=== cascade_mag_cmp ===
cascade_mag_cmp/cell_density.png
The bar under the picture is 20 µm long. 11 x 12 tiles, from dark blue (low) to red (high), 0 to 100% covered.
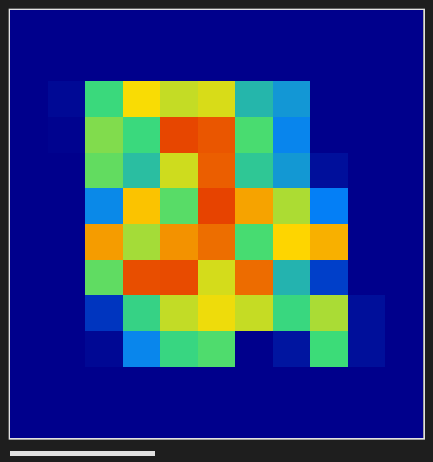

[src/rtl/cmp_pkg.sv]
// cmp_pkg -- shared types and helpers for the cascadable magnitude comparator.
//   cmp_res_t   : packed partial compare result {eq, gt}; LT is encoded as {0,0}.
//   CMP_DEF_WIDTH : default operand width.
//   CMP_EQ      : the "equal so far" result, used to seed leaves and pad the tree.
//   cmp_merge() : combine a more-significant result (hi) with a less-significant one (lo).
package cmp_pkg;

    typedef struct packed {
        logic eq;
        logic gt;
    } cmp_res_t;

    localparam int CMP_DEF_WIDTH = 8;

    localparam cmp_res_t CMP_EQ = 2'b10;

    // The high side decides unless it is still equal, in which case the low side decides.
    function automatic cmp_res_t cmp_merge(input cmp_res_t hi, input cmp_res_t lo);
        cmp_res_t r;
        r.eq = hi.eq & lo.eq;
        r.gt = hi.gt | (hi.eq & lo.gt);
        return r;
    endfunction

endpackage

[src/rtl/cmp_cell.sv]
// cmp_cell -- one-bit compare stage.
//   a_i, b_i : operand bits at this position
//   prev_i   : result of all more-significant positions (CMP_EQ for a leaf)
//   next_o   : result including this bit
// A settled GT/LT on prev_i passes through; an EQ prev_i lets this bit decide.
module cmp_cell
    import cmp_pkg::*;
(
    input  logic     a_i,
    input  logic     b_i,
    input  cmp_res_t prev_i,
    output cmp_res_t next_o
);

    cmp_res_t leaf;

    assign leaf.eq = ~(a_i ^ b_i);
    assign leaf.gt = a_i & ~b_i;
    assign next_o  = cmp_merge(prev_i, leaf);

endmodule

[src/rtl/cascade_mag_cmp.sv]
// cascade_mag_cmp -- registered unsigned magnitude comparator with cascade inputs.
// Chain several instances to build a wider compare: the MSB-side block's result feeds
// eq_in/gt_in of the next, less-significant block.
//   clk        : clock, all state on the rising edge
//   rst_n      : asynchronous active-low reset
//   in_valid   : a/b/eq_in/gt_in valid this cycle
//   a, b       : WIDTH-bit unsigned operands
//   eq_in      : more-significant stages equal so far (1 when standalone)
//   gt_in      : more-significant stages already A>B (0 when standalone); wins over eq_in
//   out_valid  : registered result valid (1 cycle after in_valid)
//   eq_out/gt_out/lt_out : one-hot cascaded result, held while in_valid is low
// Build option: define CMP_TREE_EN for a log2(WIDTH)-deep reduction tree; otherwise the
// core is a linear MSB-to-LSB ripple of cmp_cell stages. Both give identical port behaviour.
module cascade_mag_cmp
    import cmp_pkg::*;
#(
    parameter int WIDTH = CMP_DEF_WIDTH
) (
    input  logic             clk,
    input  logic             rst_n,
    input  logic             in_valid,
    input  logic [WIDTH-1:0] a,
    input  logic [WIDTH-1:0] b,
    input  logic             eq_in,
    input  logic             gt_in,
    output logic             out_valid,
    output logic             eq_out,
    output logic             gt_out,
    output logic             lt_out
);

    cmp_res_t cas_res;
    cmp_res_t core_res;

    // Cascade decode: gt_in dominates, otherwise eq_in selects EQ vs LT.
    always_comb begin
        cas_res = 2'b00;
        if (gt_in) begin
            cas_res = 2'b01;
        end else if (eq_in) begin
            cas_res = CMP_EQ;
        end
    end

`ifdef CMP_TREE_EN
    localparam int LVLS = $clog2(WIDTH);
    localparam int P    = 1 << LVLS;

    // Heap-ordered tree: node 0 is the root, children of k are 2k+1 (more significant)
    // and 2k+2. Leaf j holds bit WIDTH-1-j, so unused leaves sit on the LSB side where
    // padding with EQ cannot change the answer.
    cmp_res_t node [2*P-1];

    genvar gi;
    generate
        for (gi = 0; gi < P; gi++) begin : g_leaf
            if (gi < WIDTH) begin : g_bit
                cmp_cell u_leaf (
                    .a_i    (a[WIDTH-1-gi]),
                    .b_i    (b[WIDTH-1-gi]),
                    .prev_i (CMP_EQ),
                    .next_o (node[P-1+gi])
                );
            end else begin : g_pad
                assign node[P-1+gi] = CMP_EQ;
            end
        end
        for (gi = 0; gi < P-1; gi++) begin : g_merge
            assign node[gi] = cmp_merge(node[2*gi+1], node[2*gi+2]);
        end
    endgenerate

    assign core_res = cmp_merge(cas_res, node[0]);
`else
    // chain[WIDTH] is the cascade seed; chain[i] is the result after bit i.
    cmp_res_t chain [WIDTH+1];

    assign chain[WIDTH] = cas_res;

    genvar gi;
    generate
        for (gi = WIDTH-1; gi >= 0; gi--) begin : g_ripple
            cmp_cell u_cell (
                .a_i    (a[gi]),
                .b_i    (b[gi]),
                .prev_i (chain[gi+1]),
                .next_o (chain[gi])
            );
        end
    endgenerate

    assign core_res = chain[0];
`endif

    logic out_valid_q, out_valid_d;
    logic eq_q, eq_d;
    logic gt_q, gt_d;
    logic lt_q, lt_d;

    // Results update only on accepted inputs; otherwise they hold.
    always_comb begin
        out_valid_d = in_valid;
        eq_d        = eq_q;
        gt_d        = gt_q;
        lt_d        = lt_q;
        if (in_valid) begin
            eq_d = core_res.eq;
            gt_d = core_res.gt;
            lt_d = ~core_res.eq & ~core_res.gt;
        end
    end

    always_ff @(posedge clk or negedge rst_n) begin
        if (!rst_n) begin
            out_valid_q <= 1'b0;
            eq_q        <= 1'b0;
            gt_q        <= 1'b0;
            lt_q        <= 1'b0;
        end else begin
            out_valid_q <= out_valid_d;
            eq_q        <= eq_d;
            gt_q        <= gt_d;
            lt_q        <= lt_d;
        end
    end

    assign out_valid = out_valid_q;
    assign eq_out    = eq_q;
    assign gt_out    = gt_q;
    assign lt_out    = lt_q;

endmodule

[config.mk]
export PLATFORM = sky130hd
export DESIGN_NAME = cascade_mag_cmp
export DESIGN_NICKNAME = d
export VERILOG_FILES = /design/src/rtl/cmp_pkg.sv /design/src/rtl/cmp_cell.sv /design/src/rtl/cascade_mag_cmp.sv
export SDC_FILE = /design/constraint.sdc
export NUM_CORES = 1
export LEC_CHECK = 0
export ABC_AREA = 1
export CORE_AREA = 10 10 47 49
export DETAILED_ROUTE_END_ITERATION = 8
export DIE_AREA = 0 0 57 59
export PLACE_DENSITY_LB_ADDON = 0.2
export SYNTH_ARGS = -nofsm -noshare
export SYNTH_HDL_FRONTEND = slang
export SYNTH_SLANG_ARGS = --single-unit
[constraint.sdc]
create_clock -name clk -period 1.5 [get_ports clk]
set_clock_uncertainty 0.15 [all_clocks]
set_input_delay 0.225 -clock clk [delete_from_list [all_inputs] [get_ports clk]]
set_output_delay 0.225 -clock clk [all_outputs]
set_load 0.03 [all_outputs]
=== pll_lock_controller ===
[src/rtl/pll_lock_controller.sv]
// PLL reset/lock sequencer: holds the PLL in reset, waits for a stable lock, and retries or falls back on timeout.
// Optional macro PLL_LOCK_CONTROLLER_BYPASS_FALLBACK_EN selects BYPASS instead of FAIL as the fallback state.
module pll_lock_controller #(
  parameter int unsigned RESET_CYCLES = 16,
  parameter int unsigned LOCK_STABLE  = 256,
  parameter int unsigned LOCK_TIMEOUT = 4096,
  parameter int unsigned MAX_RETRIES  = 3
) (
  input  logic       REFERENCECLK,
  input  logic       RESET,
  input  logic       LOCK,
  input  logic       FORCE_BYPASS,
  output logic       PLL_RESETB,
  output logic       PLL_BYPASS,
  output logic       SYS_RESETN,
  output logic       LOCKED,
  output logic       FAILED,
  output logic [3:0] RETRY_CNT,
  output logic [2:0] dbg_state
);

  localparam logic [15:0] HOLD_LEN    = 16'(RESET_CYCLES);
  localparam logic [15:0] STABLE_LEN  = 16'(LOCK_STABLE);
  localparam logic [15:0] TIMEOUT_LEN = 16'(LOCK_TIMEOUT);
  localparam logic [3:0]  RETRY_LIMIT = 4'(MAX_RETRIES);

  typedef enum logic [2:0] {
    ST_HOLD      = 3'd0,
    ST_WAIT_LOCK = 3'd1,
    ST_RUN       = 3'd2,
`ifdef PLL_LOCK_CONTROLLER_BYPASS_FALLBACK_EN
    ST_BYPASS    = 3'd3
`else
    ST_FAIL      = 3'd4
`endif
  } state_t;

`ifdef PLL_LOCK_CONTROLLER_BYPASS_FALLBACK_EN
  localparam state_t ST_FALLBACK = ST_BYPASS;
`else
  localparam state_t ST_FALLBACK = ST_FAIL;
  logic unused_force_bypass;
  assign unused_force_bypass = FORCE_BYPASS;
`endif

  state_t      state_q, state_d;
  logic        lock_meta_q, lock_sync_q;
  logic [15:0] cycle_cnt_q, cycle_cnt_d;
  logic [15:0] stable_cnt_q, stable_cnt_d;
  logic [3:0]  retry_cnt_q, retry_cnt_d;
  logic        failed_q, failed_d;
  logic        pll_resetb_q, pll_resetb_d;
  logic        pll_bypass_q, pll_bypass_d;
  logic        sys_resetn_q, sys_resetn_d;
  logic        locked_q, locked_d;
  logic [15:0] cycle_inc, stable_inc;
  logic [3:0]  retry_inc;

  always_ff @(posedge REFERENCECLK or negedge RESET) begin
    if (!RESET) begin
      state_q      <= ST_HOLD;
      lock_meta_q  <= 1'b0;
      lock_sync_q  <= 1'b0;
      cycle_cnt_q  <= 16'd0;
      stable_cnt_q <= 16'd0;
      retry_cnt_q  <= 4'd0;
      failed_q     <= 1'b0;
      pll_resetb_q <= 1'b0;
      pll_bypass_q <= 1'b0;
      sys_resetn_q <= 1'b0;
      locked_q     <= 1'b0;
    end else begin
      state_q      <= state_d;
      lock_meta_q  <= LOCK;
      lock_sync_q  <= lock_meta_q;
      cycle_cnt_q  <= cycle_cnt_d;
      stable_cnt_q <= stable_cnt_d;
      retry_cnt_q  <= retry_cnt_d;
      failed_q     <= failed_d;
      pll_resetb_q <= pll_resetb_d;
      pll_bypass_q <= pll_bypass_d;
      sys_resetn_q <= sys_resetn_d;
      locked_q     <= locked_d;
    end
  end

  // Transitions fire on the edge where a counter would reach its limit, so
  // HOLD lasts exactly RESET_CYCLES and RUN follows LOCK by 2+LOCK_STABLE.
  always_comb begin
    state_d      = state_q;
    cycle_cnt_d  = cycle_cnt_q;
    stable_cnt_d = stable_cnt_q;
    retry_cnt_d  = retry_cnt_q;
    failed_d     = failed_q;
    cycle_inc    = cycle_cnt_q + 16'd1;
    stable_inc   = lock_sync_q ? (stable_cnt_q + 16'd1) : 16'd0;
    retry_inc    = retry_cnt_q + 4'd1;

    unique case (state_q)
      ST_HOLD: begin
        if (cycle_inc == HOLD_LEN) begin
          state_d      = ST_WAIT_LOCK;
          cycle_cnt_d  = 16'd0;
          stable_cnt_d = 16'd0;
        end else begin
          cycle_cnt_d  = cycle_inc;
        end
      end
      ST_WAIT_LOCK: begin
        // Stable completion wins a tie with the timeout.
        if (stable_inc == STABLE_LEN) begin
          state_d      = ST_RUN;
          cycle_cnt_d  = 16'd0;
          stable_cnt_d = 16'd0;
          retry_cnt_d  = 4'd0;
        end else if (cycle_inc == TIMEOUT_LEN) begin
          retry_cnt_d  = retry_inc;
          cycle_cnt_d  = 16'd0;
          stable_cnt_d = 16'd0;
          if (retry_inc < RETRY_LIMIT) begin
            state_d = ST_HOLD;
          end else begin
            state_d  = ST_FALLBACK;
            failed_d = 1'b1;
          end
        end else begin
          cycle_cnt_d  = cycle_inc;
          stable_cnt_d = stable_inc;
        end
      end
      ST_RUN: begin
        retry_cnt_d = 4'd0;
        if (!lock_sync_q) begin
          state_d      = ST_HOLD;
          cycle_cnt_d  = 16'd0;
          stable_cnt_d = 16'd0;
        end
      end
      ST_FALLBACK: begin
        state_d = ST_FALLBACK;
      end
      default: begin
        state_d      = ST_HOLD;
        cycle_cnt_d  = 16'd0;
        stable_cnt_d = 16'd0;
      end
    endcase

`ifdef PLL_LOCK_CONTROLLER_BYPASS_FALLBACK_EN
    // A forced bypass overrides everything and never marks the PLL as failed.
    if (FORCE_BYPASS && (state_q != ST_BYPASS)) begin
      state_d      = ST_BYPASS;
      cycle_cnt_d  = 16'd0;
      stable_cnt_d = 16'd0;
      retry_cnt_d  = retry_cnt_q;
      failed_d     = failed_q;
    end
`endif
  end

  always_comb begin
    pll_resetb_d = 1'b0;
    pll_bypass_d = 1'b0;
    sys_resetn_d = 1'b0;
    locked_d     = 1'b0;
    case (state_d)
      ST_WAIT_LOCK: begin
        pll_resetb_d = 1'b1;
      end
      ST_RUN: begin
        pll_resetb_d = 1'b1;
        sys_resetn_d = 1'b1;
        locked_d     = 1'b1;
      end
`ifdef PLL_LOCK_CONTROLLER_BYPASS_FALLBACK_EN
      ST_BYPASS: begin
        // System reset releases one cycle after the bypass mux has switched.
        pll_resetb_d = 1'b1;
        pll_bypass_d = 1'b1;
        sys_resetn_d = (state_q == ST_BYPASS);
      end
`endif
      default: begin
        pll_resetb_d = 1'b0;
      end
    endcase
  end

  assign PLL_RESETB = pll_resetb_q;
  assign PLL_BYPASS = pll_bypass_q;
  assign SYS_RESETN = sys_resetn_q;
  assign LOCKED     = locked_q;
  assign FAILED     = failed_q;
  assign RETRY_CNT  = retry_cnt_q;
  assign dbg_state  = state_q;

endmodule

[config.mk]
export PLATFORM = sky130hd
export DESIGN_NAME = pll_lock_controller
export DESIGN_NICKNAME = d
export VERILOG_FILES = /design/src/rtl/pll_lock_controller.sv
export SDC_FILE = /design/constraint.sdc
export NUM_CORES = 1
export LEC_CHECK = 0
export CAP_MARGIN = 40
export CELL_PAD_IN_SITES_DETAIL_PLACEMENT = 0
export CELL_PAD_IN_SITES_GLOBAL_PLACEMENT = 1
export CORE_UTILIZATION = 47
export CTS_BUF_LIST = sky130_fd_sc_hd__clkbuf_8
export DETAILED_ROUTE_END_ITERATION = 6
export GPL_ROUTABILITY_DRIVEN = 1
export PLACE_DENSITY_LB_ADDON = 0.1
export SYNTH_ARGS = -nofsm -noshare
export SYNTH_HDL_FRONTEND = slang
export SYNTH_SLANG_ARGS = --single-unit
[constraint.sdc]
create_clock -name REFERENCECLK -period 5.66 [get_ports REFERENCECLK]
set_clock_uncertainty 0.2 [all_clocks]
set_input_delay 0.849 -clock REFERENCECLK [delete_from_list [all_inputs] [get_ports REFERENCECLK]]
set_output_delay 0.849 -clock REFERENCECLK [all_outputs]
set_load 0.03 [all_outputs]
=== piso_serializer ===
[config.mk]
export PLATFORM = sky130hd
export DESIGN_NAME = piso_serializer
export DESIGN_NICKNAME = d
export VERILOG_FILES = /design/src/rtl/piso_serializer.sv
export SDC_FILE = /design/constraint.sdc
export NUM_CORES = 1
export LEC_CHECK = 0
export ABC_AREA = 1
export CAP_MARGIN = 20
export CORE_AREA = 8 8 45 47
export CTS_CLUSTER_DIAMETER = 200
export DETAILED_ROUTE_END_ITERATION = 10
export DIE_AREA = 0 0 53 55
export PLACE_DENSITY = 0.74
export SLEW_MARGIN = 10
export SYNTH_ARGS = -nofsm -noshare
export SYNTH_HDL_FRONTEND = slang
export SYNTH_SLANG_ARGS = --single-unit
export TNS_END_PERCENT = 30
[constraint.sdc]
create_clock -name Clk -period 1.3 [get_ports Clk]
set_clock_uncertainty 0.05 [all_clocks]
set_input_delay 0.26 -clock Clk [delete_from_list [all_inputs] [get_ports Clk]]
set_output_delay 0.26 -clock Clk [all_outputs]
set_load 0.03 [all_outputs]
[src/rtl/piso_serializer.sv]
// Parallel-in, serial-out transmitter with Valid/Ready load and Busy/Last/Done framing.
// Optional even-parity bit appended after the data bits when PISO_PARITY_EN is defined.
//
// state | meaning
// IDLE  | no frame in flight, Out held low, ready for a word
// SHIFT | a frame bit is on Out; counter holds bits remaining after this one
module piso_serializer #(
  parameter int WIDTH     = 4,
  parameter bit LSB_FIRST = 1'b0
) (
  input  logic             Clk,
  input  logic             Rst_n,
  input  logic [WIDTH-1:0] Data,
  input  logic             Valid,
  output logic             Ready,
  output logic             Out,
  output logic             Busy,
  output logic             Last,
  output logic             Done
);

  localparam int CW = $clog2(WIDTH + 1);
`ifdef PISO_PARITY_EN
  localparam logic [CW-1:0] CNT_LOAD = CW'(WIDTH);
`else
  localparam logic [CW-1:0] CNT_LOAD = CW'(WIDTH - 1);
`endif

  typedef enum logic {IDLE, SHIFT} state_t;

  state_t           state_q, state_d;
  logic [WIDTH-1:0] shift_q, shift_d;
  logic [CW-1:0]    cnt_q, cnt_d;
  logic             out_q, out_d;
  logic             done_q, done_d;

  logic             fill_bit;
  logic             load_bit;
  logic [WIDTH-1:0] load_shift;
  logic             nxt_bit;
  logic [WIDTH-1:0] nxt_shift;
  logic             last;
  logic             accept;

  // The parity bit rides in the shift register's vacated end, so it falls out after the data.
`ifdef PISO_PARITY_EN
  assign fill_bit = ^Data;
`else
  assign fill_bit = 1'b0;
`endif

  always_comb begin
    if (LSB_FIRST) begin
      load_bit   = Data[0];
      load_shift = {fill_bit, Data[WIDTH-1:1]};
      nxt_bit    = shift_q[0];
      nxt_shift  = {1'b0, shift_q[WIDTH-1:1]};
    end else begin
      load_bit   = Data[WIDTH-1];
      load_shift = {Data[WIDTH-2:0], fill_bit};
      nxt_bit    = shift_q[WIDTH-1];
      nxt_shift  = {shift_q[WIDTH-2:0], 1'b0};
    end
  end

  assign last   = (state_q == SHIFT) && (cnt_q == '0);
  assign Ready  = (state_q == IDLE) || last;
  assign accept = Valid && Ready;

  always_comb begin
    state_d = state_q;
    shift_d = shift_q;
    cnt_d   = cnt_q;
    out_d   = out_q;
    done_d  = 1'b0;
    case (state_q)
      IDLE: begin
        out_d = 1'b0;
        if (accept) begin
          state_d = SHIFT;
          shift_d = load_shift;
          out_d   = load_bit;
          cnt_d   = CNT_LOAD;
        end
      end
      SHIFT: begin
        if (last) begin
          done_d = 1'b1;
          if (accept) begin
            shift_d = load_shift;
            out_d   = load_bit;
            cnt_d   = CNT_LOAD;
          end else begin
            state_d = IDLE;
            out_d   = 1'b0;
          end
        end else begin
          out_d   = nxt_bit;
          shift_d = nxt_shift;
          cnt_d   = cnt_q - CW'(1);
        end
      end
      default: state_d = IDLE;
    endcase
  end

  always_ff @(posedge Clk or negedge Rst_n) begin
    if (!Rst_n) begin
      state_q <= IDLE;
      shift_q <= '0;
      cnt_q   <= '0;
      out_q   <= 1'b0;
      done_q  <= 1'b0;
    end else begin
      state_q <= state_d;
      shift_q <= shift_d;
      cnt_q   <= cnt_d;
      out_q   <= out_d;
      done_q  <= done_d;
    end
  end

  assign Out  = out_q;
  assign Busy = (state_q == SHIFT);
  assign Last = last;
  assign Done = done_q;

endmodule

=== dispatcher ===
==> src/rtl/dispatcher.sv <==
// Round-robin fan-out: one valid/ready input stream spread over NUM_OUTPUTS
// lanes, each lane buffered by its own first-word-fall-through FIFO.

module dispatcher_lane #(
    parameter int DATA_WIDTH = 64,
    parameter int NUM_SLOTS  = 4
) (
    input  logic                  clk_in,
    input  logic                  rst_in,
    input  logic                  push_in,
    input  logic [DATA_WIDTH-1:0] push_data_in,
    input  logic                  pop_ready_in,
    output logic                  full_out,
    output logic [DATA_WIDTH-1:0] data_out,
    output logic                  data_valid_out
);
    localparam int PTR_W = (NUM_SLOTS > 1) ? $clog2(NUM_SLOTS) : 1;
    localparam int CNT_W = $clog2(NUM_SLOTS + 1);

    logic [DATA_WIDTH-1:0] mem_q [NUM_SLOTS];
    logic [DATA_WIDTH-1:0] mem_d [NUM_SLOTS];
    logic [PTR_W-1:0]      rd_ptr_q, rd_ptr_d;
    logic [PTR_W-1:0]      wr_ptr_q, wr_ptr_d;
    logic [CNT_W-1:0]      count_q, count_d;
    logic                  pop;

    function automatic logic [PTR_W-1:0] ptr_inc(input logic [PTR_W-1:0] p);
        return (p == PTR_W'(NUM_SLOTS - 1)) ? '0 : p + PTR_W'(1);
    endfunction

    assign data_valid_out = (count_q != '0);
    assign data_out       = mem_q[rd_ptr_q];
    assign full_out       = (count_q == CNT_W'(NUM_SLOTS));

    always_comb begin
        pop      = data_valid_out && pop_ready_in;
        mem_d    = mem_q;
        rd_ptr_d = rd_ptr_q;
        wr_ptr_d = wr_ptr_q;
        count_d  = count_q;
        if (push_in) begin
            mem_d[wr_ptr_q] = push_data_in;
            wr_ptr_d        = ptr_inc(wr_ptr_q);
        end
        if (pop) begin
            rd_ptr_d = ptr_inc(rd_ptr_q);
        end
        // Push and pop together leave the occupancy unchanged.
        case ({push_in, pop})
            2'b10:   count_d = count_q + CNT_W'(1);
            2'b01:   count_d = count_q - CNT_W'(1);
            default: count_d = count_q;
        endcase
    end

    always_ff @(posedge clk_in) begin
        if (rst_in) begin
            rd_ptr_q <= '0;
            wr_ptr_q <= '0;
            count_q  <= '0;
        end else begin
            rd_ptr_q <= rd_ptr_d;
            wr_ptr_q <= wr_ptr_d;
            count_q  <= count_d;
        end
    end

    // Storage is not reset; occupancy alone decides what is visible.
    always_ff @(posedge clk_in) begin
        mem_q <= mem_d;
    end
endmodule

module dispatcher #(
    parameter int NUM_OUTPUTS = 4,
    parameter int DATA_WIDTH  = 64,
    parameter int NUM_SLOTS   = 4
) (
    input  logic                                   clk_in,
    input  logic                                   rst_in,
    input  logic [DATA_WIDTH-1:0]                  data_in,
    input  logic                                   data_valid_in,
    output logic                                   ready_out,
    input  logic [NUM_OUTPUTS-1:0]                 receiver_ready,
    output logic [NUM_OUTPUTS-1:0][DATA_WIDTH-1:0] data_out,
    output logic [NUM_OUTPUTS-1:0]                 data_valid_out,
    output logic [$clog2(NUM_OUTPUTS)-1:0]         lane_out
);
    localparam int LANE_W = $clog2(NUM_OUTPUTS);

    logic [NUM_OUTPUTS-1:0] lane_full;
    logic [NUM_OUTPUTS-1:0] lane_push;
    logic [LANE_W-1:0]      rr_ptr_q, rr_ptr_d;
    logic [LANE_W-1:0]      target;
    logic [LANE_W-1:0]      scan_idx;
    logic                   found;
    logic                   accept;

    // Target depends only on registered occupancy, so ready_out never
    // waits on this cycle's pops or on data_valid_in.
    always_comb begin
        target   = '0;
        found    = 1'b0;
        scan_idx = '0;
        for (int k = 0; k < NUM_OUTPUTS; k++) begin
            scan_idx = LANE_W'((int'(rr_ptr_q) + k) % NUM_OUTPUTS);
            if (!found && !lane_full[scan_idx]) begin
                target = scan_idx;
                found  = 1'b1;
            end
        end
    end

    always_comb begin
        ready_out = found && !rst_in;
        accept    = data_valid_in && ready_out;
        lane_out  = target;
        rr_ptr_d  = rr_ptr_q;
        if (accept) begin
            rr_ptr_d = (target == LANE_W'(NUM_OUTPUTS - 1)) ? '0 : target + LANE_W'(1);
        end
    end

    always_ff @(posedge clk_in) begin
        if (rst_in) begin
            rr_ptr_q <= '0;
        end else begin
            rr_ptr_q <= rr_ptr_d;
        end
    end

    for (genvar i = 0; i < NUM_OUTPUTS; i++) begin : g_lane
        assign lane_push[i] = accept && (target == LANE_W'(i));

        dispatcher_lane #(
            .DATA_WIDTH (DATA_WIDTH),
            .NUM_SLOTS  (NUM_SLOTS)
        ) u_lane (
            .clk_in         (clk_in),
            .rst_in         (rst_in),
            .push_in        (lane_push[i]),
            .push_data_in   (data_in),
            .pop_ready_in   (receiver_ready[i]),
            .full_out       (lane_full[i]),
            .data_out       (data_out[i]),
            .data_valid_out (data_valid_out[i])
        );
    end
endmodule

==> config.mk <==
export PLATFORM = sky130hd
export DESIGN_NAME = dispatcher
export DESIGN_NICKNAME = d
export VERILOG_FILES = /design/src/rtl/dispatcher.sv
export SDC_FILE = /design/constraint.sdc
export NUM_CORES = 1
export LEC_CHECK = 0
export CAP_MARGIN = 30
export CORE_ASPECT_RATIO = 0.7
export CORE_UTILIZATION = 57
export CTS_CLUSTER_SIZE = 12
export DETAILED_ROUTE_END_ITERATION = 8
export GPL_TIMING_DRIVEN = 0
export PLACE_DENSITY_LB_ADDON = 0.2
export SETUP_SLACK_MARGIN = 0.5
export SLEW_MARGIN = 15
export SYNTH_ARGS = -nofsm -noshare
export SYNTH_HDL_FRONTEND = slang
export SYNTH_HIERARCHICAL = 1
export SYNTH_SLANG_ARGS = --single-unit
==> constraint.sdc <==
create_clock -name clk_in -period 4.03 [get_ports clk_in]
set_clock_uncertainty 0.1 [all_clocks]
set_input_delay 0.806 -clock clk_in [delete_from_list [all_inputs] [get_ports clk_in]]
set_output_delay 0.806 -clock clk_in [all_outputs]
set_load 0.05 [all_outputs]
=== mcp01_stack_unit ===
## src/rtl/mcp01_stack_unit.sv

```systemverilog
// Purpose: LIFO operand stack serving the MCP01 controller's push/pop/tos strobes, with sticky overflow/underflow flags.
// Latency: d_out, count, empty and full update one clock edge after the strobe; error flags set on the strobe edge.
// Backpressure: none; pushes while full and reads while empty are dropped and recorded in the sticky flags.
module mcp01_stack_unit #(
    parameter int DATA_W = 8,
    parameter int DEPTH  = 16
) (
    input  logic                       clk,
    input  logic                       rst,
    input  logic                       push,
    input  logic                       pop,
    input  logic                       tos,
    input  logic [DATA_W-1:0]          d_in,
    output logic [DATA_W-1:0]          d_out,
    output logic                       empty,
    output logic                       full,
    output logic [$clog2(DEPTH+1)-1:0] count,
    output logic                       overflow,
    output logic                       underflow
);

    localparam int SP_W  = $clog2(DEPTH + 1);
    localparam int IDX_W = $clog2(DEPTH);
    localparam logic [SP_W-1:0] DEPTH_C = SP_W'(DEPTH);
    localparam logic [SP_W-1:0] ONE_C   = SP_W'(1);

    logic [DATA_W-1:0] mem_q [DEPTH];

    logic [SP_W-1:0]   sp_q, sp_d;
    logic [DATA_W-1:0] dout_q, dout_d;
    logic              ovf_q, ovf_d;
    logic              unf_q, unf_d;

    logic              is_empty, is_full;
    logic [IDX_W-1:0]  top_idx;
    logic              wr_en;
    logic [IDX_W-1:0]  wr_idx;

    assign is_empty = (sp_q == '0);
    assign is_full  = (sp_q == DEPTH_C);
    // Only meaningful when the stack is non-empty; never used otherwise.
    assign top_idx  = IDX_W'(sp_q - ONE_C);

    // Next-state decode: read path first, then either an in-place top replace or a plain push/pop.
    always_comb begin
        sp_d   = sp_q;
        dout_d = dout_q;
        ovf_d  = ovf_q;
        unf_d  = unf_q;
        wr_en  = 1'b0;
        wr_idx = sp_q[IDX_W-1:0];

        // pop and tos both read the current top; pop taking priority changes nothing here.
        if (pop || tos) begin
            if (is_empty) begin
                unf_d = 1'b1;
            end else begin
                dout_d = mem_q[top_idx];
            end
        end

        if (push && pop && !is_empty) begin
            // Replace the top in place: legal even when full, so no overflow.
            wr_en  = 1'b1;
            wr_idx = top_idx;
        end else begin
            if (pop && !is_empty) begin
                sp_d = sp_q - ONE_C;
            end
            if (push) begin
                if (is_full) begin
                    ovf_d = 1'b1;
                end else begin
                    wr_en  = 1'b1;
                    wr_idx = sp_q[IDX_W-1:0];
                    sp_d   = sp_q + ONE_C;
                end
            end
        end
    end

    // Pointer, read data and sticky flags; reset discards all entries and overrides strobes.
    always_ff @(posedge clk) begin
        if (!rst) begin
            sp_q   <= '0;
            dout_q <= '0;
            ovf_q  <= 1'b0;
            unf_q  <= 1'b0;
        end else begin
            sp_q   <= sp_d;
            dout_q <= dout_d;
            ovf_q  <= ovf_d;
            unf_q  <= unf_d;
        end
    end

    // Storage array is left uncleared; stale entries are unreachable because reads require sp > 0.
    always_ff @(posedge clk) begin
        if (rst && wr_en) begin
            mem_q[wr_idx] <= d_in;
        end
    end

    assign d_out     = dout_q;
    assign count     = sp_q;
    assign empty     = is_empty;
    assign full      = is_full;
    assign overflow  = ovf_q;
    assign underflow = unf_q;

endmodule

```

## config.mk

```make
export PLATFORM = sky130hd
export DESIGN_NAME = mcp01_stack_unit
export DESIGN_NICKNAME = d
export VERILOG_FILES = /design/src/rtl/mcp01_stack_unit.sv
export SDC_FILE = /design/constraint.sdc
export NUM_CORES = 1
export LEC_CHECK = 0
export CORE_ASPECT_RATIO = 1.4
export CORE_MARGIN = 4
export CORE_UTILIZATION = 30
export CTS_CLUSTER_SIZE = 40
export DETAILED_ROUTE_END_ITERATION = 8
export PLACE_DENSITY_LB_ADDON = 0.3
export SETUP_SLACK_MARGIN = 0.15
export SLEW_MARGIN = 10
export SYNTH_ARGS = -nofsm -noshare
export SYNTH_HDL_FRONTEND = slang
export SYNTH_SLANG_ARGS = --single-unit
```

## constraint.sdc

```tcl
create_clock -name clk -period 3.3 [get_ports clk]
set_input_delay 0.66 -clock clk [delete_from_list [all_inputs] [get_ports clk]]
set_output_delay 0.66 -clock clk [all_outputs]
set_load 0.01 [all_outputs]
```

pll_lock_controller/congestion.png
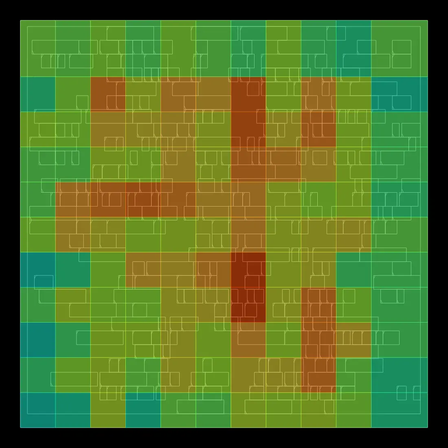
Finished Core Util: 0.526
M2 GR Usage: 0.334

==> results.sh, pll_lock_controller <==
# implementation run metrics
export IMPL_outcome="complete, no violations"
export IMPL_path_delay_family="simple AND/OR/NAND/NOR gates"
export IMPL_synthArstFlopShare=1.00
export IMPL_final_common_cell="dfrtp_1"
export IMPL_fin_crit_sh=0.601
export IMPL_regArea_um2=1100
export IMPL_comb_share=0.525
export IMPL_rsz0062_at_grt="no"
export IMPL_min_path_type="register to register"
export IMPL_n_all_inverters=7
export IMPL_core_um2=5890
export IMPL_place_gp_congestion=0.746
export IMPL_path_depth=8
export IMPL_synth_nets=325
export IMPL_hpwl_mm=4.38
export IMPL_postLayoutSetupSlackWorst_ps=2260
export IMPL_netlist_top_cells_count="dfrtp_1 (44), nand2_1 (29), o21ai_0 (22)"
export IMPL_io_pins=16
export IMPL_num_rows=28
export IMPL_comb_cells=245
export IMPL_power_frac_comb=0.038
export IMPL_drv_cap=0
export IMPL_yosys_cells=317
export IMPL_cts_root_buf="clkbuf_8"
export IMPL_internal_power_mw=0.422
export IMPL_dp_worst_setup_slack_ps=2260
export IMPL_antenna_found_initial=0
export IMPL_total_power_mw=0.555
export IMPL_p_leak_nw=1.22
export IMPL_ff_type="dfrtp_1"
export IMPL_synthXorXnorAreaFrac=0.0489
export IMPL_clkPwrFrac=0.384
export IMPL_slowest_delay_ps=580
export IMPL_ys_top_logic_family="simple AND/OR/NAND/NOR gates"
-- pll_lock_controller: flip-flops by register name, indices dropped and copies added, names as in the netlist --
name and flops:
lock_meta_q 1, LOCKED 1, PLL_RESETB 1, cycle_cnt_q 16, RETRY_CNT 4, dbg_state 3
lock_sync_q 1, stable_cnt_q 16, FAILED 1
-- pll_lock_controller: per-layer routing --
| metal | global-route usage | part of all wire |
|---|---|---|
| met3 | 0.0341 | 0.042 |
| met2 | 0.334 | 0.45 |
| met1 | 0.310 | 0.49 |
| met5 | 0 | 0 |
| met4 | 0.0482 | 0.0091 |
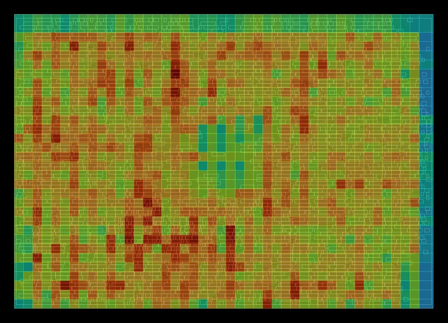
dispatcher/congestion.png
GR peak layer: met2
M2 GR Usage: 0.407

==> results.sh, dispatcher <==
# implementation run metrics
export IMPL_outcome="complete, no violations"
export IMPL_drive_gt1_frac=0.269
export IMPL_fp_util=0.581
export IMPL_ff_type="edfxtp_1"
export IMPL_comb_share=0.152
export IMPL_vias_per_cell=6.19
export IMPL_synthArstFlopShare=0
export IMPL_ys_top_logic_family="multiplexers"
export IMPL_postCtsHoldBufs=0
export IMPL_fin_cells=2938
export IMPL_clkSinkCount=1054
export IMPL_io_pins=334
export IMPL_slew_headroom=0.471
export IMPL_yosysMostFrequentCell="edfxtp_1"
export IMPL_seqPwrFrac=0.511
export IMPL_finalInstanceArea_um2=46100
export IMPL_clock_fmax_ghz=0.289
export IMPL_grt_pass1_wl_mm=126
export IMPL_num_antenna_cells=1
export IMPL_critPathSlowestCell="clkdlybuf4s50_1"
export IMPL_avgSynthCellArea_um2=25.0
export IMPL_cts_root_buf="clkbuf_16"
export IMPL_dp_worst_setup_slack_ps=-9.90
export IMPL_drv_slew=0
export IMPL_grt_overflow=0
export IMPL_total_power_mw=24.1
export IMPL_area_growth_pct=18.7
export IMPL_core_um2=66900
export IMPL_die_y_um=220
export IMPL_p_sw_frac=0.256
export IMPL_synth_nets=1657
export IMPL_power_density_nw_per_um2=522
export IMPL_comb_power_mw=3.54
export IMPL_place_area_um2=43800
export IMPL_num_rows=79
export IMPL_path_class="register to primary output"
export IMPL_hold_depth=2
dispatcher: cells in the final DEF (no fill, tap or decap), drive strengths merged:
master and n:
buf 68, xor2 8, nand2 5, clkinv 9, clkbuf 198, a21boi 1, dlygate4sd2 170, inv 33
nand4 1, dlymetal6s2s 6, and3 8, nor2b 1, o21ai 6, nand3b 1, nand2b 1, mux2i 8
or3 12, o21a 1, nor2 25, a22oi 1, a311oi 1, a211o 1, clkdlybuf4s15 21, o41ai 1
nor3b 4, clkdlybuf4s50 74, mux4 256, and2 16, edfxtp 1024, o31ai 4, and2b 1, o221ai 1
fa 4, dfxtp 30, ha 28, diode 1, a21oi 17
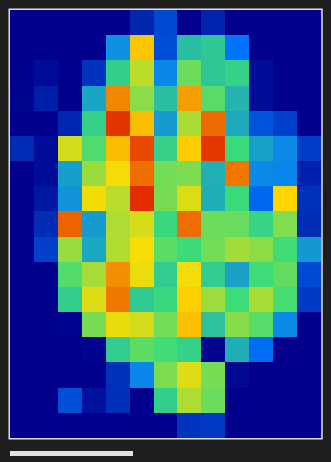
mcp01_stack_unit/cell_density.png
The bar under the picture is 50 µm long. 13 x 17 tiles, from dark blue (low) to red (high), 0 to 100% covered.
emptiest ninth of the die = bottom left
tiles over 75% full = 9.0%
densest ninth of the die = middle
nearly empty tiles = 33%

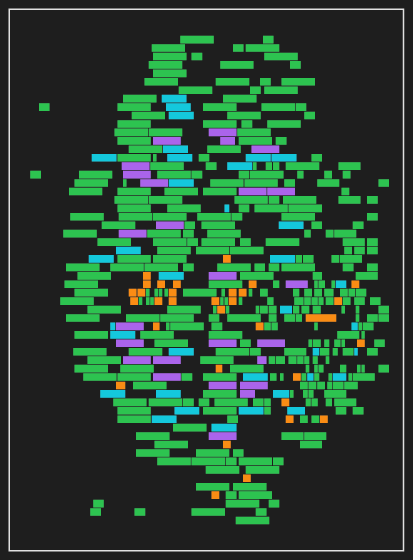
mcp01_stack_unit/sizes.png
_2 cells -> cyan  # cells 35
_0 and _1 cells -> green  # cells 320
_6 and larger -> purple  # cells 25
_3 and _4 cells -> orange  # cells 32

==> results.sh, mcp01_stack_unit <==
# implementation run metrics
export IMPL_outcome="complete, no violations"
export IMPL_drv_slew=0
export IMPL_top_power_group="registers"
export IMPL_area_dominant_class="sequential cells"
export IMPL_nets=414
export IMPL_drc=0
export IMPL_die_y_um=174
export IMPL_p_seq_mw=2.15
export IMPL_yosysChipArea_um2=5910
export IMPL_netlist_top_cells_count="edfxtp_1 (128), mux2i_1 (42), nor2_1 (25)"
export IMPL_cts_tree="yes"
export IMPL_clk_latency_ps=400
export IMPL_synth_area_leader_cell="edfxtp_1"
export IMPL_slew_headroom=0.498
export IMPL_finClkSkew_ps=7.38
export IMPL_min_period_ps=2990
export IMPL_drive_gt1_frac=0.223
export IMPL_grt_pass1_vias=3387
export IMPL_timing_critical_path_buf_inv=3
export IMPL_synth_area_um2=5910
export IMPL_yosysTopAreaCellShare=0.650
export IMPL_seq_area_frac=0.572
export IMPL_fp_util=0.306
export IMPL_grt_util_met3=0.0274
export IMPL_setup_tns_ps=0
export IMPL_top_register="mem_q"
export IMPL_antenna_found_initial=0
export IMPL_grt_pass1_wl_mm=20.3
export IMPL_numPortBuffers=29
export IMPL_grt_use_met1=0.148
export IMPL_largest_reg_flops=128
export IMPL_cp_cell_sequence="inv_1 -> ha_2 -> or4b_1 -> inv_2 -> clkdlybuf4s50_1"
export IMPL_tightestPinTransition_ps=749
export IMPL_regArea_um2=4140
export IMPL_ant_nets=0
export IMPL_path_delay_family="buffers and inverters"
export IMPL_num_antenna_cells=0
export IMPL_seqPwrFrac=0.390
export IMPL_area_growth_pct=22.6
export IMPL_highest_layer="met4"
export IMPL_ys_flops=143
export IMPL_hp_start="d_out[7]$_SDFFE_PN0P_"
export IMPL_avgSynthCellArea_um2=17.4
==> mcp01_stack_unit: cells by family after synthesis <==
group / share of synthesized area
flops: 0.701
buf+inv: 0.0226
simple gates: 0.0487
compound gates: 0.0576
mux: 0.164
xor+xnor: 0.00148
fa+ha+maj: 0.00423
==> mcp01_stack_unit: stage by stage <==
step,hold WS [ps],utilization
floorplan,497,-
global placement,445,0.344
detailed placement,452,0.344
CTS,466,0.376
global route,474,0.376
finish,458,0.376
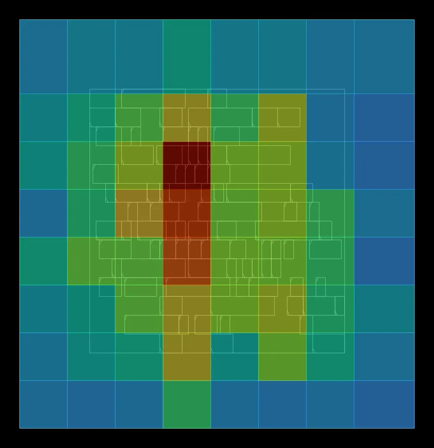
cascade_mag_cmp/congestion.png
GR met3 Demand/Resource: 0.0279
GR peak layer: met2
M2 GR Usage: 0.107

Notes on cascade_mag_cmp/cell_density.png above:
fullest tile = 92%
mean over tiles = 23%
emptiest ninth of the die = top right
tiles over 75% full = 11%
densest ninth of the die = middle
nearly empty tiles = 59%

==> results.sh, cascade_mag_cmp <==
# implementation run metrics
export IMPL_grt_pass1_vias=462
export IMPL_clk_path_buf_depth=2
export IMPL_path_class="primary input to register"
export IMPL_reg2reg_to="lt_out$_DFFE_PN0P_"
export IMPL_muxShareOfSynthArea=0
export IMPL_outcome="complete, no violations"
export IMPL_die_w_um=57
export IMPL_total_power_mw=0.420
export IMPL_firstDrtPassIters=4
export IMPL_ys_flops=4
export IMPL_drc=0
export IMPL_grt_use_met1=0.0757
export IMPL_routedWlPerCell_um=12.1
export IMPL_nNonClkBuffers=26
export IMPL_vias_per_cell=4.51
[cascade_mag_cmp: metrics by stage]
step	hold slack (ps)	cell area, µm²	setup TNS [ps]
after CTS	44.1	744	-70.7
after floorplan	-221	409	0
after global placement	288	669	-1320
after global routing	52.3	787	-9.98
after detailed placement	289	669	-1350
final	42.8	787	0
[cascade_mag_cmp: worst max-delay path, cell delays in order]
cell	delay [ps]
clkdlybuf4s50_1	460
ha_4	290
inv_2	40
nor2_4	120
nand3_2	100
a21oi_2	140
a21oi_1	50
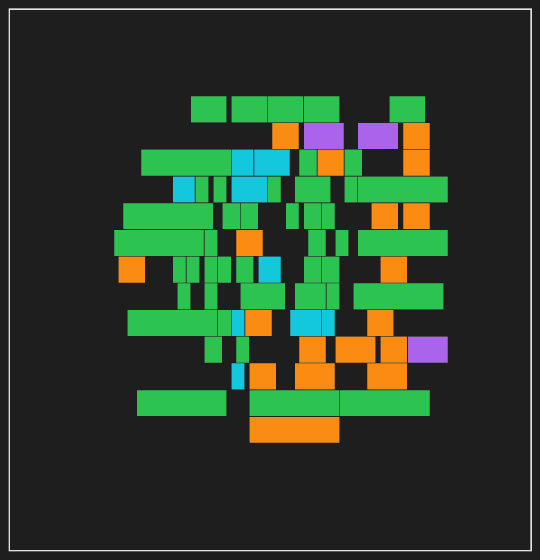
piso_serializer/sizes.png
_6 and larger -> purple  # cells 3
_3 and _4 cells -> orange  # cells 18
_2 cells -> cyan  # cells 9
_0 and _1 cells -> green  # cells 45

==> results.sh, piso_serializer <==
# implementation run metrics
export IMPL_outcome="finished with violations"
export IMPL_violations="setup timing"
export IMPL_netlist_top_cells_count="dfrtp_1 (10), nand2_1 (10), nand3_1 (9)"
export IMPL_grt_max_degree=11
export IMPL_clock_fmax_ghz=0.697
export IMPL_yosys_cells=53
export IMPL_clk_latency_ps=260
export IMPL_lay_top_cells="buf_4 (11), dfrtp_1 (10), nand2_1 (9)"
export IMPL_postLayoutSetupSlackWorst_ps=-135
export IMPL_arrival_ps=1120
export IMPL_antenna_found_initial=0
export IMPL_avgSynthCellArea_um2=8.99
export IMPL_io_pins=12
export IMPL_setup_worst_path_start_class="register"
export IMPL_setup_viol=2
export IMPL_fa_ha_area_frac=0.0525
export IMPL_die_w_um=53
export IMPL_comb_cells=33
-- piso_serializer: sequential cells by signal, indices dropped and copies added (netlist names) --
register  count
Busy          1
Out           1
Done          1
shift_q       4
cnt_q         3
-- piso_serializer: stage by stage --
step	cells	instance area [µm²]	util
after floorplan	53	479	-
after global placement	84	623	0.450
after detailed placement	84	623	0.450
after CTS	90	707	0.511
after global routing	91	722	0.522
final	91	722	0.522
-- piso_serializer: worst reg2reg max path, delay by kind of cell (launching register included) --
family	cells	cell delay, ps
DFF	1	330
adders and majority gates	1	160
buffers and inverters	2	180
AOI/OAI and AO/OA	1	250
and+or+nand+nor	3	210

=== abcde_step_sequencer ===
abcde_step_sequencer/placement_by_type.png
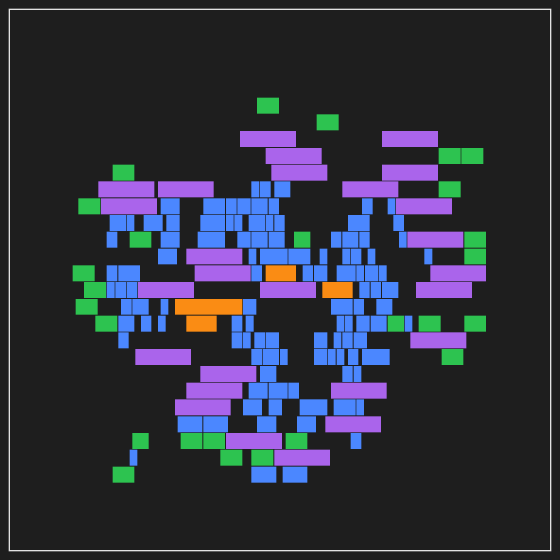

===== src/rtl/abcde_step_sequencer.sv =====
// Staircase stimulus sequencer for the a..e assertion lines: runs P passes of 5 cumulative steps, each held H+1 clocks.
// Optional macro ABCDE_SEQ_STATUS_EN adds a saturating busy-cycle counter output (cycle_count).
module abcde_step_sequencer #(
  parameter int HOLD_W = 4,
  parameter int REP_W  = 4
) (
  input  logic              clock,
  input  logic              reset,
  input  logic              start,
  input  logic [REP_W-1:0]  repeat_cnt,
  input  logic [HOLD_W-1:0] hold_cycles,
  input  logic              pause,
  input  logic              abort,
  output logic              a,
  output logic              b,
  output logic              c,
  output logic              d,
  output logic              e,
  output logic              busy,
  output logic              done,
  output logic [REP_W-1:0]  pass_idx
`ifdef ABCDE_SEQ_STATUS_EN
  ,
  output logic [15:0]       cycle_count
`endif
);

  typedef enum logic {S_IDLE, S_RUN} state_t;

  state_t            r_state, w_state_nxt;
  logic [2:0]        r_step, w_step_nxt;
  logic [HOLD_W-1:0] r_hold, w_hold_nxt;
  logic [HOLD_W-1:0] r_hlim, w_hlim_nxt;
  logic [REP_W-1:0]  r_pass, w_pass_nxt;
  logic [REP_W-1:0]  r_last, w_last_nxt;
  logic [4:0]        r_lines, w_lines_nxt;
  logic              r_busy, r_done, w_done_nxt;
  logic              w_start_acc;

  assign w_start_acc = (r_state == S_IDLE) && start;

  always_ff @(posedge clock or posedge reset) begin
    if (reset) begin
      r_state <= S_IDLE;
      r_step  <= '0;
      r_hold  <= '0;
      r_hlim  <= '0;
      r_pass  <= '0;
      r_last  <= '0;
      r_lines <= '0;
      r_busy  <= 1'b0;
      r_done  <= 1'b0;
    end else begin
      r_state <= w_state_nxt;
      r_step  <= w_step_nxt;
      r_hold  <= w_hold_nxt;
      r_hlim  <= w_hlim_nxt;
      r_pass  <= w_pass_nxt;
      r_last  <= w_last_nxt;
      r_lines <= w_lines_nxt;
      r_busy  <= (w_state_nxt == S_RUN);
      r_done  <= w_done_nxt;
    end
  end

  always_comb begin
    w_state_nxt = r_state;
    w_step_nxt  = r_step;
    w_hold_nxt  = r_hold;
    w_hlim_nxt  = r_hlim;
    w_pass_nxt  = r_pass;
    w_last_nxt  = r_last;
    w_done_nxt  = 1'b0;
    case (r_state)
      S_IDLE: begin
        if (start) begin
          w_state_nxt = S_RUN;
          w_step_nxt  = 3'd1;
          w_hold_nxt  = '0;
          w_pass_nxt  = '0;
          // Keep P-1 so a zero repeat count collapses to a single pass
          w_last_nxt  = (repeat_cnt == '0) ? '0 : repeat_cnt - 1'b1;
          w_hlim_nxt  = hold_cycles;
        end
      end
      S_RUN: begin
        if (abort) begin
          w_state_nxt = S_IDLE;
          w_step_nxt  = '0;
          w_hold_nxt  = '0;
          w_pass_nxt  = '0;
        end else if (!pause) begin
          if (r_hold != r_hlim) begin
            w_hold_nxt = r_hold + 1'b1;
          end else begin
            w_hold_nxt = '0;
            if (r_step != 3'd5) begin
              w_step_nxt = r_step + 3'd1;
            end else if (r_pass != r_last) begin
              w_step_nxt = 3'd1;
              w_pass_nxt = r_pass + 1'b1;
            end else begin
              w_state_nxt = S_IDLE;
              w_step_nxt  = '0;
              w_pass_nxt  = '0;
              w_done_nxt  = 1'b1;
            end
          end
        end
      end
      default: w_state_nxt = S_IDLE;
    endcase
  end

  always_comb begin
    w_lines_nxt = 5'b00000;
    case (w_step_nxt)
      3'd1:    w_lines_nxt = 5'b00001;
      3'd2:    w_lines_nxt = 5'b00011;
      3'd3:    w_lines_nxt = 5'b00111;
      3'd4:    w_lines_nxt = 5'b01111;
      3'd5:    w_lines_nxt = 5'b11111;
      default: w_lines_nxt = 5'b00000;
    endcase
  end

  assign a        = r_lines[0];
  assign b        = r_lines[1];
  assign c        = r_lines[2];
  assign d        = r_lines[3];
  assign e        = r_lines[4];
  assign busy     = r_busy;
  assign done     = r_done;
  assign pass_idx = r_pass;

`ifdef ABCDE_SEQ_STATUS_EN
  logic [15:0] r_cyc;

  always_ff @(posedge clock or posedge reset) begin
    if (reset) begin
      r_cyc <= '0;
    end else if (w_start_acc) begin
      r_cyc <= '0;
    end else if (r_busy && (r_cyc != 16'hFFFF)) begin
      r_cyc <= r_cyc + 16'd1;
    end
  end

  assign cycle_count = r_cyc;
`endif

endmodule


===== config.mk =====
export PLATFORM = sky130hd
export DESIGN_NAME = abcde_step_sequencer
export DESIGN_NICKNAME = d
export VERILOG_FILES = /design/src/rtl/abcde_step_sequencer.sv
export SDC_FILE = /design/constraint.sdc
export NUM_CORES = 1
export LEC_CHECK = 0
export ABC_CLOCK_PERIOD_IN_PS = 2400
export CORE_MARGIN = 10
export CORE_UTILIZATION = 30
export DETAILED_ROUTE_END_ITERATION = 8
export GPL_ROUTABILITY_DRIVEN = 1
export PLACE_DENSITY = 0.56
export SKIP_LAST_GASP = 1
export SYNTH_ARGS = -nofsm -noshare
export SYNTH_HDL_FRONTEND = slang
export SYNTH_SLANG_ARGS = --single-unit
export TNS_END_PERCENT = 100

===== constraint.sdc =====
create_clock -name clock -period 2.4 [get_ports clock]
set_clock_uncertainty 0.15 [all_clocks]
set_input_delay 0.48 -clock clock [delete_from_list [all_inputs] [get_ports clock]]
set_output_delay 0.48 -clock clock [all_outputs]
set_load 0.01 [all_outputs]

=== axis_rx_frame_sink ===
===== config.mk =====
export PLATFORM = sky130hd
export DESIGN_NAME = axis_rx_frame_sink
export DESIGN_NICKNAME = d
export VERILOG_FILES = /design/src/rtl/axis_rx_frame_sink.sv
export SDC_FILE = /design/constraint.sdc
export NUM_CORES = 1
export LEC_CHECK = 0
export ABC_AREA = 1
export ABC_CLOCK_PERIOD_IN_PS = 4150
export CAP_MARGIN = 15
export CORE_ASPECT_RATIO = 0.8
export CORE_MARGIN = 3
export CORE_UTILIZATION = 29
export CTS_BUF_LIST = sky130_fd_sc_hd__clkbuf_4
export CTS_CLUSTER_SIZE = 8
export DETAILED_ROUTE_END_ITERATION = 7
export SYNTH_ARGS = -nofsm -noshare
export SYNTH_HDL_FRONTEND = slang
export SYNTH_SLANG_ARGS = --single-unit

===== constraint.sdc =====
create_clock -name clk -period 4.15 [get_ports clk]
set_clock_uncertainty 0.1 [all_clocks]
set_input_delay 1.0375 -clock clk [delete_from_list [all_inputs] [get_ports clk]]
set_output_delay 1.0375 -clock clk [all_outputs]
set_load 0.05 [all_outputs]

===== src/rtl/axis_rx_frame_sink.sv =====
// axis_rx_frame_sink
// Consumer end of the LMAC rx_axis_mac_* stream. Drives tready with a
// selectable backpressure pattern, counts frame bytes from tstrb, flags
// strobe / length / tuser errors, cross-checks the length reported on
// rx_statistics_vector and keeps saturating frame and error counters.
// Optional feature: define AXIS_SINK_CRC_EN to add frm_crc, the Ethernet
// CRC-32 of each received frame.
module axis_rx_frame_sink #(
  parameter int DATA_WIDTH   = 64,
  parameter int STRB_WIDTH   = DATA_WIDTH / 8,
  parameter int BCNT_WIDTH   = 16,
  parameter int MIN_FRAME    = 60,
  parameter int MAX_FRAME    = 1518,
  parameter int STAT_TIMEOUT = 16
) (
  input  logic                  clk,
  input  logic                  reset_,
  input  logic [DATA_WIDTH-1:0] rx_axis_mac_tdata,
  input  logic                  rx_axis_mac_tvalid,
  input  logic                  rx_axis_mac_tlast,
  input  logic                  rx_axis_mac_tuser,
  input  logic [STRB_WIDTH-1:0] rx_axis_mac_tstrb,
  output logic                  rx_axis_mac_tready,
  input  logic [27:0]           rx_statistics_vector,
  input  logic                  rx_statistics_valid,
  input  logic                  sink_en,
  input  logic [1:0]            bp_mode,
  output logic                  frm_done,
  output logic [BCNT_WIDTH-1:0] frm_len,
  output logic [3:0]            frm_err,
  output logic [31:0]           frm_cnt,
  output logic [31:0]           err_cnt
`ifdef AXIS_SINK_CRC_EN
  ,
  output logic [31:0]           frm_crc
`endif
);

  localparam int PC_W  = $clog2(STRB_WIDTH + 1);
  localparam int TMR_W = $clog2(STAT_TIMEOUT + 1);
  // Leaving STAT_WAIT when the timer shows STAT_TIMEOUT-1 puts REPORT
  // exactly STAT_TIMEOUT cycles after the tlast beat.
  localparam logic [TMR_W-1:0]      TMR_LAST = TMR_W'(STAT_TIMEOUT - 1);
  localparam logic [BCNT_WIDTH-1:0] MIN_LEN  = BCNT_WIDTH'(MIN_FRAME);
  localparam logic [BCNT_WIDTH-1:0] MAX_LEN  = BCNT_WIDTH'(MAX_FRAME);
  localparam logic [15:0]           LFSR_SEED = 16'hACE1;

  typedef enum logic [1:0] {
    S_IDLE      = 2'd0,
    S_RECV      = 2'd1,
    S_STAT_WAIT = 2'd2,
    S_REPORT    = 2'd3
  } state_t;

  state_t                  state_q;
  state_t                  state_d;
  logic                    tready_d;
  logic                    rdy_en;
  logic                    rdy_pat;
  logic                    accept;
  logic                    go_report;
  logic [15:0]             lfsr_q;
  logic                    lfsr_fb;
  logic [TMR_W-1:0]        timer_q;
  logic [BCNT_WIDTH-1:0]   bcnt_q;
  logic                    strb_err_q;
  logic                    tuser_err_q;
  logic                    stat_hit_q;
  logic [13:0]             stat_len_q;
  logic                    stat_mis;
  logic                    len_err;
  logic [3:0]              frm_err_d;
  logic                    stat_window;

  // Bits of the statistics vector other than the length field are not used.
  logic unused_stat;
  assign unused_stat = ^{rx_statistics_vector[27:19], rx_statistics_vector[4:0]};

  // Number of valid bytes flagged in a strobe mask.
  function automatic logic [PC_W-1:0] popcount(input logic [STRB_WIDTH-1:0] s);
    logic [PC_W-1:0] n;
    n = '0;
    for (int i = 0; i < STRB_WIDTH; i++) begin
      n = n + PC_W'(s[i]);
    end
    return n;
  endfunction

  // Non-last beats must be full; the last beat must be non-empty and
  // contiguous from byte 0 (mask of the form 2^k-1).
  function automatic logic strb_bad(input logic [STRB_WIDTH-1:0] s, input logic last);
    logic [STRB_WIDTH-1:0] s_inc;
    s_inc = s + STRB_WIDTH'(1);
    if (!last) begin
      return s != '1;
    end
    return (s == '0) || ((s & s_inc) != '0);
  endfunction

  // Byte counter addition that sticks at all-ones.
  function automatic logic [BCNT_WIDTH-1:0] bcnt_add(input logic [BCNT_WIDTH-1:0] acc,
                                                      input logic [PC_W-1:0]       inc);
    logic [BCNT_WIDTH:0] sum;
    sum = {1'b0, acc} + (BCNT_WIDTH + 1)'(inc);
    return sum[BCNT_WIDTH] ? '1 : sum[BCNT_WIDTH-1:0];
  endfunction

  // 32-bit counter increment that holds at all-ones.
  function automatic logic [31:0] sat_inc(input logic [31:0] v);
    return (v == 32'hFFFF_FFFF) ? v : v + 32'd1;
  endfunction

  assign accept      = rx_axis_mac_tvalid && rx_axis_mac_tready;
  assign lfsr_fb     = lfsr_q[0] ^ lfsr_q[2] ^ lfsr_q[3] ^ lfsr_q[5];
  assign stat_window = (state_q == S_RECV) || (state_q == S_STAT_WAIT);

  // Next state and next tready value, computed one cycle ahead of use.
  always_comb begin
    state_d   = state_q;
    go_report = 1'b0;
    rdy_pat   = 1'b0;
    case (state_q)
      S_IDLE: begin
        if (accept) begin
          state_d = rx_axis_mac_tlast ? S_STAT_WAIT : S_RECV;
        end
      end
      S_RECV: begin
        if (accept && rx_axis_mac_tlast) begin
          state_d = S_STAT_WAIT;
        end
      end
      S_STAT_WAIT: begin
        if (stat_hit_q || (timer_q == TMR_LAST)) begin
          state_d   = S_REPORT;
          go_report = 1'b1;
        end
      end
      S_REPORT: begin
        state_d = S_IDLE;
      end
      default: begin
        state_d = S_IDLE;
      end
    endcase
    case (bp_mode)
      2'b00:   rdy_pat = 1'b1;
      2'b01:   rdy_pat = ~rx_axis_mac_tready;
      2'b10:   rdy_pat = lfsr_q[0];
      default: rdy_pat = 1'b0;
    endcase
    rdy_en   = (state_d == S_RECV) || ((state_d == S_IDLE) && sink_en);
    tready_d = rdy_en && rdy_pat;
  end

  // Per-frame verdict, valid while STAT_WAIT decides to report.
  always_comb begin
    stat_mis  = !stat_hit_q || (BCNT_WIDTH'(stat_len_q) != bcnt_q);
    len_err   = (bcnt_q < MIN_LEN) || (bcnt_q > MAX_LEN);
    frm_err_d = {stat_mis, len_err, strb_err_q, tuser_err_q};
  end

  // FSM state, registered tready and the free-running backpressure LFSR.
  always_ff @(posedge clk or negedge reset_) begin
    if (!reset_) begin
      state_q            <= S_IDLE;
      rx_axis_mac_tready <= 1'b0;
      lfsr_q             <= LFSR_SEED;
    end else begin
      state_q            <= state_d;
      rx_axis_mac_tready <= tready_d;
      lfsr_q             <= {lfsr_fb, lfsr_q[15:1]};
    end
  end

  // Frame accumulators: byte count, sticky error flags, statistics latch
  // and the post-tlast timer; all cleared once the frame is reported.
  always_ff @(posedge clk or negedge reset_) begin
    if (!reset_) begin
      bcnt_q      <= '0;
      strb_err_q  <= 1'b0;
      tuser_err_q <= 1'b0;
      stat_hit_q  <= 1'b0;
      stat_len_q  <= '0;
      timer_q     <= '0;
    end else if (state_q == S_REPORT) begin
      bcnt_q      <= '0;
      strb_err_q  <= 1'b0;
      tuser_err_q <= 1'b0;
      stat_hit_q  <= 1'b0;
      stat_len_q  <= '0;
      timer_q     <= '0;
    end else begin
      if (accept) begin
        bcnt_q <= bcnt_add(bcnt_q, popcount(rx_axis_mac_tstrb));
        if (strb_bad(rx_axis_mac_tstrb, rx_axis_mac_tlast)) begin
          strb_err_q <= 1'b1;
        end
        if (rx_axis_mac_tlast) begin
          tuser_err_q <= rx_axis_mac_tuser;
          timer_q     <= TMR_W'(1);
        end
      end
      if (state_q == S_STAT_WAIT) begin
        timer_q <= timer_q + TMR_W'(1);
      end
      if (stat_window && rx_statistics_valid && !stat_hit_q) begin
        stat_hit_q <= 1'b1;
        stat_len_q <= rx_statistics_vector[18:5];
      end
    end
  end

  // Report registers: one-cycle done pulse, held results, saturating counters.
  always_ff @(posedge clk or negedge reset_) begin
    if (!reset_) begin
      frm_done <= 1'b0;
      frm_len  <= '0;
      frm_err  <= '0;
      frm_cnt  <= '0;
      err_cnt  <= '0;
    end else begin
      frm_done <= go_report;
      if (go_report) begin
        frm_len <= bcnt_q;
        frm_err <= frm_err_d;
        frm_cnt <= sat_inc(frm_cnt);
        if (frm_err_d != 4'b0000) begin
          err_cnt <= sat_inc(err_cnt);
        end
      end
    end
  end

`ifdef AXIS_SINK_CRC_EN
  logic [31:0] crc_q;

  // Reflected CRC-32 (poly 0x04C11DB7 as 0xEDB88320) over one byte.
  function automatic logic [31:0] crc32_byte(input logic [31:0] c_in, input logic [7:0] b);
    logic [31:0] c;
    c = c_in ^ {24'h000000, b};
    for (int k = 0; k < 8; k++) begin
      c = c[0] ? ((c >> 1) ^ 32'hEDB8_8320) : (c >> 1);
    end
    return c;
  endfunction

  // Fold every strobed byte of a beat into the CRC, byte 0 first.
  function automatic logic [31:0] crc32_beat(input logic [31:0]           c_in,
                                             input logic [DATA_WIDTH-1:0] d,
                                             input logic [STRB_WIDTH-1:0] s);
    logic [31:0] c;
    c = c_in;
    for (int i = 0; i < STRB_WIDTH; i++) begin
      if (s[i]) begin
        c = crc32_byte(c, d[8*i +: 8]);
      end
    end
    return c;
  endfunction

  // Running CRC per frame and the final inverted value published at report.
  always_ff @(posedge clk or negedge reset_) begin
    if (!reset_) begin
      crc_q   <= 32'hFFFF_FFFF;
      frm_crc <= '0;
    end else begin
      if (state_q == S_REPORT) begin
        crc_q <= 32'hFFFF_FFFF;
      end else if (accept) begin
        crc_q <= crc32_beat(crc_q, rx_axis_mac_tdata, rx_axis_mac_tstrb);
      end
      if (go_report) begin
        frm_crc <= ~crc_q;
      end
    end
  end
`else
  // Data bytes only feed the CRC, which is absent in this build.
  logic unused_data;
  assign unused_data = ^rx_axis_mac_tdata;
`endif

endmodule

abcde_step_sequencer/cell_density.png
The bar under the picture is 20 µm long. 9 x 9 tiles, from dark blue (low) to red (high), 0 to 100% covered.
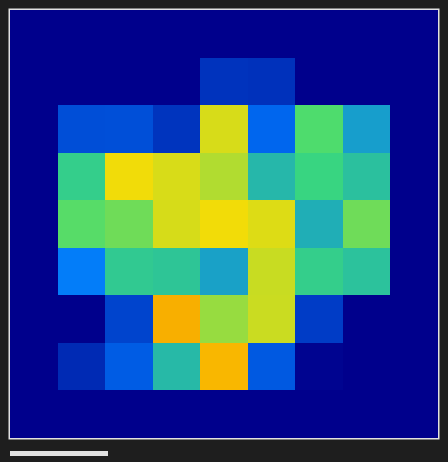
nearly empty tiles = 51%
tiles over 75% full = 2.5%
densest ninth of the die = middle

## Picture notes: abcde_step_sequencer/placement_by_type.png
clock drivers and dummy loads -> orange  # cells 4
sequential cells -> purple  # cells 26
combinational and other logic -> blue  # cells 110
remaining buffers and delay cells -> green  # cells 26

==> results.sh, abcde_step_sequencer <==
# implementation run metrics
export IMPL_lay_top_cells="dfrtp_1 (26), clkdlybuf4s50_1 (23), nand2_1 (15)"
export IMPL_min_period_ps=1980
export IMPL_synth_area_leader_cell="dfrtp_1"
export IMPL_n_all_inverters=7
export IMPL_clock_fmax_ghz=0.504
export IMPL_use_met2=0.141
export IMPL_grt_use_met1=0.100
export IMPL_avgSynthCellArea_um2=9.72
export IMPL_power_frac_comb=0.203
export IMPL_grt_overflow=0
export IMPL_die_w_um=87.6
export IMPL_seq_area_frac=0.375
export IMPL_path_delay_family="simple AND/OR/NAND/NOR gates"
export IMPL_clk_pin_slew_ps=90
export IMPL_hold_viol=0
export IMPL_top_power_group="registers"
export IMPL_firstDrtPassIters=4
export IMPL_outcome="complete, no violations"
export IMPL_nNonClkBuffers=26
export IMPL_reg2reg_to="pass_idx[3]$_DFFE_PP0P_"
export IMPL_yosys_cells=141
export IMPL_drive_gt1_frac=0.102
export IMPL_synth_nets=156
export IMPL_warning_count=26
## abcde_step_sequencer: cells by family (layout without fill, tap and decap cells)
group | Yosys count | in the layout | share of synthesized area
buf+inv | 12 | 37 | 0.0384
fa+ha+maj | 2 | 2 | 0.0183
simple gates | 54 | 54 | 0.217
mux | 5 | 5 | 0.0411
flops | 26 | 26 | 0.475
compound gates | 34 | 34 | 0.159
xor+xnor | 8 | 8 | 0.0511
## abcde_step_sequencer: flip-flops by register name, indices dropped and copies added (netlist names)
name,cells
r_lines,5
r_last,4
done,1
r_hold,4
pass_idx,4
r_step,3
r_hlim,4
busy,1
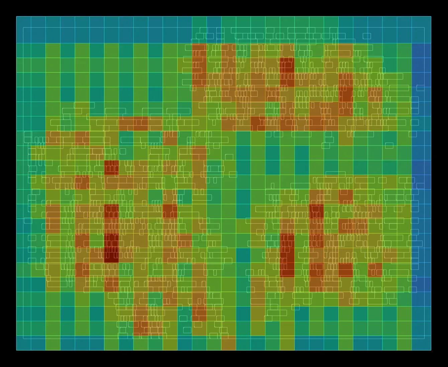
axis_rx_frame_sink/congestion.png
routing usage on met1: 0.224
Tot GR Track Use: 0.150

==> results.sh, axis_rx_frame_sink <==
# implementation run metrics
export IMPL_outcome="complete, no violations"
export IMPL_min_period_ps=3980
export IMPL_cts_setup_buffers=0
export IMPL_num_antenna_cells=0
export IMPL_die_w_um=195
export IMPL_ff_type="dfrtp_1"
export IMPL_slowest_delay_ps=540
export IMPL_synth_area_um2=8330
export IMPL_netlist_top_cells_count="nand2_1 (375), dfrtp_1 (134), inv_1 (99)"
export IMPL_worstPathMaxFanout=4
export IMPL_drc=0
export IMPL_dp_worst_setup_slack_ps=-754
export IMPL_edf_count=0
export IMPL_n_all_inverters=113
export IMPL_cpMostUsedCell="fa_1"
export IMPL_postLayoutSetupSlackWorst_ps=171
axis_rx_frame_sink: kinds of logic after synthesis:
group | synth area share
simple gates | 0.326
flops | 0.428
buf+inv | 0.0753
compound gates | 0.0748
xor+xnor | 0.0579
fa+ha+maj | 0.0376
axis_rx_frame_sink: metal layers:
layer,global-route usage,vias up,share of wire
li1,-,3725,-
met1,0.224,3472,0.51
met2,0.231,159,0.44
met3,0.0289,4,0.048
met4,0.0224,0,0.0029
met5,0,-,0

## Gallery

Drive-strength map.
panel A
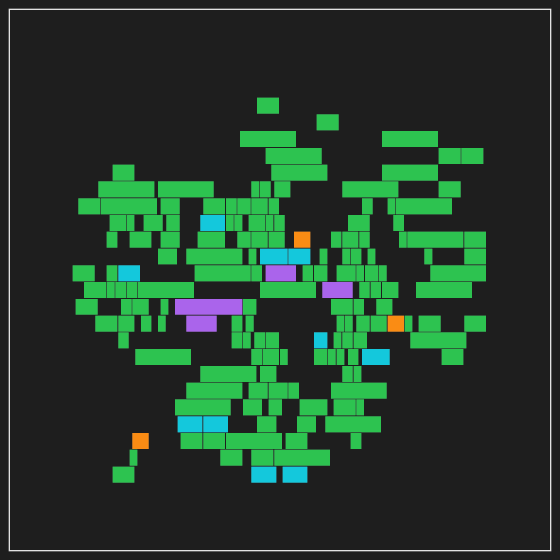
panel B
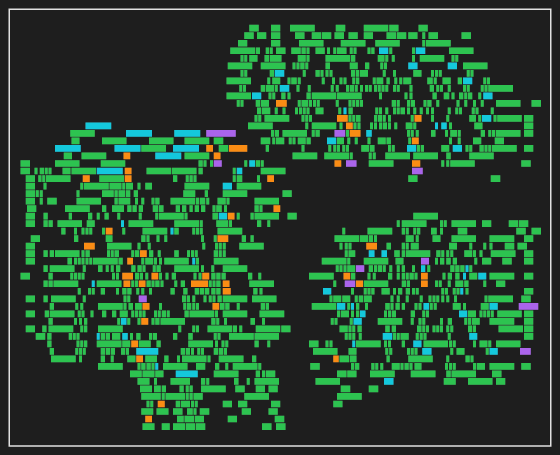
The one with the most cells is panel B.
panel B: axis_rx_frame_sink
panel A: abcde_step_sequencer


=== mulcol_acc8_p32 ===
mulcol_acc8_p32/cell_density.png
The bar under the picture is 50 µm long. 13 x 13 tiles, from dark blue (low) to red (high), 0 to 100% covered.
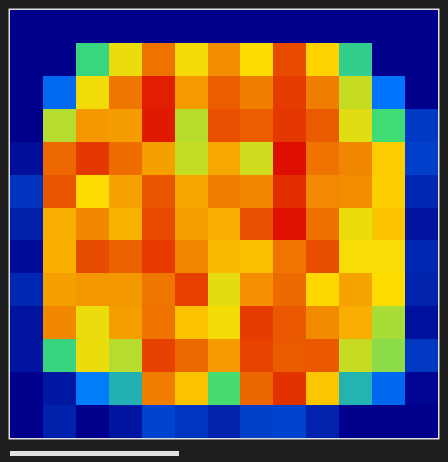

===== src/rtl/mulcol_acc8_p32.sv =====
// Purpose: accumulates a frame of GF(2^13) elements through an external 8-product constant-multiplier column, then drains the 8 lane sums.
// Latency: the drain starts on the cycle after the last beat is accepted, with one lane per out handshake and 8 handshakes per frame.
// Backpressure: in_ready drops for the whole drain, and out_* hold stable while out_ready is low.
module mulcol_acc8_p32 (
    input  logic        clk,
    input  logic        rst_n,
    input  logic        in_valid,
    input  logic [12:0] in_data,
    input  logic        in_last,
    output logic        in_ready,
    output logic [12:0] mc_b,
    input  logic [12:0] mc_p1,
    input  logic [12:0] mc_p2,
    input  logic [12:0] mc_p3,
    input  logic [12:0] mc_p4,
    input  logic [12:0] mc_p5,
    input  logic [12:0] mc_p6,
    input  logic [12:0] mc_p7,
    input  logic [12:0] mc_p8,
    output logic        out_valid,
    input  logic        out_ready,
    output logic [12:0] out_data,
    output logic [2:0]  out_idx,
    output logic        out_last,
    output logic [5:0]  frame_len
);

    typedef enum logic {ACC, DRAIN} state_t;

    state_t      state;
    logic        first_beat;
    logic [2:0]  idx;
    logic [12:0] acc  [0:7];
    logic [12:0] prod [0:7];
    logic        accept;

    assign prod[0] = mc_p1;
    assign prod[1] = mc_p2;
    assign prod[2] = mc_p3;
    assign prod[3] = mc_p4;
    assign prod[4] = mc_p5;
    assign prod[5] = mc_p6;
    assign prod[6] = mc_p7;
    assign prod[7] = mc_p8;

    assign in_ready = (state == ACC);
    assign accept   = in_valid && in_ready;

    // The column is fed zero while draining so it never sees stale or stalled input.
    assign mc_b = (state == ACC) ? in_data : 13'd0;

    // Outputs depend only on registered state, never on in_* or mc_p*.
    assign out_valid = (state == DRAIN);
    assign out_data  = (state == DRAIN) ? acc[idx] : 13'd0;
    assign out_idx   = (state == DRAIN) ? idx : 3'd0;
    assign out_last  = (state == DRAIN) && (idx == 3'd7);

    always_ff @(posedge clk or negedge rst_n) begin
        if (!rst_n) begin
            state      <= ACC;
            first_beat <= 1'b1;
            idx        <= 3'd0;
            frame_len  <= 6'd0;
            for (int k = 0; k < 8; k++) begin
                acc[k] <= 13'd0;
            end
        end else begin
            case (state)
                ACC: begin
                    if (accept) begin
                        // The first beat overwrites, so no separate clear cycle is needed between frames.
                        for (int k = 0; k < 8; k++) begin
                            acc[k] <= first_beat ? prod[k] : (acc[k] ^ prod[k]);
                        end
                        first_beat <= 1'b0;
                        if (first_beat) begin
                            frame_len <= 6'd1;
                        end else if (frame_len != 6'd63) begin
                            frame_len <= frame_len + 6'd1;
                        end
                        if (in_last) begin
                            state <= DRAIN;
                            idx   <= 3'd0;
                        end
                    end
                end
                DRAIN: begin
                    if (out_ready) begin
                        if (idx == 3'd7) begin
                            state      <= ACC;
                            first_beat <= 1'b1;
                            idx        <= 3'd0;
                        end else begin
                            idx <= idx + 3'd1;
                        end
                    end
                end
                default: begin
                    state <= ACC;
                end
            endcase
        end
    end

endmodule

===== config.mk =====
export PLATFORM = sky130hd
export DESIGN_NAME = mulcol_acc8_p32
export DESIGN_NICKNAME = d
export VERILOG_FILES = /design/src/rtl/mulcol_acc8_p32.sv
export SDC_FILE = /design/constraint.sdc
export NUM_CORES = 1
export LEC_CHECK = 0
export ABC_CLOCK_PERIOD_IN_PS = 3300
export CORE_MARGIN = 8
export CORE_UTILIZATION = 55
export CTS_CLUSTER_DIAMETER = 100
export CTS_CLUSTER_SIZE = 24
export DETAILED_ROUTE_END_ITERATION = 8
export GPL_ROUTABILITY_DRIVEN = 0
export GPL_TIMING_DRIVEN = 0
export PLACE_DENSITY = 0.87
export SLEW_MARGIN = 15
export SYNTH_ARGS = -nofsm -noshare
export SYNTH_HDL_FRONTEND = slang
export SYNTH_SLANG_ARGS = --single-unit

===== constraint.sdc =====
create_clock -name clk -period 3.3 [get_ports clk]
set_clock_uncertainty 0.1 [all_clocks]
set_input_delay 0.66 -clock clk [delete_from_list [all_inputs] [get_ports clk]]
set_output_delay 0.66 -clock clk [all_outputs]
set_load 0.01 [all_outputs]

=== vga_pattern_ctrl ===
`config.mk`:
```
export PLATFORM = sky130hd
export DESIGN_NAME = vga_pattern_ctrl
export DESIGN_NICKNAME = d
export VERILOG_FILES = /design/src/rtl/vga_pkg.sv /design/src/rtl/btn_debounce.sv /design/src/rtl/vga_pattern_ctrl.sv
export SDC_FILE = /design/constraint.sdc
export NUM_CORES = 1
export LEC_CHECK = 0
export ABC_AREA = 1
export CORE_MARGIN = 3
export CORE_UTILIZATION = 55
export CTS_CLUSTER_DIAMETER = 30
export CTS_CLUSTER_SIZE = 24
export DETAILED_ROUTE_END_ITERATION = 8
export GPL_TIMING_DRIVEN = 1
export PLACE_DENSITY = 0.8
export SLEW_MARGIN = 0
export SYNTH_ARGS = -nofsm -noshare
export SYNTH_HDL_FRONTEND = slang
export SYNTH_SLANG_ARGS = --single-unit
```
`constraint.sdc`:
```
create_clock -name clock_25_i -period 1.8 [get_ports clock_25_i]
set_input_delay 0.36 -clock clock_25_i [delete_from_list [all_inputs] [get_ports clock_25_i]]
set_output_delay 0.36 -clock clock_25_i [all_outputs]
set_load 0.05 [all_outputs]
```
`src/rtl/vga_pkg.sv`:
```
// Shared definitions for the VGA colour-bar generator and its pattern sequencer.
package vga_pkg;

    // 640x480 @ 60 Hz timing, in pixels / lines
    localparam int unsigned H_VISIBLE = 640;
    localparam int unsigned H_FRONT   = 16;
    localparam int unsigned H_SYNC    = 96;
    localparam int unsigned H_BACK    = 48;
    localparam int unsigned H_TOTAL   = H_VISIBLE + H_FRONT + H_SYNC + H_BACK;
    localparam int unsigned V_VISIBLE = 480;
    localparam int unsigned V_FRONT   = 10;
    localparam int unsigned V_SYNC    = 2;
    localparam int unsigned V_BACK    = 33;
    localparam int unsigned V_TOTAL   = V_VISIBLE + V_FRONT + V_SYNC + V_BACK;

    typedef enum logic [2:0] {
        PAT_BARS    = 3'd0,
        PAT_GRAY    = 3'd1,
        PAT_RED     = 3'd2,
        PAT_GREEN   = 3'd3,
        PAT_BLUE    = 3'd4,
        PAT_CHECKER = 3'd5,
        PAT_INVERT  = 3'd6,
        PAT_BLACK   = 3'd7
    } pat_e;

    typedef enum logic {
        S_WAIT  = 1'b0,
        S_APPLY = 1'b1
    } ctrl_state_e;

endpackage

```
`src/rtl/btn_debounce.sv`:
```
// Push-button conditioner: 2-FF synchroniser, stability counter, rising-edge pulse.
module btn_debounce #(
    parameter int unsigned DEBOUNCE_CYCLES = 250000
) (
    input  logic clk_i,
    input  logic rst_ni,
    input  logic btn_i,
    output logic rise_o
);

    localparam int unsigned CW = $clog2(DEBOUNCE_CYCLES + 1);

    logic          sync1_q;
    logic          sync2_q;
    logic          level_q;
    logic          rise_q;
    logic [CW-1:0] cnt_q;

    // Level flips only after DEBOUNCE_CYCLES consecutive samples disagreeing with it
    always_ff @(posedge clk_i) begin
        if (!rst_ni) begin
            sync1_q <= 1'b0;
            sync2_q <= 1'b0;
            level_q <= 1'b0;
            rise_q  <= 1'b0;
            cnt_q   <= '0;
        end else begin
            sync1_q <= btn_i;
            sync2_q <= sync1_q;
            rise_q  <= 1'b0;
            if (sync2_q != level_q) begin
                if (cnt_q == CW'(DEBOUNCE_CYCLES - 1)) begin
                    level_q <= sync2_q;
                    rise_q  <= sync2_q;
                    cnt_q   <= '0;
                end else begin
                    cnt_q <= cnt_q + CW'(1);
                end
            end else begin
                cnt_q <= '0;
            end
        end
    end

    assign rise_o = rise_q;

endmodule

```
`src/rtl/vga_pattern_ctrl.sv`:
```
// Steps the colour-bar generator through its patterns, committing changes only
// in vertical blanking; auto mode dwells N frames, manual mode advances on a button.
module vga_pattern_ctrl
    import vga_pkg::*;
#(
    parameter int unsigned NUM_PATTERNS       = 8,
    parameter int unsigned FRAMES_PER_PATTERN = 60,
    parameter int unsigned DEBOUNCE_CYCLES    = 250000,
    parameter bit          VS_ACTIVE_LOW      = 1'b1,
    localparam int unsigned PW                = $clog2(NUM_PATTERNS)
) (
    input  logic          clock_25_i,
    input  logic          reset_n_i,
    input  logic          vga_vs_i,
    input  logic          btn_next_i,
    input  logic          btn_mode_i,
    output logic [PW-1:0] pattern_o,
    output logic          mode_auto_o,
    output logic          frame_start_o,
    output logic          pattern_update_o,
    output logic [15:0]   frame_cnt_o
);

    localparam int unsigned DW = (FRAMES_PER_PATTERN > 1) ? $clog2(FRAMES_PER_PATTERN) : 1;

    ctrl_state_e   state_q, state_d;
    logic [PW-1:0] pattern_q, pattern_d;
    logic          mode_auto_q, mode_auto_d;
    logic          pattern_update_q, pattern_update_d;
    logic [15:0]   frame_cnt_q, frame_cnt_d;
    logic [DW-1:0] dwell_q, dwell_d;
    logic          pending_q, pending_d;
    logic          frame_start_q;
    logic          vs_prev_q;
    logic          vs_active;
    logic          next_press;
    logic          mode_press;
    logic          expiry;

    btn_debounce #(.DEBOUNCE_CYCLES(DEBOUNCE_CYCLES)) u_db_next (
        .clk_i  (clock_25_i),
        .rst_ni (reset_n_i),
        .btn_i  (btn_next_i),
        .rise_o (next_press)
    );

    btn_debounce #(.DEBOUNCE_CYCLES(DEBOUNCE_CYCLES)) u_db_mode (
        .clk_i  (clock_25_i),
        .rst_ni (reset_n_i),
        .btn_i  (btn_mode_i),
        .rise_o (mode_press)
    );

    // VS comes from the generator on this clock, so it is used unsynchronised
    assign vs_active = VS_ACTIVE_LOW ? ~vga_vs_i : vga_vs_i;

    always_ff @(posedge clock_25_i) begin
        if (!reset_n_i) begin
            state_q          <= S_WAIT;
            pattern_q        <= '0;
            mode_auto_q      <= 1'b1;
            pattern_update_q <= 1'b0;
            frame_cnt_q      <= '0;
            dwell_q          <= '0;
            pending_q        <= 1'b0;
            frame_start_q    <= 1'b0;
            vs_prev_q        <= 1'b0;
        end else begin
            state_q          <= state_d;
            pattern_q        <= pattern_d;
            mode_auto_q      <= mode_auto_d;
            pattern_update_q <= pattern_update_d;
            frame_cnt_q      <= frame_cnt_d;
            dwell_q          <= dwell_d;
            pending_q        <= pending_d;
            frame_start_q    <= vs_active & ~vs_prev_q;
            vs_prev_q        <= vs_active;
        end
    end

    // Later assignments to dwell_d/pending_d deliberately override earlier ones
    always_comb begin
        state_d          = state_q;
        pattern_d        = pattern_q;
        mode_auto_d      = mode_auto_q;
        pattern_update_d = 1'b0;
        frame_cnt_d      = frame_cnt_q;
        dwell_d          = dwell_q;
        pending_d        = pending_q;
        expiry           = 1'b0;

        if (frame_start_q) begin
            frame_cnt_d = frame_cnt_q + 16'd1;
        end

        if (frame_start_q && mode_auto_q) begin
            expiry = (dwell_q == DW'(FRAMES_PER_PATTERN - 1)) && !mode_press;
            if (dwell_q != DW'(FRAMES_PER_PATTERN - 1)) begin
                dwell_d = dwell_q + DW'(1);
            end
        end

        if (mode_press) begin
            mode_auto_d = ~mode_auto_q;
            dwell_d     = '0;
        end

        if (next_press) begin
            pending_d = 1'b1;
            if (mode_auto_q) begin
                dwell_d = '0;
            end
        end

        case (state_q)
            S_WAIT: begin
                if (frame_start_q && (pending_q || next_press || expiry)) begin
                    state_d   = S_APPLY;
                    pending_d = 1'b0;
                    dwell_d   = '0;
                end
            end
            S_APPLY: begin
                pattern_d        = (pattern_q == PW'(NUM_PATTERNS - 1)) ? '0 : pattern_q + PW'(1);
                pattern_update_d = 1'b1;
                state_d          = S_WAIT;
            end
            default: state_d = S_WAIT;
        endcase
    end

    assign pattern_o        = pattern_q;
    assign mode_auto_o      = mode_auto_q;
    assign frame_start_o    = frame_start_q;
    assign pattern_update_o = pattern_update_q;
    assign frame_cnt_o      = frame_cnt_q;

endmodule

```
=== fork_n_avlstrm ===
$ cat config.mk
export PLATFORM = sky130hd
export DESIGN_NAME = fork_n_avlstrm
export DESIGN_NICKNAME = d
export VERILOG_FILES = /design/src/rtl/fork_n_pkg.sv /design/src/rtl/fork_out_slot.sv /design/src/rtl/fork_n_avlstrm.sv
export SDC_FILE = /design/constraint.sdc
export NUM_CORES = 2
export LEC_CHECK = 0
export CAP_MARGIN = 20
export CORE_AREA = 2 2 693 695
export DETAILED_ROUTE_END_ITERATION = 8
export DIE_AREA = 0 0 695 697
export MAX_ROUTING_LAYER = met4
export REMOVE_ABC_BUFFERS = 1
export SYNTH_ARGS = -nofsm -noshare
export SYNTH_HDL_FRONTEND = slang
export SYNTH_HIERARCHICAL = 1
export SYNTH_SLANG_ARGS = --single-unit
$ cat constraint.sdc
create_clock -name clk -period 5.9 [get_ports clk]
set_input_delay 0.59 -clock clk [delete_from_list [all_inputs] [get_ports clk]]
set_output_delay 0.59 -clock clk [all_outputs]
set_load 0.01 [all_outputs]
$ cat src/rtl/fork_n_pkg.sv
// Shared definitions for the fork_n_avlstrm Avalon-ST packet router:
// FSM state encoding, fan-out limit, default beat layout and a counter helper.
package fork_n_pkg;

   localparam int MAX_FORK_OUT = 8;
   localparam int DEF_DATA_W   = 512;
   localparam int DEF_EMPTY_W  = 6;

   typedef enum logic [1:0] {
      ST_IDLE = 2'd0,
      ST_FWD  = 2'd1,
      ST_DROP = 2'd2
   } fork_state_e;

   // One Avalon-ST beat as held in an output slot (default widths).
   typedef struct packed {
      logic [DEF_DATA_W-1:0]  data;
      logic                   sop;
      logic                   eop;
      logic [DEF_EMPTY_W-1:0] empty;
   } fork_beat_t;

   // 32-bit wrapping increment used by all statistics counters.
   function automatic logic [31:0] cnt_inc(input logic [31:0] value);
      return value + 32'd1;
   endfunction

endpackage

$ cat src/rtl/fork_out_slot.sv
// One-entry output register slot with valid/ready handshake.
// A load always wins over a drain in the same cycle; the payload is only
// written on load, so it stays stable while out_valid && !out_ready.
module fork_out_slot
   import fork_n_pkg::*;
#(
   parameter type beat_t = fork_beat_t
) (
   input  logic  clk,
   input  logic  rst_n,
   input  logic  load,
   input  beat_t beat_in,
   input  logic  out_ready,
   output logic  out_valid,
   output beat_t beat_out
);

   // Slot occupancy and payload register.
   always_ff @(posedge clk) begin
      if (!rst_n) begin
         out_valid <= 1'b0;
         beat_out  <= '0;
      end else if (load) begin
         out_valid <= 1'b1;
         beat_out  <= beat_in;
      end else if (out_valid && out_ready) begin
         out_valid <= 1'b0;
      end else begin
         out_valid <= out_valid;
      end
   end

endmodule

$ cat src/rtl/fork_n_avlstrm.sv
// fork_n_avlstrm: routes each Avalon-ST packet to one of N_OUT outputs chosen
// by in_channel on the SOP beat. Illegal channels drop the whole packet and
// beats outside any packet are discarded as orphans.
// Optional macro FORK_N_STATS_EN builds the 32-bit statistics counters;
// without it the stats outputs are tied to zero.
module fork_n_avlstrm
   import fork_n_pkg::*;
#(
   parameter int N_OUT   = 2,
   parameter int DATA_W  = 512,
   parameter int EMPTY_W = 6,
   parameter int CH_W    = 8
) (
   input  logic                            clk,
   input  logic                            rst_n,
   input  logic [DATA_W-1:0]               in_data,
   input  logic                            in_valid,
   output logic                            in_ready,
   input  logic                            in_sop,
   input  logic                            in_eop,
   input  logic [EMPTY_W-1:0]              in_empty,
   input  logic [CH_W-1:0]                 in_channel,
   output logic [N_OUT-1:0][DATA_W-1:0]    out_data,
   output logic [N_OUT-1:0]                out_valid,
   input  logic [N_OUT-1:0]                out_ready,
   output logic [N_OUT-1:0]                out_sop,
   output logic [N_OUT-1:0]                out_eop,
   output logic [N_OUT-1:0][EMPTY_W-1:0]   out_empty,
   output logic [N_OUT-1:0][31:0]          stats_out_pkt,
   output logic [N_OUT-1:0][31:0]          stats_out_pkt_s,
   output logic [31:0]                     stats_drop_pkt,
   output logic [31:0]                     stats_orphan_beat
);

   localparam int SEL_W = $clog2(N_OUT);
   localparam int N_PAD = 1 << SEL_W;

   typedef struct packed {
      logic [DATA_W-1:0]  data;
      logic               sop;
      logic               eop;
      logic [EMPTY_W-1:0] empty;
   } beat_t;

   fork_state_e       state;
   logic [SEL_W-1:0]  sel;
   logic              ready_en;
   logic              ch_legal;
   logic [SEL_W-1:0]  ch_idx;
   logic [N_PAD-1:0]  slot_free;
   logic              accept;
   logic              route_en;
   logic [SEL_W-1:0]  route_idx;
   beat_t             beat_in;
   beat_t             slot_beat [N_OUT];

   assign ch_legal = (in_channel < CH_W'(N_OUT));
   assign ch_idx   = in_channel[SEL_W-1:0];
   assign accept   = in_valid && in_ready;
   assign beat_in  = {in_data, in_sop, in_eop, in_empty};

   // A slot can take a beat when empty or draining this cycle; padded to a power of two.
   always_comb begin
      slot_free = '0;
      slot_free[N_OUT-1:0] = ~out_valid | out_ready;
   end

   // Input backpressure from FSM state and target slot only, never from in_valid.
   always_comb begin
      in_ready = 1'b0;
      if (!rst_n || !ready_en) begin
         in_ready = 1'b0;
      end else begin
         case (state)
            ST_IDLE: begin
               if (in_sop && ch_legal) begin
                  in_ready = slot_free[ch_idx];
               end else begin
                  in_ready = 1'b1;
               end
            end
            ST_FWD:  in_ready = slot_free[sel];
            ST_DROP: in_ready = 1'b1;
            default: in_ready = 1'b0;
         endcase
      end
   end

   // Decide which slot, if any, loads the accepted beat.
   always_comb begin
      route_en  = 1'b0;
      route_idx = sel;
      case (state)
         ST_IDLE: begin
            if (in_sop && ch_legal) begin
               route_en  = accept;
               route_idx = ch_idx;
            end else begin
               route_en  = 1'b0;
            end
         end
         ST_FWD:  route_en = accept;
         ST_DROP: route_en = 1'b0;
         default: route_en = 1'b0;
      endcase
   end

   // Packet FSM: tracks in-packet state, latched route and post-reset ready gating.
   always_ff @(posedge clk) begin
      if (!rst_n) begin
         state    <= ST_IDLE;
         sel      <= '0;
         ready_en <= 1'b0;
      end else begin
         ready_en <= 1'b1;
         if (accept) begin
            case (state)
               ST_IDLE: begin
                  if (in_sop && ch_legal) begin
                     sel   <= ch_idx;
                     state <= in_eop ? ST_IDLE : ST_FWD;
                  end else if (in_sop) begin
                     state <= in_eop ? ST_IDLE : ST_DROP;
                  end else begin
                     state <= ST_IDLE;
                  end
               end
               ST_FWD:  state <= in_eop ? ST_IDLE : ST_FWD;
               ST_DROP: state <= in_eop ? ST_IDLE : ST_DROP;
               default: state <= ST_IDLE;
            endcase
         end
      end
   end

   for (genvar i = 0; i < N_OUT; i++) begin : g_slot
      fork_out_slot #(
         .beat_t (beat_t)
      ) u_slot (
         .clk       (clk),
         .rst_n     (rst_n),
         .load      (route_en && (route_idx == SEL_W'(i))),
         .beat_in   (beat_in),
         .out_ready (out_ready[i]),
         .out_valid (out_valid[i]),
         .beat_out  (slot_beat[i])
      );
      assign out_data[i]  = slot_beat[i].data;
      assign out_sop[i]   = slot_beat[i].sop;
      assign out_eop[i]   = slot_beat[i].eop;
      assign out_empty[i] = slot_beat[i].empty;
   end

`ifdef FORK_N_STATS_EN
   logic [N_OUT-1:0][31:0] pkt_cnt;
   logic [N_OUT-1:0][31:0] pkt_s_cnt;
   logic [31:0]            drop_cnt;
   logic [31:0]            orphan_cnt;
   logic                   drop_hit;
   logic                   orphan_hit;

   assign drop_hit   = accept && (state == ST_IDLE) && in_sop && !ch_legal;
   assign orphan_hit = accept && (state == ST_IDLE) && !in_sop;

   // Wrapping statistics; per-output counts follow output handshakes.
   always_ff @(posedge clk) begin
      if (!rst_n) begin
         pkt_cnt    <= '0;
         pkt_s_cnt  <= '0;
         drop_cnt   <= 32'd0;
         orphan_cnt <= 32'd0;
      end else begin
         for (int i = 0; i < N_OUT; i++) begin
            if (out_valid[i] && out_ready[i] && out_eop[i]) begin
               pkt_cnt[i] <= cnt_inc(pkt_cnt[i]);
            end
            if (out_valid[i] && out_ready[i] && out_sop[i]) begin
               pkt_s_cnt[i] <= cnt_inc(pkt_s_cnt[i]);
            end
         end
         if (drop_hit) begin
            drop_cnt <= cnt_inc(drop_cnt);
         end
         if (orphan_hit) begin
            orphan_cnt <= cnt_inc(orphan_cnt);
         end
      end
   end

   assign stats_out_pkt     = pkt_cnt;
   assign stats_out_pkt_s   = pkt_s_cnt;
   assign stats_drop_pkt    = drop_cnt;
   assign stats_orphan_beat = orphan_cnt;
`else
   assign stats_out_pkt     = '0;
   assign stats_out_pkt_s   = '0;
   assign stats_drop_pkt    = 32'd0;
   assign stats_orphan_beat = 32'd0;
`endif

endmodule

=== alu_sequencer ===
==> config.mk <==
export PLATFORM = sky130hd
export DESIGN_NAME = alu_sequencer
export DESIGN_NICKNAME = d
export VERILOG_FILES = /design/src/rtl/alu_sequencer.sv
export SDC_FILE = /design/constraint.sdc
export NUM_CORES = 1
export LEC_CHECK = 0
export CELL_PAD_IN_SITES_DETAIL_PLACEMENT = 0
export CELL_PAD_IN_SITES_GLOBAL_PLACEMENT = 1
export CORE_AREA = 2 2 97 99
export CTS_CLUSTER_DIAMETER = 80
export CTS_CLUSTER_SIZE = 16
export DETAILED_ROUTE_END_ITERATION = 10
export DIE_AREA = 0 0 99 101
export GPL_TIMING_DRIVEN = 0
export PLACE_DENSITY = 0.86
export SKIP_CTS_REPAIR_TIMING = 1
export SLEW_MARGIN = 30
export SYNTH_ARGS = -nofsm -noshare
export SYNTH_HDL_FRONTEND = slang
export SYNTH_SLANG_ARGS = --single-unit
==> constraint.sdc <==
create_clock -name clk -period 1.6 [get_ports clk]
set_input_delay 0.16 -clock clk [delete_from_list [all_inputs] [get_ports clk]]
set_output_delay 0.16 -clock clk [all_outputs]
set_load 0.03 [all_outputs]
==> src/rtl/alu_sequencer.sv <==
// Instruction sequencer for a registered alu: handshakes one decoded instruction,
// drives the alu across its one-cycle latency, writes back the result and {CF,OF,SF,ZF}.
module alu_sequencer #(
  parameter  int WIDTH = 8,
  parameter  int REGS  = 4,
  localparam int AW    = (REGS > 1) ? $clog2(REGS) : 1
) (
  input  logic             clk,
  input  logic             rst_n,
  input  logic             instr_valid,
  output logic             instr_ready,
  input  logic [3:0]       op,
  input  logic [AW-1:0]    rd,
  input  logic [AW-1:0]    rs1,
  input  logic [AW-1:0]    rs2,
  input  logic [WIDTH-1:0] imm,
  output logic [3:0]       alu_opcode,
  output logic [WIDTH-1:0] alu_a,
  output logic [WIDTH-1:0] alu_b,
  output logic             alu_en,
  output logic             alu_oe,
  input  logic [WIDTH-1:0] alu_result,
  input  logic             alu_cf,
  input  logic             alu_of,
  output logic [3:0]       flags,
  output logic             done,
  output logic             err,
  input  logic [AW-1:0]    dbg_addr,
  output logic [WIDTH-1:0] dbg_data
);

  localparam logic [3:0] OP_LDI = 4'b0001;

  typedef enum logic [1:0] {IDLE, EXEC, WB, RET} state_t;

  typedef struct packed {
    logic [3:0]       op;
    logic [AW-1:0]    rd;
    logic [AW-1:0]    rs1;
    logic [AW-1:0]    rs2;
    logic [WIDTH-1:0] imm;
  } instr_t;

  state_t                      state, nxt;
  instr_t                      ir;
  logic [REGS-1:0][WIDTH-1:0]  rf;
  logic                        wr_en;
  logic [WIDTH-1:0]            wr_data;
  logic                        flag_we;

  // alu ops occupy 0010..0111; anything with op[3] set is illegal
  function automatic logic is_alu(input logic [3:0] o);
    return !o[3] && (o[2] | o[1]);
  endfunction

  // ready is gated by rst_n so it stays low for the whole reset window
  assign instr_ready = (state == IDLE) && rst_n;
  assign dbg_data    = rf[dbg_addr];

  always_ff @(posedge clk or negedge rst_n) begin
    if (!rst_n) begin
      state <= IDLE;
      ir    <= '0;
      rf    <= '0;
      flags <= '0;
    end else begin
      state <= nxt;
      if (state == IDLE && instr_valid)
        ir <= '{op: op, rd: rd, rs1: rs1, rs2: rs2, imm: imm};
      if (wr_en)
        rf[ir.rd] <= wr_data;
      if (flag_we)
        flags <= {alu_cf, alu_of, alu_result[WIDTH-1], alu_result == '0};
    end
  end

  always_comb begin
    nxt        = state;
    alu_opcode = '0;
    alu_a      = '0;
    alu_b      = '0;
    alu_en     = 1'b0;
    alu_oe     = 1'b0;
    done       = 1'b0;
    err        = 1'b0;
    wr_en      = 1'b0;
    wr_data    = ir.imm;
    flag_we    = 1'b0;
    unique case (state)
      IDLE: begin
        if (instr_valid) begin
          if (is_alu(op))        nxt = EXEC;
          else if (op == OP_LDI) nxt = WB;
          else                   nxt = RET;
        end
      end
      EXEC: begin
        // operands are read here, before any write of this instruction lands
        alu_opcode = ir.op;
        alu_a      = rf[ir.rs1];
        alu_b      = rf[ir.rs2];
        alu_en     = 1'b1;
        nxt        = WB;
      end
      WB: begin
        if (is_alu(ir.op)) begin
          alu_oe  = 1'b1;
          wr_en   = 1'b1;
          wr_data = alu_result;
          flag_we = 1'b1;
        end else if (ir.op == OP_LDI) begin
          wr_en = 1'b1;
        end
        nxt = RET;
      end
      RET: begin
        done = 1'b1;
        err  = ir.op[3];
        nxt  = IDLE;
      end
      default: nxt = IDLE;
    endcase
  end

endmodule

=== alu_lane ===
File: config.mk
export PLATFORM = sky130hd
export DESIGN_NAME = alu_lane
export DESIGN_NICKNAME = d
export VERILOG_FILES = /design/src/rtl/alu_lockstep_pkg.sv /design/src/rtl/alu_lane.sv
export SDC_FILE = /design/constraint.sdc
export NUM_CORES = 1
export LEC_CHECK = 0
export ABC_AREA = 1
export ABC_CLOCK_PERIOD_IN_PS = 2600
export CAP_MARGIN = 20
export CORE_AREA = 2 2 39 41
export DETAILED_ROUTE_END_ITERATION = 6
export DIE_AREA = 0 0 41 43
export GPL_TIMING_DRIVEN = 0
export SLEW_MARGIN = 30
export SYNTH_ARGS = -nofsm -noshare
export SYNTH_HDL_FRONTEND = slang
export SYNTH_SLANG_ARGS = --single-unit
File: constraint.sdc
create_clock -name vclk -period 2.6
set_clock_uncertainty 0.05 [all_clocks]
set_input_delay 0.52 -clock vclk [all_inputs]
set_output_delay 0.52 -clock vclk [all_outputs]
set_load 0.05 [all_outputs]
File: src/rtl/alu_lockstep_pkg.sv
// Shared types for the lockstep ALU checker: lane opcodes and pipeline mode encodings.
package alu_lockstep_pkg;

  typedef enum logic [1:0] {
    ALU_ADD = 2'd0,
    ALU_SUB = 2'd1,
    ALU_AND = 2'd2,
    ALU_XOR = 2'd3
  } alu_op_e;

  localparam logic MODE_LOCKSTEP = 1'b0;
  localparam logic MODE_DUAL     = 1'b1;

endpackage

File: src/rtl/alu_lane.sv
// Combinational ALU lane returning {carry, result}; carry is the borrow for SUB.
module alu_lane
  import alu_lockstep_pkg::*;
#(
  parameter int WIDTH = 4
) (
  input  logic [WIDTH-1:0] a,
  input  logic [WIDTH-1:0] b,
  input  alu_op_e          op,
  output logic [WIDTH:0]   res
);

  always_comb begin
    res = '0;
    case (op)
      // Zero-extended subtraction leaves bit WIDTH set exactly when a < b.
      ALU_ADD: res = {1'b0, a} + {1'b0, b};
      ALU_SUB: res = {1'b0, a} - {1'b0, b};
      ALU_AND: res = {1'b0, a & b};
      ALU_XOR: res = {1'b0, a ^ b};
      default: res = '0;
    endcase
  end

endmodule

alu_sequencer/metal_density.png
The bar under the picture is 20 µm long. 20 x 20 tiles, from dark blue (low) to red (high), scaled to the fullest tile. Values are wire area over tile area, all layers added.
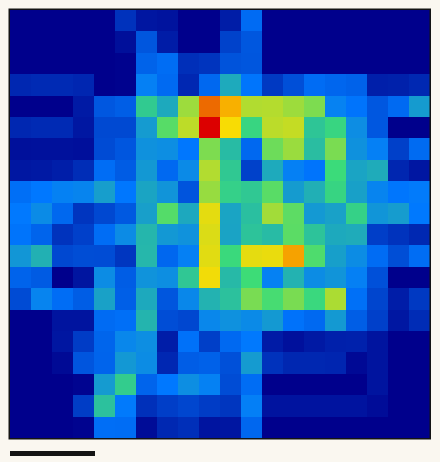
mean over tiles = 0.14
nearly empty tiles = 24%
tiles over half the peak = 9.2%
densest ninth of the die = middle
fullest tile = 0.68

==> results.sh, alu_sequencer <==
# implementation run metrics
export IMPL_simple_gate_share=0.110
export IMPL_yosysChipArea_um2=3170
export IMPL_p_clk_mw=0.752
export IMPL_rsz0062_at_grt="yes"
export IMPL_finalInstanceArea_um2=4350
export IMPL_slew_headroom=0.615
export IMPL_p_sw_frac=0.443
export IMPL_n_clock_buffer=6
export IMPL_n_fill_cell=811
export IMPL_numCtsBuffers=5
export IMPL_die_w_um=99
export IMPL_bufAreaShareNonClock=0.210
export IMPL_place_area_um2=4000
export IMPL_p_leak_nw=1.74
export IMPL_final_common_cell="dfrtp_1"
export IMPL_setup_tns_ps=-4180
export IMPL_postLayoutSetupSlackWorst_ps=-264
export IMPL_ys_warn_count=0
export IMPL_cp_cell_sequence="buf_8 -> mux4_2 -> and2_1 -> buf_2"
export IMPL_clock_fmax_ghz=0.536
export IMPL_setup_viol=21
export IMPL_min_path_type="primary input to asynchronous set/reset pin"
export IMPL_cp_endpoint="alu_a[2]"
export IMPL_nNonClkBuffers=99
export IMPL_violations="setup timing"
export IMPL_outcome="finished with violations"
export IMPL_core_um2=8980
export IMPL_dp_worst_setup_slack_ps=-559
export IMPL_synth_nets=302
export IMPL_clk_pin_slew_ps=100
export IMPL_cts_root_buf="clkbuf_8"
export IMPL_fin_crit_sh=1.16
export IMPL_comb_area_um2=1810
==> alu_sequencer: flip-flops by register name (all words and copies together), names as in the netlist <==
register	cells
rf	32
ir	18
flags	4
state	2
==> alu_sequencer: routing by layer <==
metal / vias to the layer above / global-route usage
li1: 1169 / -
met1: 1268 / 0.211
met2: 100 / 0.304
met3: 13 / 0.0312
met4: 0 / 0.0411
met5: - / 0
==> alu_sequencer: cell usage after synthesis (6+ instances only) <==
library cell and count:
clkbuf_1 11, o21ai_0 10, mux4_2 24, buf_2 7, nand3_1 8, dfrtp_1 56
mux2_2 20, a31oi_1 32, a21oi_1 32, buf_6 6, and2_1 23
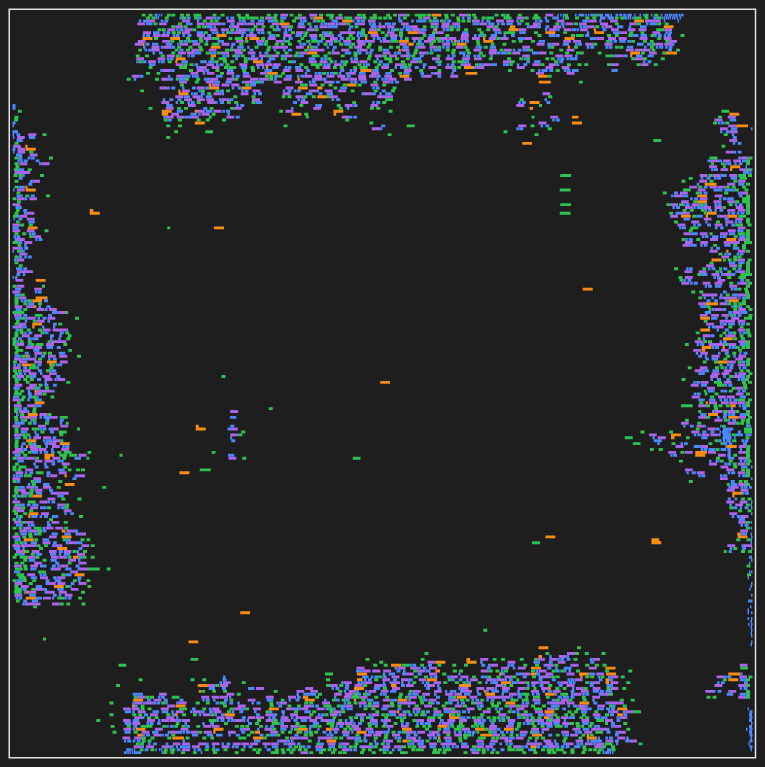
fork_n_avlstrm/placement_by_type.png
sequential cells -> purple  # cells 1046
remaining buffers and delay cells -> green  # cells 1640
combinational and other logic -> blue  # cells 2314
clock drivers and dummy loads -> orange  # cells 236

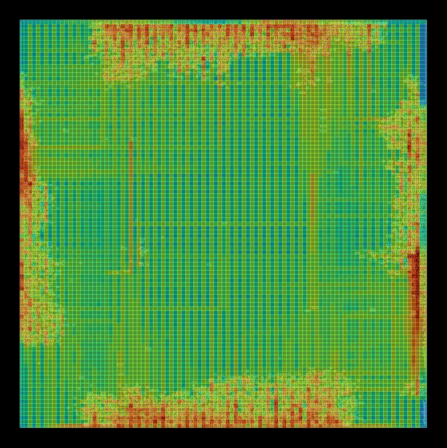
fork_n_avlstrm/congestion.png
routing usage on met1: 0.115
GR peak layer: met2
Tot GR Track Use: 0.116

==> results.sh, fork_n_avlstrm <==
# implementation run metrics
export IMPL_outcome="complete, no violations"
export IMPL_finish_utilization=0.142
export IMPL_wl_met2_mm=131
export IMPL_synthXorXnorAreaFrac=0
export IMPL_finClkSkew_ps=46.9
export IMPL_use_met2=0.183
export IMPL_n_fill_cell=53700
export IMPL_setup_tns_ps=0
export IMPL_dp_cells=11400
export IMPL_critical_path_startpoint="g_slot[0].u_slot/out_valid$_SDFFE_PN0P_"
export IMPL_cp_endpoint="in_ready"
export IMPL_cts_setup_buffers=0
export IMPL_power_frac_comb=0.049
export IMPL_netlist_instances=3593
export IMPL_numPortBuffers=1575
export IMPL_postCtsHoldBufs=0
export IMPL_fp_util=0.0876
export IMPL_ys_flops=1046
export IMPL_worstRegToRegCells=7
export IMPL_drv_cap=0
export IMPL_timing_critical_path_buf_inv=1
export IMPL_synthTopCellsByArea="dfxtp_1 (50%), mux2i_1 (25%), nor2b_1 (16%)"
export IMPL_clk_latency_ps=810
export IMPL_num_rows=254
-- fork_n_avlstrm: layout make-up --
| type | count | area, µm² | share of cell area |
|---|---|---|---|
| antenna | 9 | 22.5 | 0.000332 |
| clock buffer | 196 | 3870 | 0.0570 |
| clock inverter | 40 | 512 | 0.00754 |
| tap | 6400 | 8010 | 0.118 |
| sequential | 1046 | 20900 | 0.308 |
| inverter | 3 | 11.3 | 0.000166 |
| multi-input combinational | 2311 | 18000 | 0.264 |
| timing repair buffer | 1640 | 16600 | 0.244 |
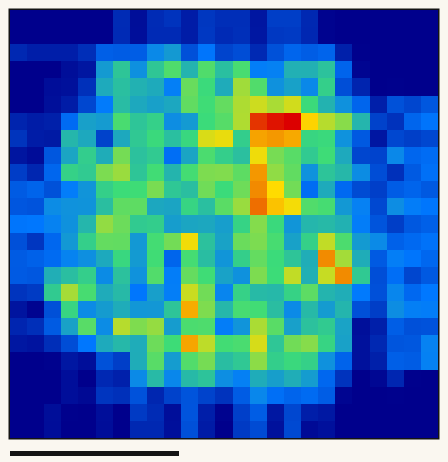
mulcol_acc8_p32/metal_density.png
The bar under the picture is 50 µm long. 25 x 25 tiles, from dark blue (low) to red (high), scaled to the fullest tile. Values are wire area over tile area, all layers added.
mean over tiles = 0.27
densest ninth of the die = middle
fullest tile = 0.94

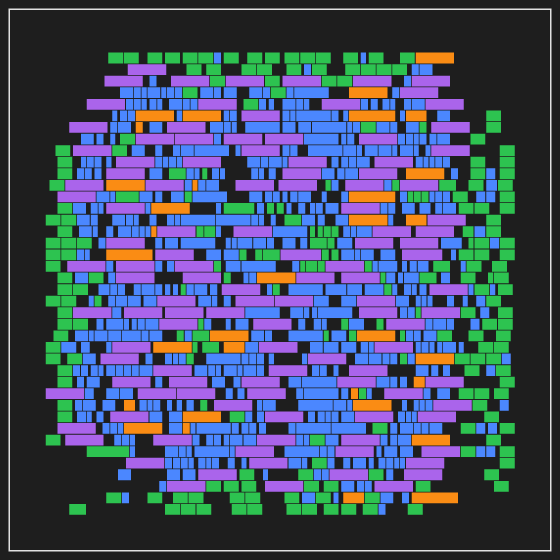
mulcol_acc8_p32/placement_by_type.png
remaining buffers and delay cells -> green  # cells 218
clock drivers and dummy loads -> orange  # cells 32
sequential cells -> purple  # cells 115
combinational and other logic -> blue  # cells 527

Notes on mulcol_acc8_p32/cell_density.png above:
densest ninth of the die = middle
mean over tiles = 56%
nearly empty tiles = 16%
tiles over 75% full = 50%
fullest tile = 98%

==> results.sh, mulcol_acc8_p32 <==
# implementation run metrics
export IMPL_routedWlPerCell_um=23.3
export IMPL_whs_ps=73.3
export IMPL_fa_ha_area_frac=0.00555
export IMPL_vias=7079
export IMPL_numPortBuffers=158
export IMPL_warning_count=26
export IMPL_outcome="complete, no violations"
export IMPL_critPathRequiredTime_ps=2540
export IMPL_cp_endpoint="out_data[8]"
export IMPL_ys_flops=115
export IMPL_n_fill_cell=790
export IMPL_grt_pass1_vias=6995
export IMPL_top_power_group="combinational logic"
export IMPL_area_growth_pct=36.1
export IMPL_hold_viol=0
export IMPL_synthArstFlopShare=1.00
export IMPL_n_clock_buffer=23
export IMPL_htree_num_levels=4
export IMPL_worstPathMaxFanout=10
mulcol_acc8_p32: state kept, by name, summed over array words and instances (netlist names):
| register | flops |
|---|---|
| acc | 104 |
| frame_len | 6 |
| idx | 3 |
| out_valid | 1 |
| first_beat | 1 |
mulcol_acc8_p32: what timing repair did:
item,CTS,global route
gates resized,1,2
cloned,0,0
endpoints found under the setup margin,9,7
mulcol_acc8_p32: worst max-delay path: cells and delay by family, from the launching register on:
| family | cells | cell delay, ps |
|---|---|---|
| AND/OR/NAND/NOR | 1 | 70 |
| multiplexers | 2 | 560 |
| buffers and inverters | 3 | 1040 |
| flip-flops | 1 | 390 |
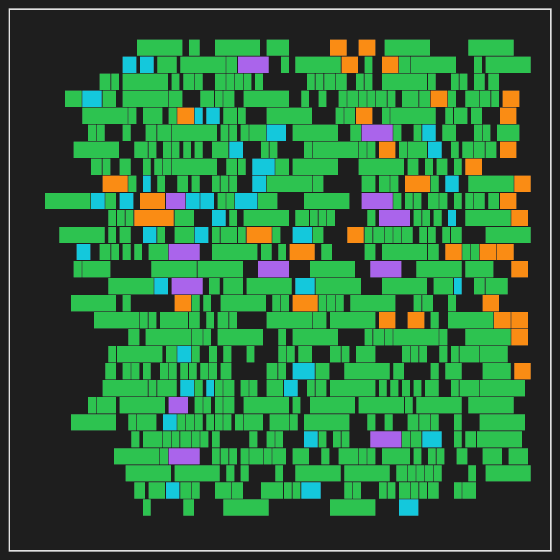
vga_pattern_ctrl/sizes.png
_6 and larger -> purple  # cells 12
_3 and _4 cells -> orange  # cells 35
_2 cells -> cyan  # cells 38
_0 and _1 cells -> green  # cells 434

==> results.sh, vga_pattern_ctrl <==
# implementation run metrics
export IMPL_outcome="complete, no violations"
export IMPL_reg2reg_to="u_db_mode.cnt_q[13]$_SDFF_PP0_"
export IMPL_grt_busiest_layer="met2"
export IMPL_bufAreaShareNonClock=0.0571
export IMPL_internal_power_mw=2.25
export IMPL_ys_seq_frac=0.424
export IMPL_first_iter_violations=139
export IMPL_timing_critical_path_buf_inv=1
export IMPL_min_path_type="register to register"
export IMPL_clkSinkCount=75
export IMPL_drc=0
export IMPL_rsz0062_at_grt="no"
export IMPL_synth_area_um2=3540
export IMPL_highest_layer="met4"
export IMPL_nNonClkBuffers=29
export IMPL_vias=3045
export IMPL_worstRegToRegCells=6
export IMPL_comb_cells=347
export IMPL_finish_utilization=0.657
export IMPL_critical_path_startpoint="pattern_update_o$_SDFF_PN0_"
export IMPL_htree_num_levels=3
export IMPL_firstDrtPassIters=4
export IMPL_track_usage=0.194
export IMPL_synthArstFlopShare=0
export IMPL_grt_overflow=0
export IMPL_synth_nets=490
export IMPL_top_power_group="registers"
export IMPL_seq_area_frac=0.375
export IMPL_regArea_um2=1500
export IMPL_path_class="register to primary output"
export IMPL_clk_share=0.0462
export IMPL_whs_endpoint="frame_start_o$_SDFF_PN0_"
export IMPL_yosysMostFrequentCell="nand2_1"
export IMPL_grt_pass1_vias=2863
export IMPL_clk_path_buf_depth=2
export IMPL_clock_fmax_ghz=0.649
export IMPL_numCtsBuffers=9
export IMPL_die_y_um=86.3
export IMPL_p_seq_mw=1.68
## vga_pattern_ctrl: logic make-up after synthesis
kind of cell,synth area share
AOI/OAI and AO/OA,0.0802
xor gates and xnor gates,0.0445
and+or+nand+nor,0.363
buffers and inverters,0.0674
adders and majority gates,0.0212
DFF,0.424
## vga_pattern_ctrl: registers in the layout (all words and copies together) (netlist names), 3 cells and up
signal / count
frame_cnt_o: 16
dwell_q: 6
pattern_o: 3
u_db_next.cnt_q: 18
u_db_mode.cnt_q: 18
## vga_pattern_ctrl: repair_timing
item,4_1_cts,5_1_grt
endpoints found under the hold margin,0,0
setup endpoints to repair,1,0
gates resized,1,0
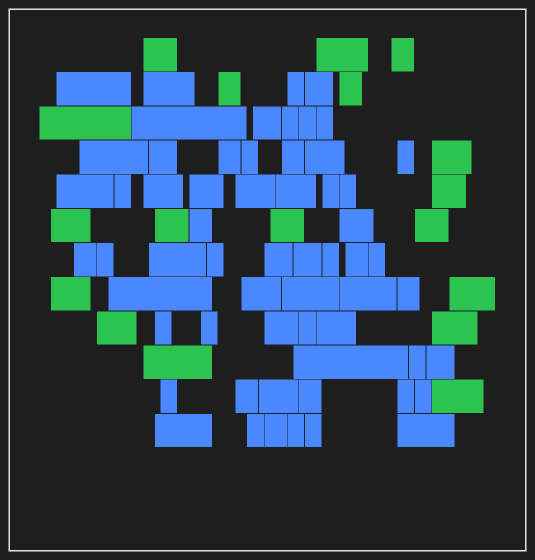
alu_lane/placement_by_type.png
remaining buffers and delay cells -> green  # cells 18
combinational and other logic -> blue  # cells 60

==> results.sh, alu_lane <==
# implementation run metrics
export IMPL_vias=420
export IMPL_ys_types=14
export IMPL_synth_cellmix_compoundShare=0.109
export IMPL_comb_area_um2=372
export IMPL_cpMostUsedCell="nand2_1"
export IMPL_synthXorXnorAreaFrac=0.0714
export IMPL_grt_overflow=0
export IMPL_final_common_cell="nand2_1"
export IMPL_area_growth_pct=70.7
export IMPL_routedWlPerCell_um=9.60
export IMPL_tightestPinTransition_ps=488
export IMPL_warning_count=36
export IMPL_die_y_um=43
export IMPL_outcome="complete, no violations"
export IMPL_rsz0062_at_grt="yes"
export IMPL_synth_nets=80
export IMPL_grt_util_met3=0
export IMPL_avgSynthCellArea_um2=6.13
export IMPL_postCtsHoldBufs=0
export IMPL_finish_utilization=0.454
export IMPL_tapCellCount=16
export IMPL_netlist_instances=60
export IMPL_simple_gate_share=0.327
export IMPL_clock_fmax_ghz=0.397
export IMPL_synthTopCellsByArea="ha_1 (31%), nand2_1 (14%), inv_1 (11%)"
[alu_lane: through the flow]
step           std cells  hold WS (ps)  total power, mW  worst slack (ps)  area (µm²)
6_report              94          1440            0.183              80.1         628
5_1_grt               94          1460            0.200             -63.2         628
4_1_cts               93          1420            0.179              1.12         599
3_5_place_dp          91          2370            0.176             -1150         586
3_3_place_gp          91          2360            0.173             -1150         586
2_1_floorplan         60          1200            0.116              -154         415
[alu_lane: worst paths after layout]
check,cells after the start,end,startpoint
setup / recovery,12,res[3],b[1]
hold / removal,5,res[4],op[1]

=== mac_seq_ctrl_flat ===
--- src/rtl/mac_seq_ctrl_pkg.sv ---
// Shared definitions for the MAC sequencer: default datapath widths and
// the sequencer state encoding.
package mac_pkg;

  localparam int A_WIDTH   = 8;
  localparam int W_WIDTH   = 8;
  localparam int P_WIDTH   = 32;
  localparam int LEN_WIDTH = 8;

  localparam logic [1:0] ST_IDLE  = 2'd0;
  localparam logic [1:0] ST_ACCUM = 2'd1;
  localparam logic [1:0] ST_DONE  = 2'd2;

  typedef enum logic [1:0] {
    S_IDLE  = ST_IDLE,
    S_ACCUM = ST_ACCUM,
    S_DONE  = ST_DONE
  } state_t;

endpackage

--- src/rtl/mac_seq_ctrl_if.sv ---
// Job, operand and result handshakes of the MAC sequencer.
// The master side issues jobs and operand pairs and consumes results.
// The slave side is the sequencer itself.
interface mac_seq_ctrl_if #(
  parameter int A_WIDTH   = mac_pkg::A_WIDTH,
  parameter int W_WIDTH   = mac_pkg::W_WIDTH,
  parameter int P_WIDTH   = mac_pkg::P_WIDTH,
  parameter int LEN_WIDTH = mac_pkg::LEN_WIDTH
);

  logic                        start;
  logic        [LEN_WIDTH-1:0] vec_len;
  logic signed [P_WIDTH-1:0]   bias;
  logic                        in_valid;
  logic                        in_ready;
  logic signed [A_WIDTH-1:0]   in_a;
  logic signed [W_WIDTH-1:0]   in_w;
  logic                        out_valid;
  logic                        out_ready;
  logic signed [P_WIDTH-1:0]   out_result;
  logic                        out_ovf;
  logic                        busy;

  modport master (
    output start, vec_len, bias, in_valid, in_a, in_w, out_ready,
    input  in_ready, out_valid, out_result, out_ovf, busy
  );

  modport slave (
    input  start, vec_len, bias, in_valid, in_a, in_w, out_ready,
    output in_ready, out_valid, out_result, out_ovf, busy
  );

endinterface

--- src/rtl/mac_seq_ctrl_mac.sv ---
// MAC_Unit: combinational multiply-accumulate.
// Computes out_p = in_p + in_a*in_w with a full-precision signed product.
// The sum wraps modulo 2^P_WIDTH.
module MAC_Unit #(
  parameter int A_WIDTH = mac_pkg::A_WIDTH,
  parameter int W_WIDTH = mac_pkg::W_WIDTH,
  parameter int P_WIDTH = mac_pkg::P_WIDTH
) (
  input  logic signed [A_WIDTH-1:0] in_a,
  input  logic signed [W_WIDTH-1:0] in_w,
  input  logic signed [P_WIDTH-1:0] in_p,
  output logic signed [P_WIDTH-1:0] out_p
);

  localparam int PROD_WIDTH = A_WIDTH + W_WIDTH;

  logic signed [PROD_WIDTH-1:0] product;

  // Widen both operands before multiplying so no product bits are lost,
  // then sign-extend the product and add it with wraparound
  always_comb begin
    product = PROD_WIDTH'(in_a) * PROD_WIDTH'(in_w);
    out_p   = P_WIDTH'(product) + in_p;
  end

endmodule

--- src/rtl/mac_seq_ctrl.sv ---
// mac_seq_ctrl: time-multiplexes one MAC_Unit to compute
// bias + sum(a[i]*w[i]) over a streamed vector.
// The result is reported with a sticky signed-overflow flag.
module mac_seq_ctrl #(
  parameter int A_WIDTH   = mac_pkg::A_WIDTH,
  parameter int W_WIDTH   = mac_pkg::W_WIDTH,
  parameter int P_WIDTH   = mac_pkg::P_WIDTH,
  parameter int LEN_WIDTH = mac_pkg::LEN_WIDTH
) (
  input  logic          clk,
  input  logic          rst,
  mac_seq_ctrl_if.slave bus
);

  import mac_pkg::*;

  state_t                    state_q, state_d;
  logic signed [P_WIDTH-1:0] acc_q, acc_d;
  logic signed [P_WIDTH-1:0] mac_out;
  logic [LEN_WIDTH-1:0]      cnt_q, cnt_d;
  logic [LEN_WIDTH-1:0]      len_q, len_d;
  logic                      ovf_q, ovf_d;
  logic                      prod_neg;
  logic                      ovf_now;

  MAC_Unit #(
    .A_WIDTH (A_WIDTH),
    .W_WIDTH (W_WIDTH),
    .P_WIDTH (P_WIDTH)
  ) u_mac (
    .in_a  (bus.in_a),
    .in_w  (bus.in_w),
    .in_p  (acc_q),
    .out_p (mac_out)
  );

  // Overflow on this beat: product and accumulator share a sign but the
  // sum does not; a zero operand yields a non-negative product
  always_comb begin
    prod_neg = (bus.in_a != '0) && (bus.in_w != '0) &&
               (bus.in_a[A_WIDTH-1] ^ bus.in_w[W_WIDTH-1]);
    ovf_now  = (prod_neg == acc_q[P_WIDTH-1]) &&
               (mac_out[P_WIDTH-1] != acc_q[P_WIDTH-1]);
  end

  // Next-state, datapath updates and handshake outputs; registers hold by default
  always_comb begin
    state_d        = state_q;
    acc_d          = acc_q;
    cnt_d          = cnt_q;
    len_d          = len_q;
    ovf_d          = ovf_q;
    bus.in_ready   = 1'b0;
    bus.out_valid  = 1'b0;
    bus.out_result = '0;
    bus.out_ovf    = 1'b0;
    bus.busy       = 1'b0;

    case (state_q)
      S_IDLE: begin
        if (bus.start) begin
          acc_d   = bus.bias;
          len_d   = bus.vec_len;
          cnt_d   = '0;
          ovf_d   = 1'b0;
          state_d = (bus.vec_len == '0) ? S_DONE : S_ACCUM;
        end
      end

      S_ACCUM: begin
        bus.in_ready = 1'b1;
        bus.busy     = 1'b1;
        if (bus.in_valid) begin
          acc_d = mac_out;
          cnt_d = cnt_q + 1'b1;
          ovf_d = ovf_q | ovf_now;
          if (cnt_q == len_q - 1'b1) begin
            state_d = S_DONE;
          end
        end
      end

      S_DONE: begin
        bus.out_valid  = 1'b1;
        bus.out_result = acc_q;
        bus.out_ovf    = ovf_q;
        bus.busy       = 1'b1;
        if (bus.out_ready) begin
          state_d = S_IDLE;
        end
      end

      default: begin
        state_d = S_IDLE;
      end
    endcase
  end

  // State and datapath registers with synchronous reset
  always_ff @(posedge clk) begin
    if (rst) begin
      state_q <= S_IDLE;
      acc_q   <= '0;
      cnt_q   <= '0;
      len_q   <= '0;
      ovf_q   <= 1'b0;
    end else begin
      state_q <= state_d;
      acc_q   <= acc_d;
      cnt_q   <= cnt_d;
      len_q   <= len_d;
      ovf_q   <= ovf_d;
    end
  end

endmodule

--- src/flat_wrapper.sv ---
// flat-port wrapper written by rule: the top's interface ports become plain ports
module mac_seq_ctrl_flat import mac_pkg::*;
#(
  parameter int A_WIDTH   = mac_pkg::A_WIDTH,
  parameter int W_WIDTH   = mac_pkg::W_WIDTH,
  parameter int P_WIDTH   = mac_pkg::P_WIDTH,
  parameter int LEN_WIDTH = mac_pkg::LEN_WIDTH
)
  (clk, rst, bus_start, bus_vec_len, bus_bias, bus_in_valid, bus_in_a, bus_in_w, bus_out_ready, bus_in_ready, bus_out_valid, bus_out_result, bus_out_ovf, bus_busy);
  mac_seq_ctrl_if #(.A_WIDTH(A_WIDTH), .W_WIDTH(W_WIDTH), .P_WIDTH(P_WIDTH), .LEN_WIDTH(LEN_WIDTH)) bus_i ();
  input  logic clk;
  input  logic rst;
  input wire logic [$bits(bus_i.start)-1:0] bus_start;
  input wire logic [$bits(bus_i.vec_len)-1:0] bus_vec_len;
  input wire logic [$bits(bus_i.bias)-1:0] bus_bias;
  input wire logic [$bits(bus_i.in_valid)-1:0] bus_in_valid;
  input wire logic [$bits(bus_i.in_a)-1:0] bus_in_a;
  input wire logic [$bits(bus_i.in_w)-1:0] bus_in_w;
  input wire logic [$bits(bus_i.out_ready)-1:0] bus_out_ready;
  output wire logic [$bits(bus_i.in_ready)-1:0] bus_in_ready;
  output wire logic [$bits(bus_i.out_valid)-1:0] bus_out_valid;
  output wire logic [$bits(bus_i.out_result)-1:0] bus_out_result;
  output wire logic [$bits(bus_i.out_ovf)-1:0] bus_out_ovf;
  output wire logic [$bits(bus_i.busy)-1:0] bus_busy;
  assign bus_i.start = bus_start;
  assign bus_i.vec_len = bus_vec_len;
  assign bus_i.bias = bus_bias;
  assign bus_i.in_valid = bus_in_valid;
  assign bus_i.in_a = bus_in_a;
  assign bus_i.in_w = bus_in_w;
  assign bus_i.out_ready = bus_out_ready;
  assign bus_in_ready = bus_i.in_ready;
  assign bus_out_valid = bus_i.out_valid;
  assign bus_out_result = bus_i.out_result;
  assign bus_out_ovf = bus_i.out_ovf;
  assign bus_busy = bus_i.busy;
  mac_seq_ctrl #(.A_WIDTH(A_WIDTH), .W_WIDTH(W_WIDTH), .P_WIDTH(P_WIDTH), .LEN_WIDTH(LEN_WIDTH)) u_core (.clk(clk), .rst(rst), .bus(bus_i));
endmodule
--- config.mk ---
export PLATFORM = sky130hd
export DESIGN_NAME = mac_seq_ctrl_flat
export DESIGN_NICKNAME = d
export VERILOG_FILES = /design/src/rtl/mac_seq_ctrl_pkg.sv /design/src/rtl/mac_seq_ctrl_if.sv /design/src/rtl/mac_seq_ctrl_mac.sv /design/src/rtl/mac_seq_ctrl.sv /design/src/flat_wrapper.sv
export SDC_FILE = /design/constraint.sdc
export NUM_CORES = 1
export LEC_CHECK = 0
export CAP_MARGIN = 40
export CORE_MARGIN = 2
export CORE_UTILIZATION = 45
export CTS_BUF_LIST = sky130_fd_sc_hd__clkbuf_4 sky130_fd_sc_hd__clkbuf_8 sky130_fd_sc_hd__clkbuf_16
export CTS_CLUSTER_DIAMETER = 80
export DETAILED_ROUTE_END_ITERATION = 10
export HOLD_SLACK_MARGIN = 0.12
export PLACE_DENSITY_LB_ADDON = 0.05
export SLEW_MARGIN = 40
export SYNTH_ARGS = -nofsm -noshare
export SYNTH_HDL_FRONTEND = slang
export SYNTH_SLANG_ARGS = --single-unit
--- constraint.sdc ---
create_clock -name clk -period 7.9 [get_ports clk]
set_clock_uncertainty 0.2 [all_clocks]
set_input_delay 0.79 -clock clk [delete_from_list [all_inputs] [get_ports clk]]
set_output_delay 0.79 -clock clk [all_outputs]
set_load 0.02 [all_outputs]
==> results.sh <==
# implementation run metrics
export IMPL_timing_critical_path_buf_inv=2
export IMPL_setup_worst_path_start_class="primary input"
export IMPL_clkSinkCount=51
export IMPL_place_area_um2=9490
export IMPL_bufAreaShareNonClock=0.106
export IMPL_area_growth_pct=16.5
export IMPL_hold_depth=2
export IMPL_ys_seq_frac=0.123
export IMPL_outcome="complete, no violations"
export IMPL_n_clock_buffer=6
export IMPL_simple_gate_share=0.162
export IMPL_firstDrtPassIters=4
export IMPL_die_y_um=140
export IMPL_track_usage=0.227
export IMPL_drive_gt1_frac=0.0345
export IMPL_num_rows=49
export IMPL_clk_path_buf_depth=2
export IMPL_regArea_um2=1020
export IMPL_vias=6430
export IMPL_slowest_delay_ps=780
export IMPL_slew_headroom=0.396
export IMPL_clk_latency_ps=310
export IMPL_fp_util=0.461
export IMPL_ff_type="dfxtp_1"
export IMPL_r2r_start="u_core.acc_q[6]$_SDFFE_PP0P_"
export IMPL_yosysTopAreaCellShare=0.328
export IMPL_routed_wl_mm=20.6
export IMPL_drv_cap=0
flip-flops by register name, indices dropped and copies added (netlist names):
name,count
u_core.acc_q,32
u_core.cnt_q,8
u_core.len_q,8
u_core.state_q,2
u_core.ovf_q,1
layer usage:
metal | vias up | global-route usage | share of wire
met5 | - | 0 | 0
met4 | 0 | 0.0395 | 0.013
met3 | 18 | 0.0248 | 0.036
met2 | 130 | 0.367 | 0.46
met1 | 3115 | 0.335 | 0.49
li1 | 3167 | - | -
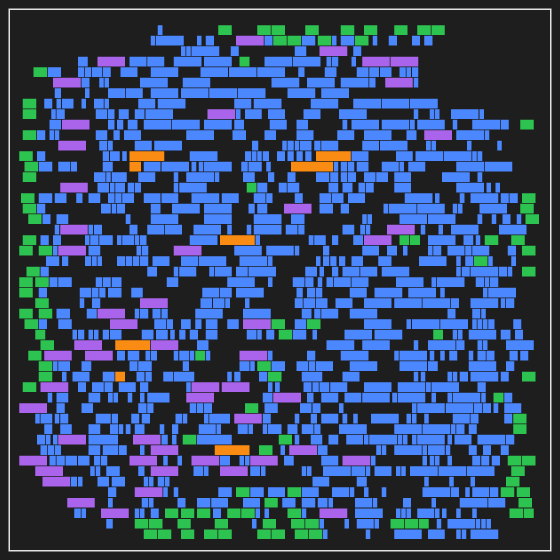
mac_seq_ctrl_flat/placement_by_type.png
clock drivers and dummy loads -> orange  # cells 8
combinational and other logic -> blue  # cells 821
sequential cells -> purple  # cells 51
remaining buffers and delay cells -> green  # cells 105

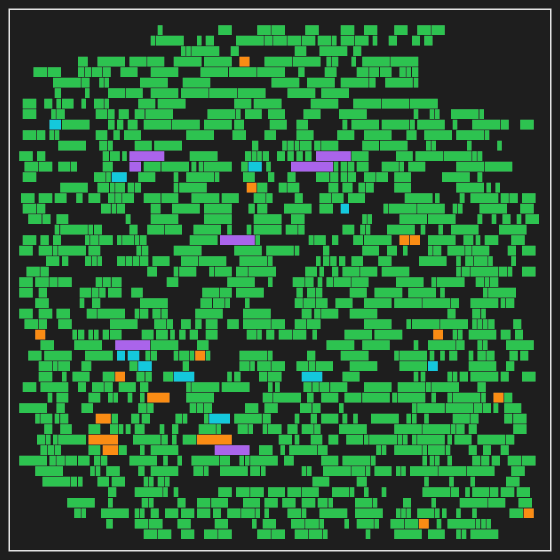
mac_seq_ctrl_flat/sizes.png
_2 cells -> cyan  # cells 11
_0 and _1 cells -> green  # cells 951
_6 and larger -> purple  # cells 7
_3 and _4 cells -> orange  # cells 16



## Gallery

Track usage over the die.
shot_01.png
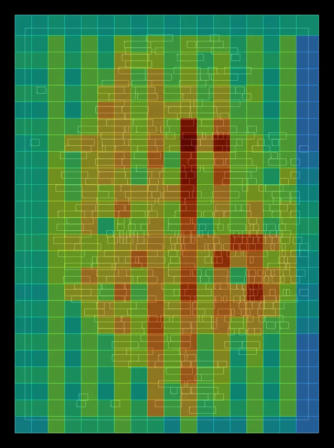
shot_02.png
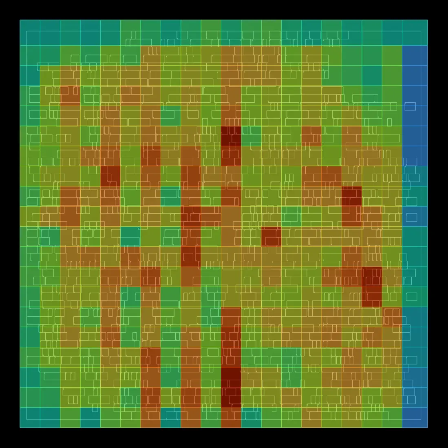
shot_03.png
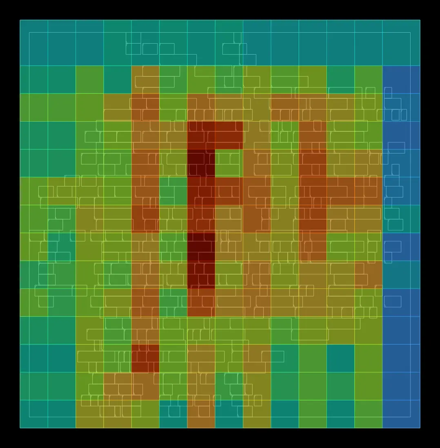
shot_04.png
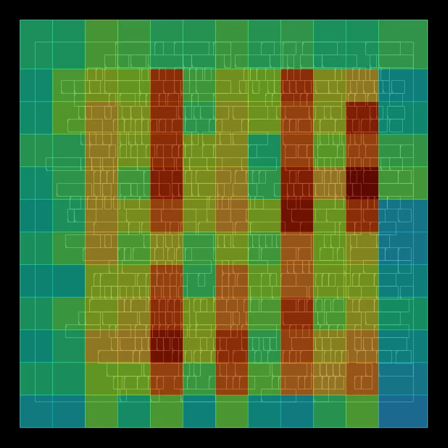
shot_05.png
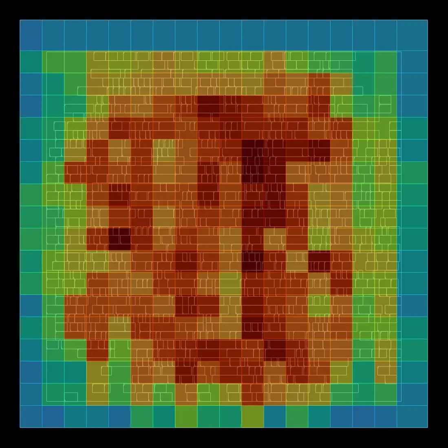
shot_06.png
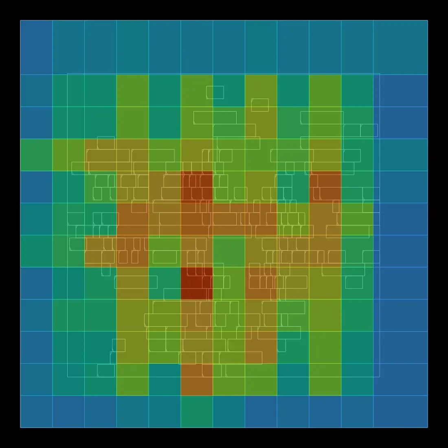
| from | picture |
|---|---|
| mcp01_stack_unit | shot_01.png |
| alu_sequencer | shot_03.png |
| mulcol_acc8_p32 | shot_05.png |
| mac_seq_ctrl_flat | shot_02.png |
| vga_pattern_ctrl | shot_04.png |
| abcde_step_sequencer | shot_06.png |


==> notes/layouts.md <==
Pictures saved along the way, in no particular order.

Placement density heat map.
image #1
The bar under the picture is 20 µm long. 11 x 11 tiles, from dark blue (low) to red (high), 0 to 100% covered.
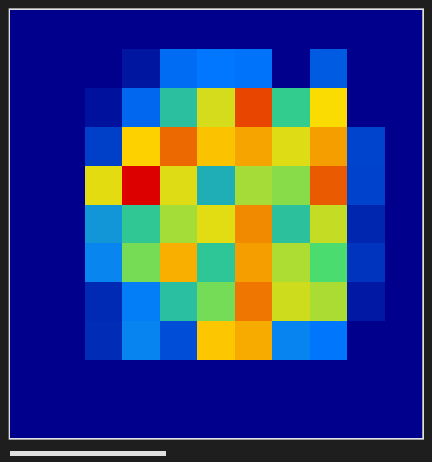
image #2
The bar under the picture is 100 µm long. 31 x 22 tiles, from dark blue (low) to red (high), 0 to 100% covered.
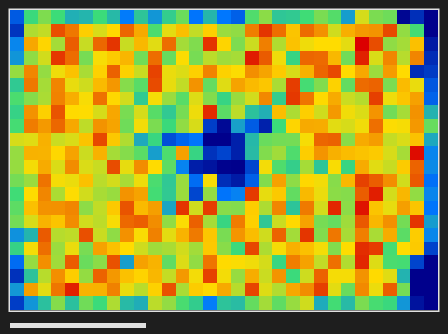
image #3
The bar under the picture is 10 µm long. 8 x 9 tiles, from dark blue (low) to red (high), 0 to 100% covered.
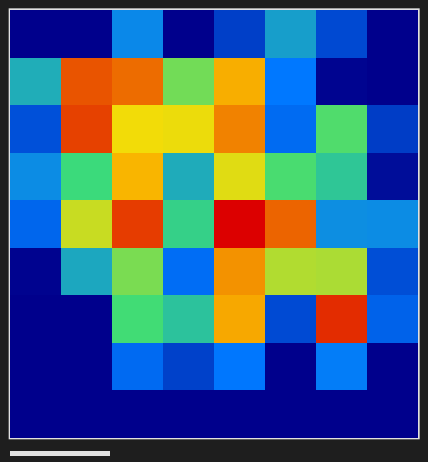
image #4
The bar under the picture is 20 µm long. 10 x 10 tiles, from dark blue (low) to red (high), 0 to 100% covered.
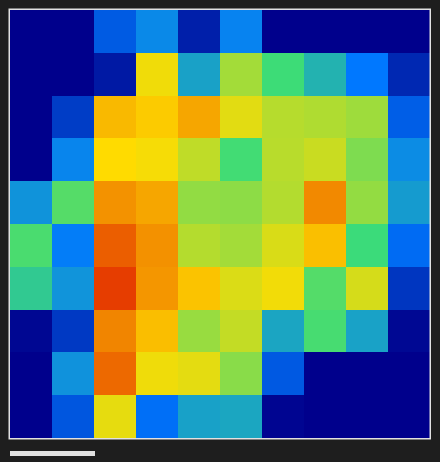
image #5
The bar under the picture is 20 µm long. 9 x 9 tiles, from dark blue (low) to red (high), 0 to 100% covered.
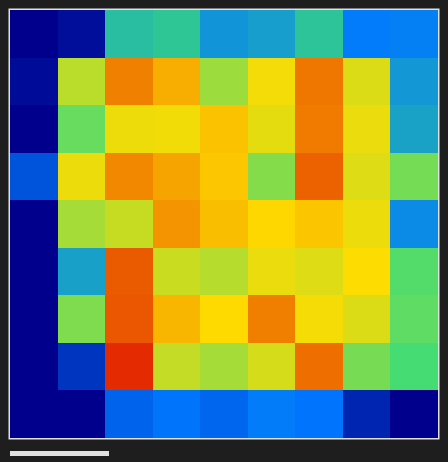
image #6
The bar under the picture is 200 µm long. 35 x 35 tiles, from dark blue (low) to red (high), 0 to 100% covered.
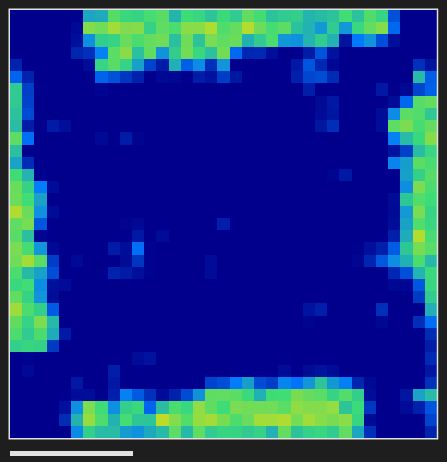
For alu_lane, see image #3.
For piso_serializer, see image #1.
For dispatcher, see image #2.
For fork_n_avlstrm, see image #6.
For alu_sequencer, see image #4.
For vga_pattern_ctrl, see image #5.
The one with the lowest utilization is image #6.
The one with the largest die is image #6.

Key to image #2:
mean over tiles = 65%
tiles over 75% full = 38%
nearly empty tiles = 2.1%

Power figures rest on the tool's default switching activity, not on a simulated workload.
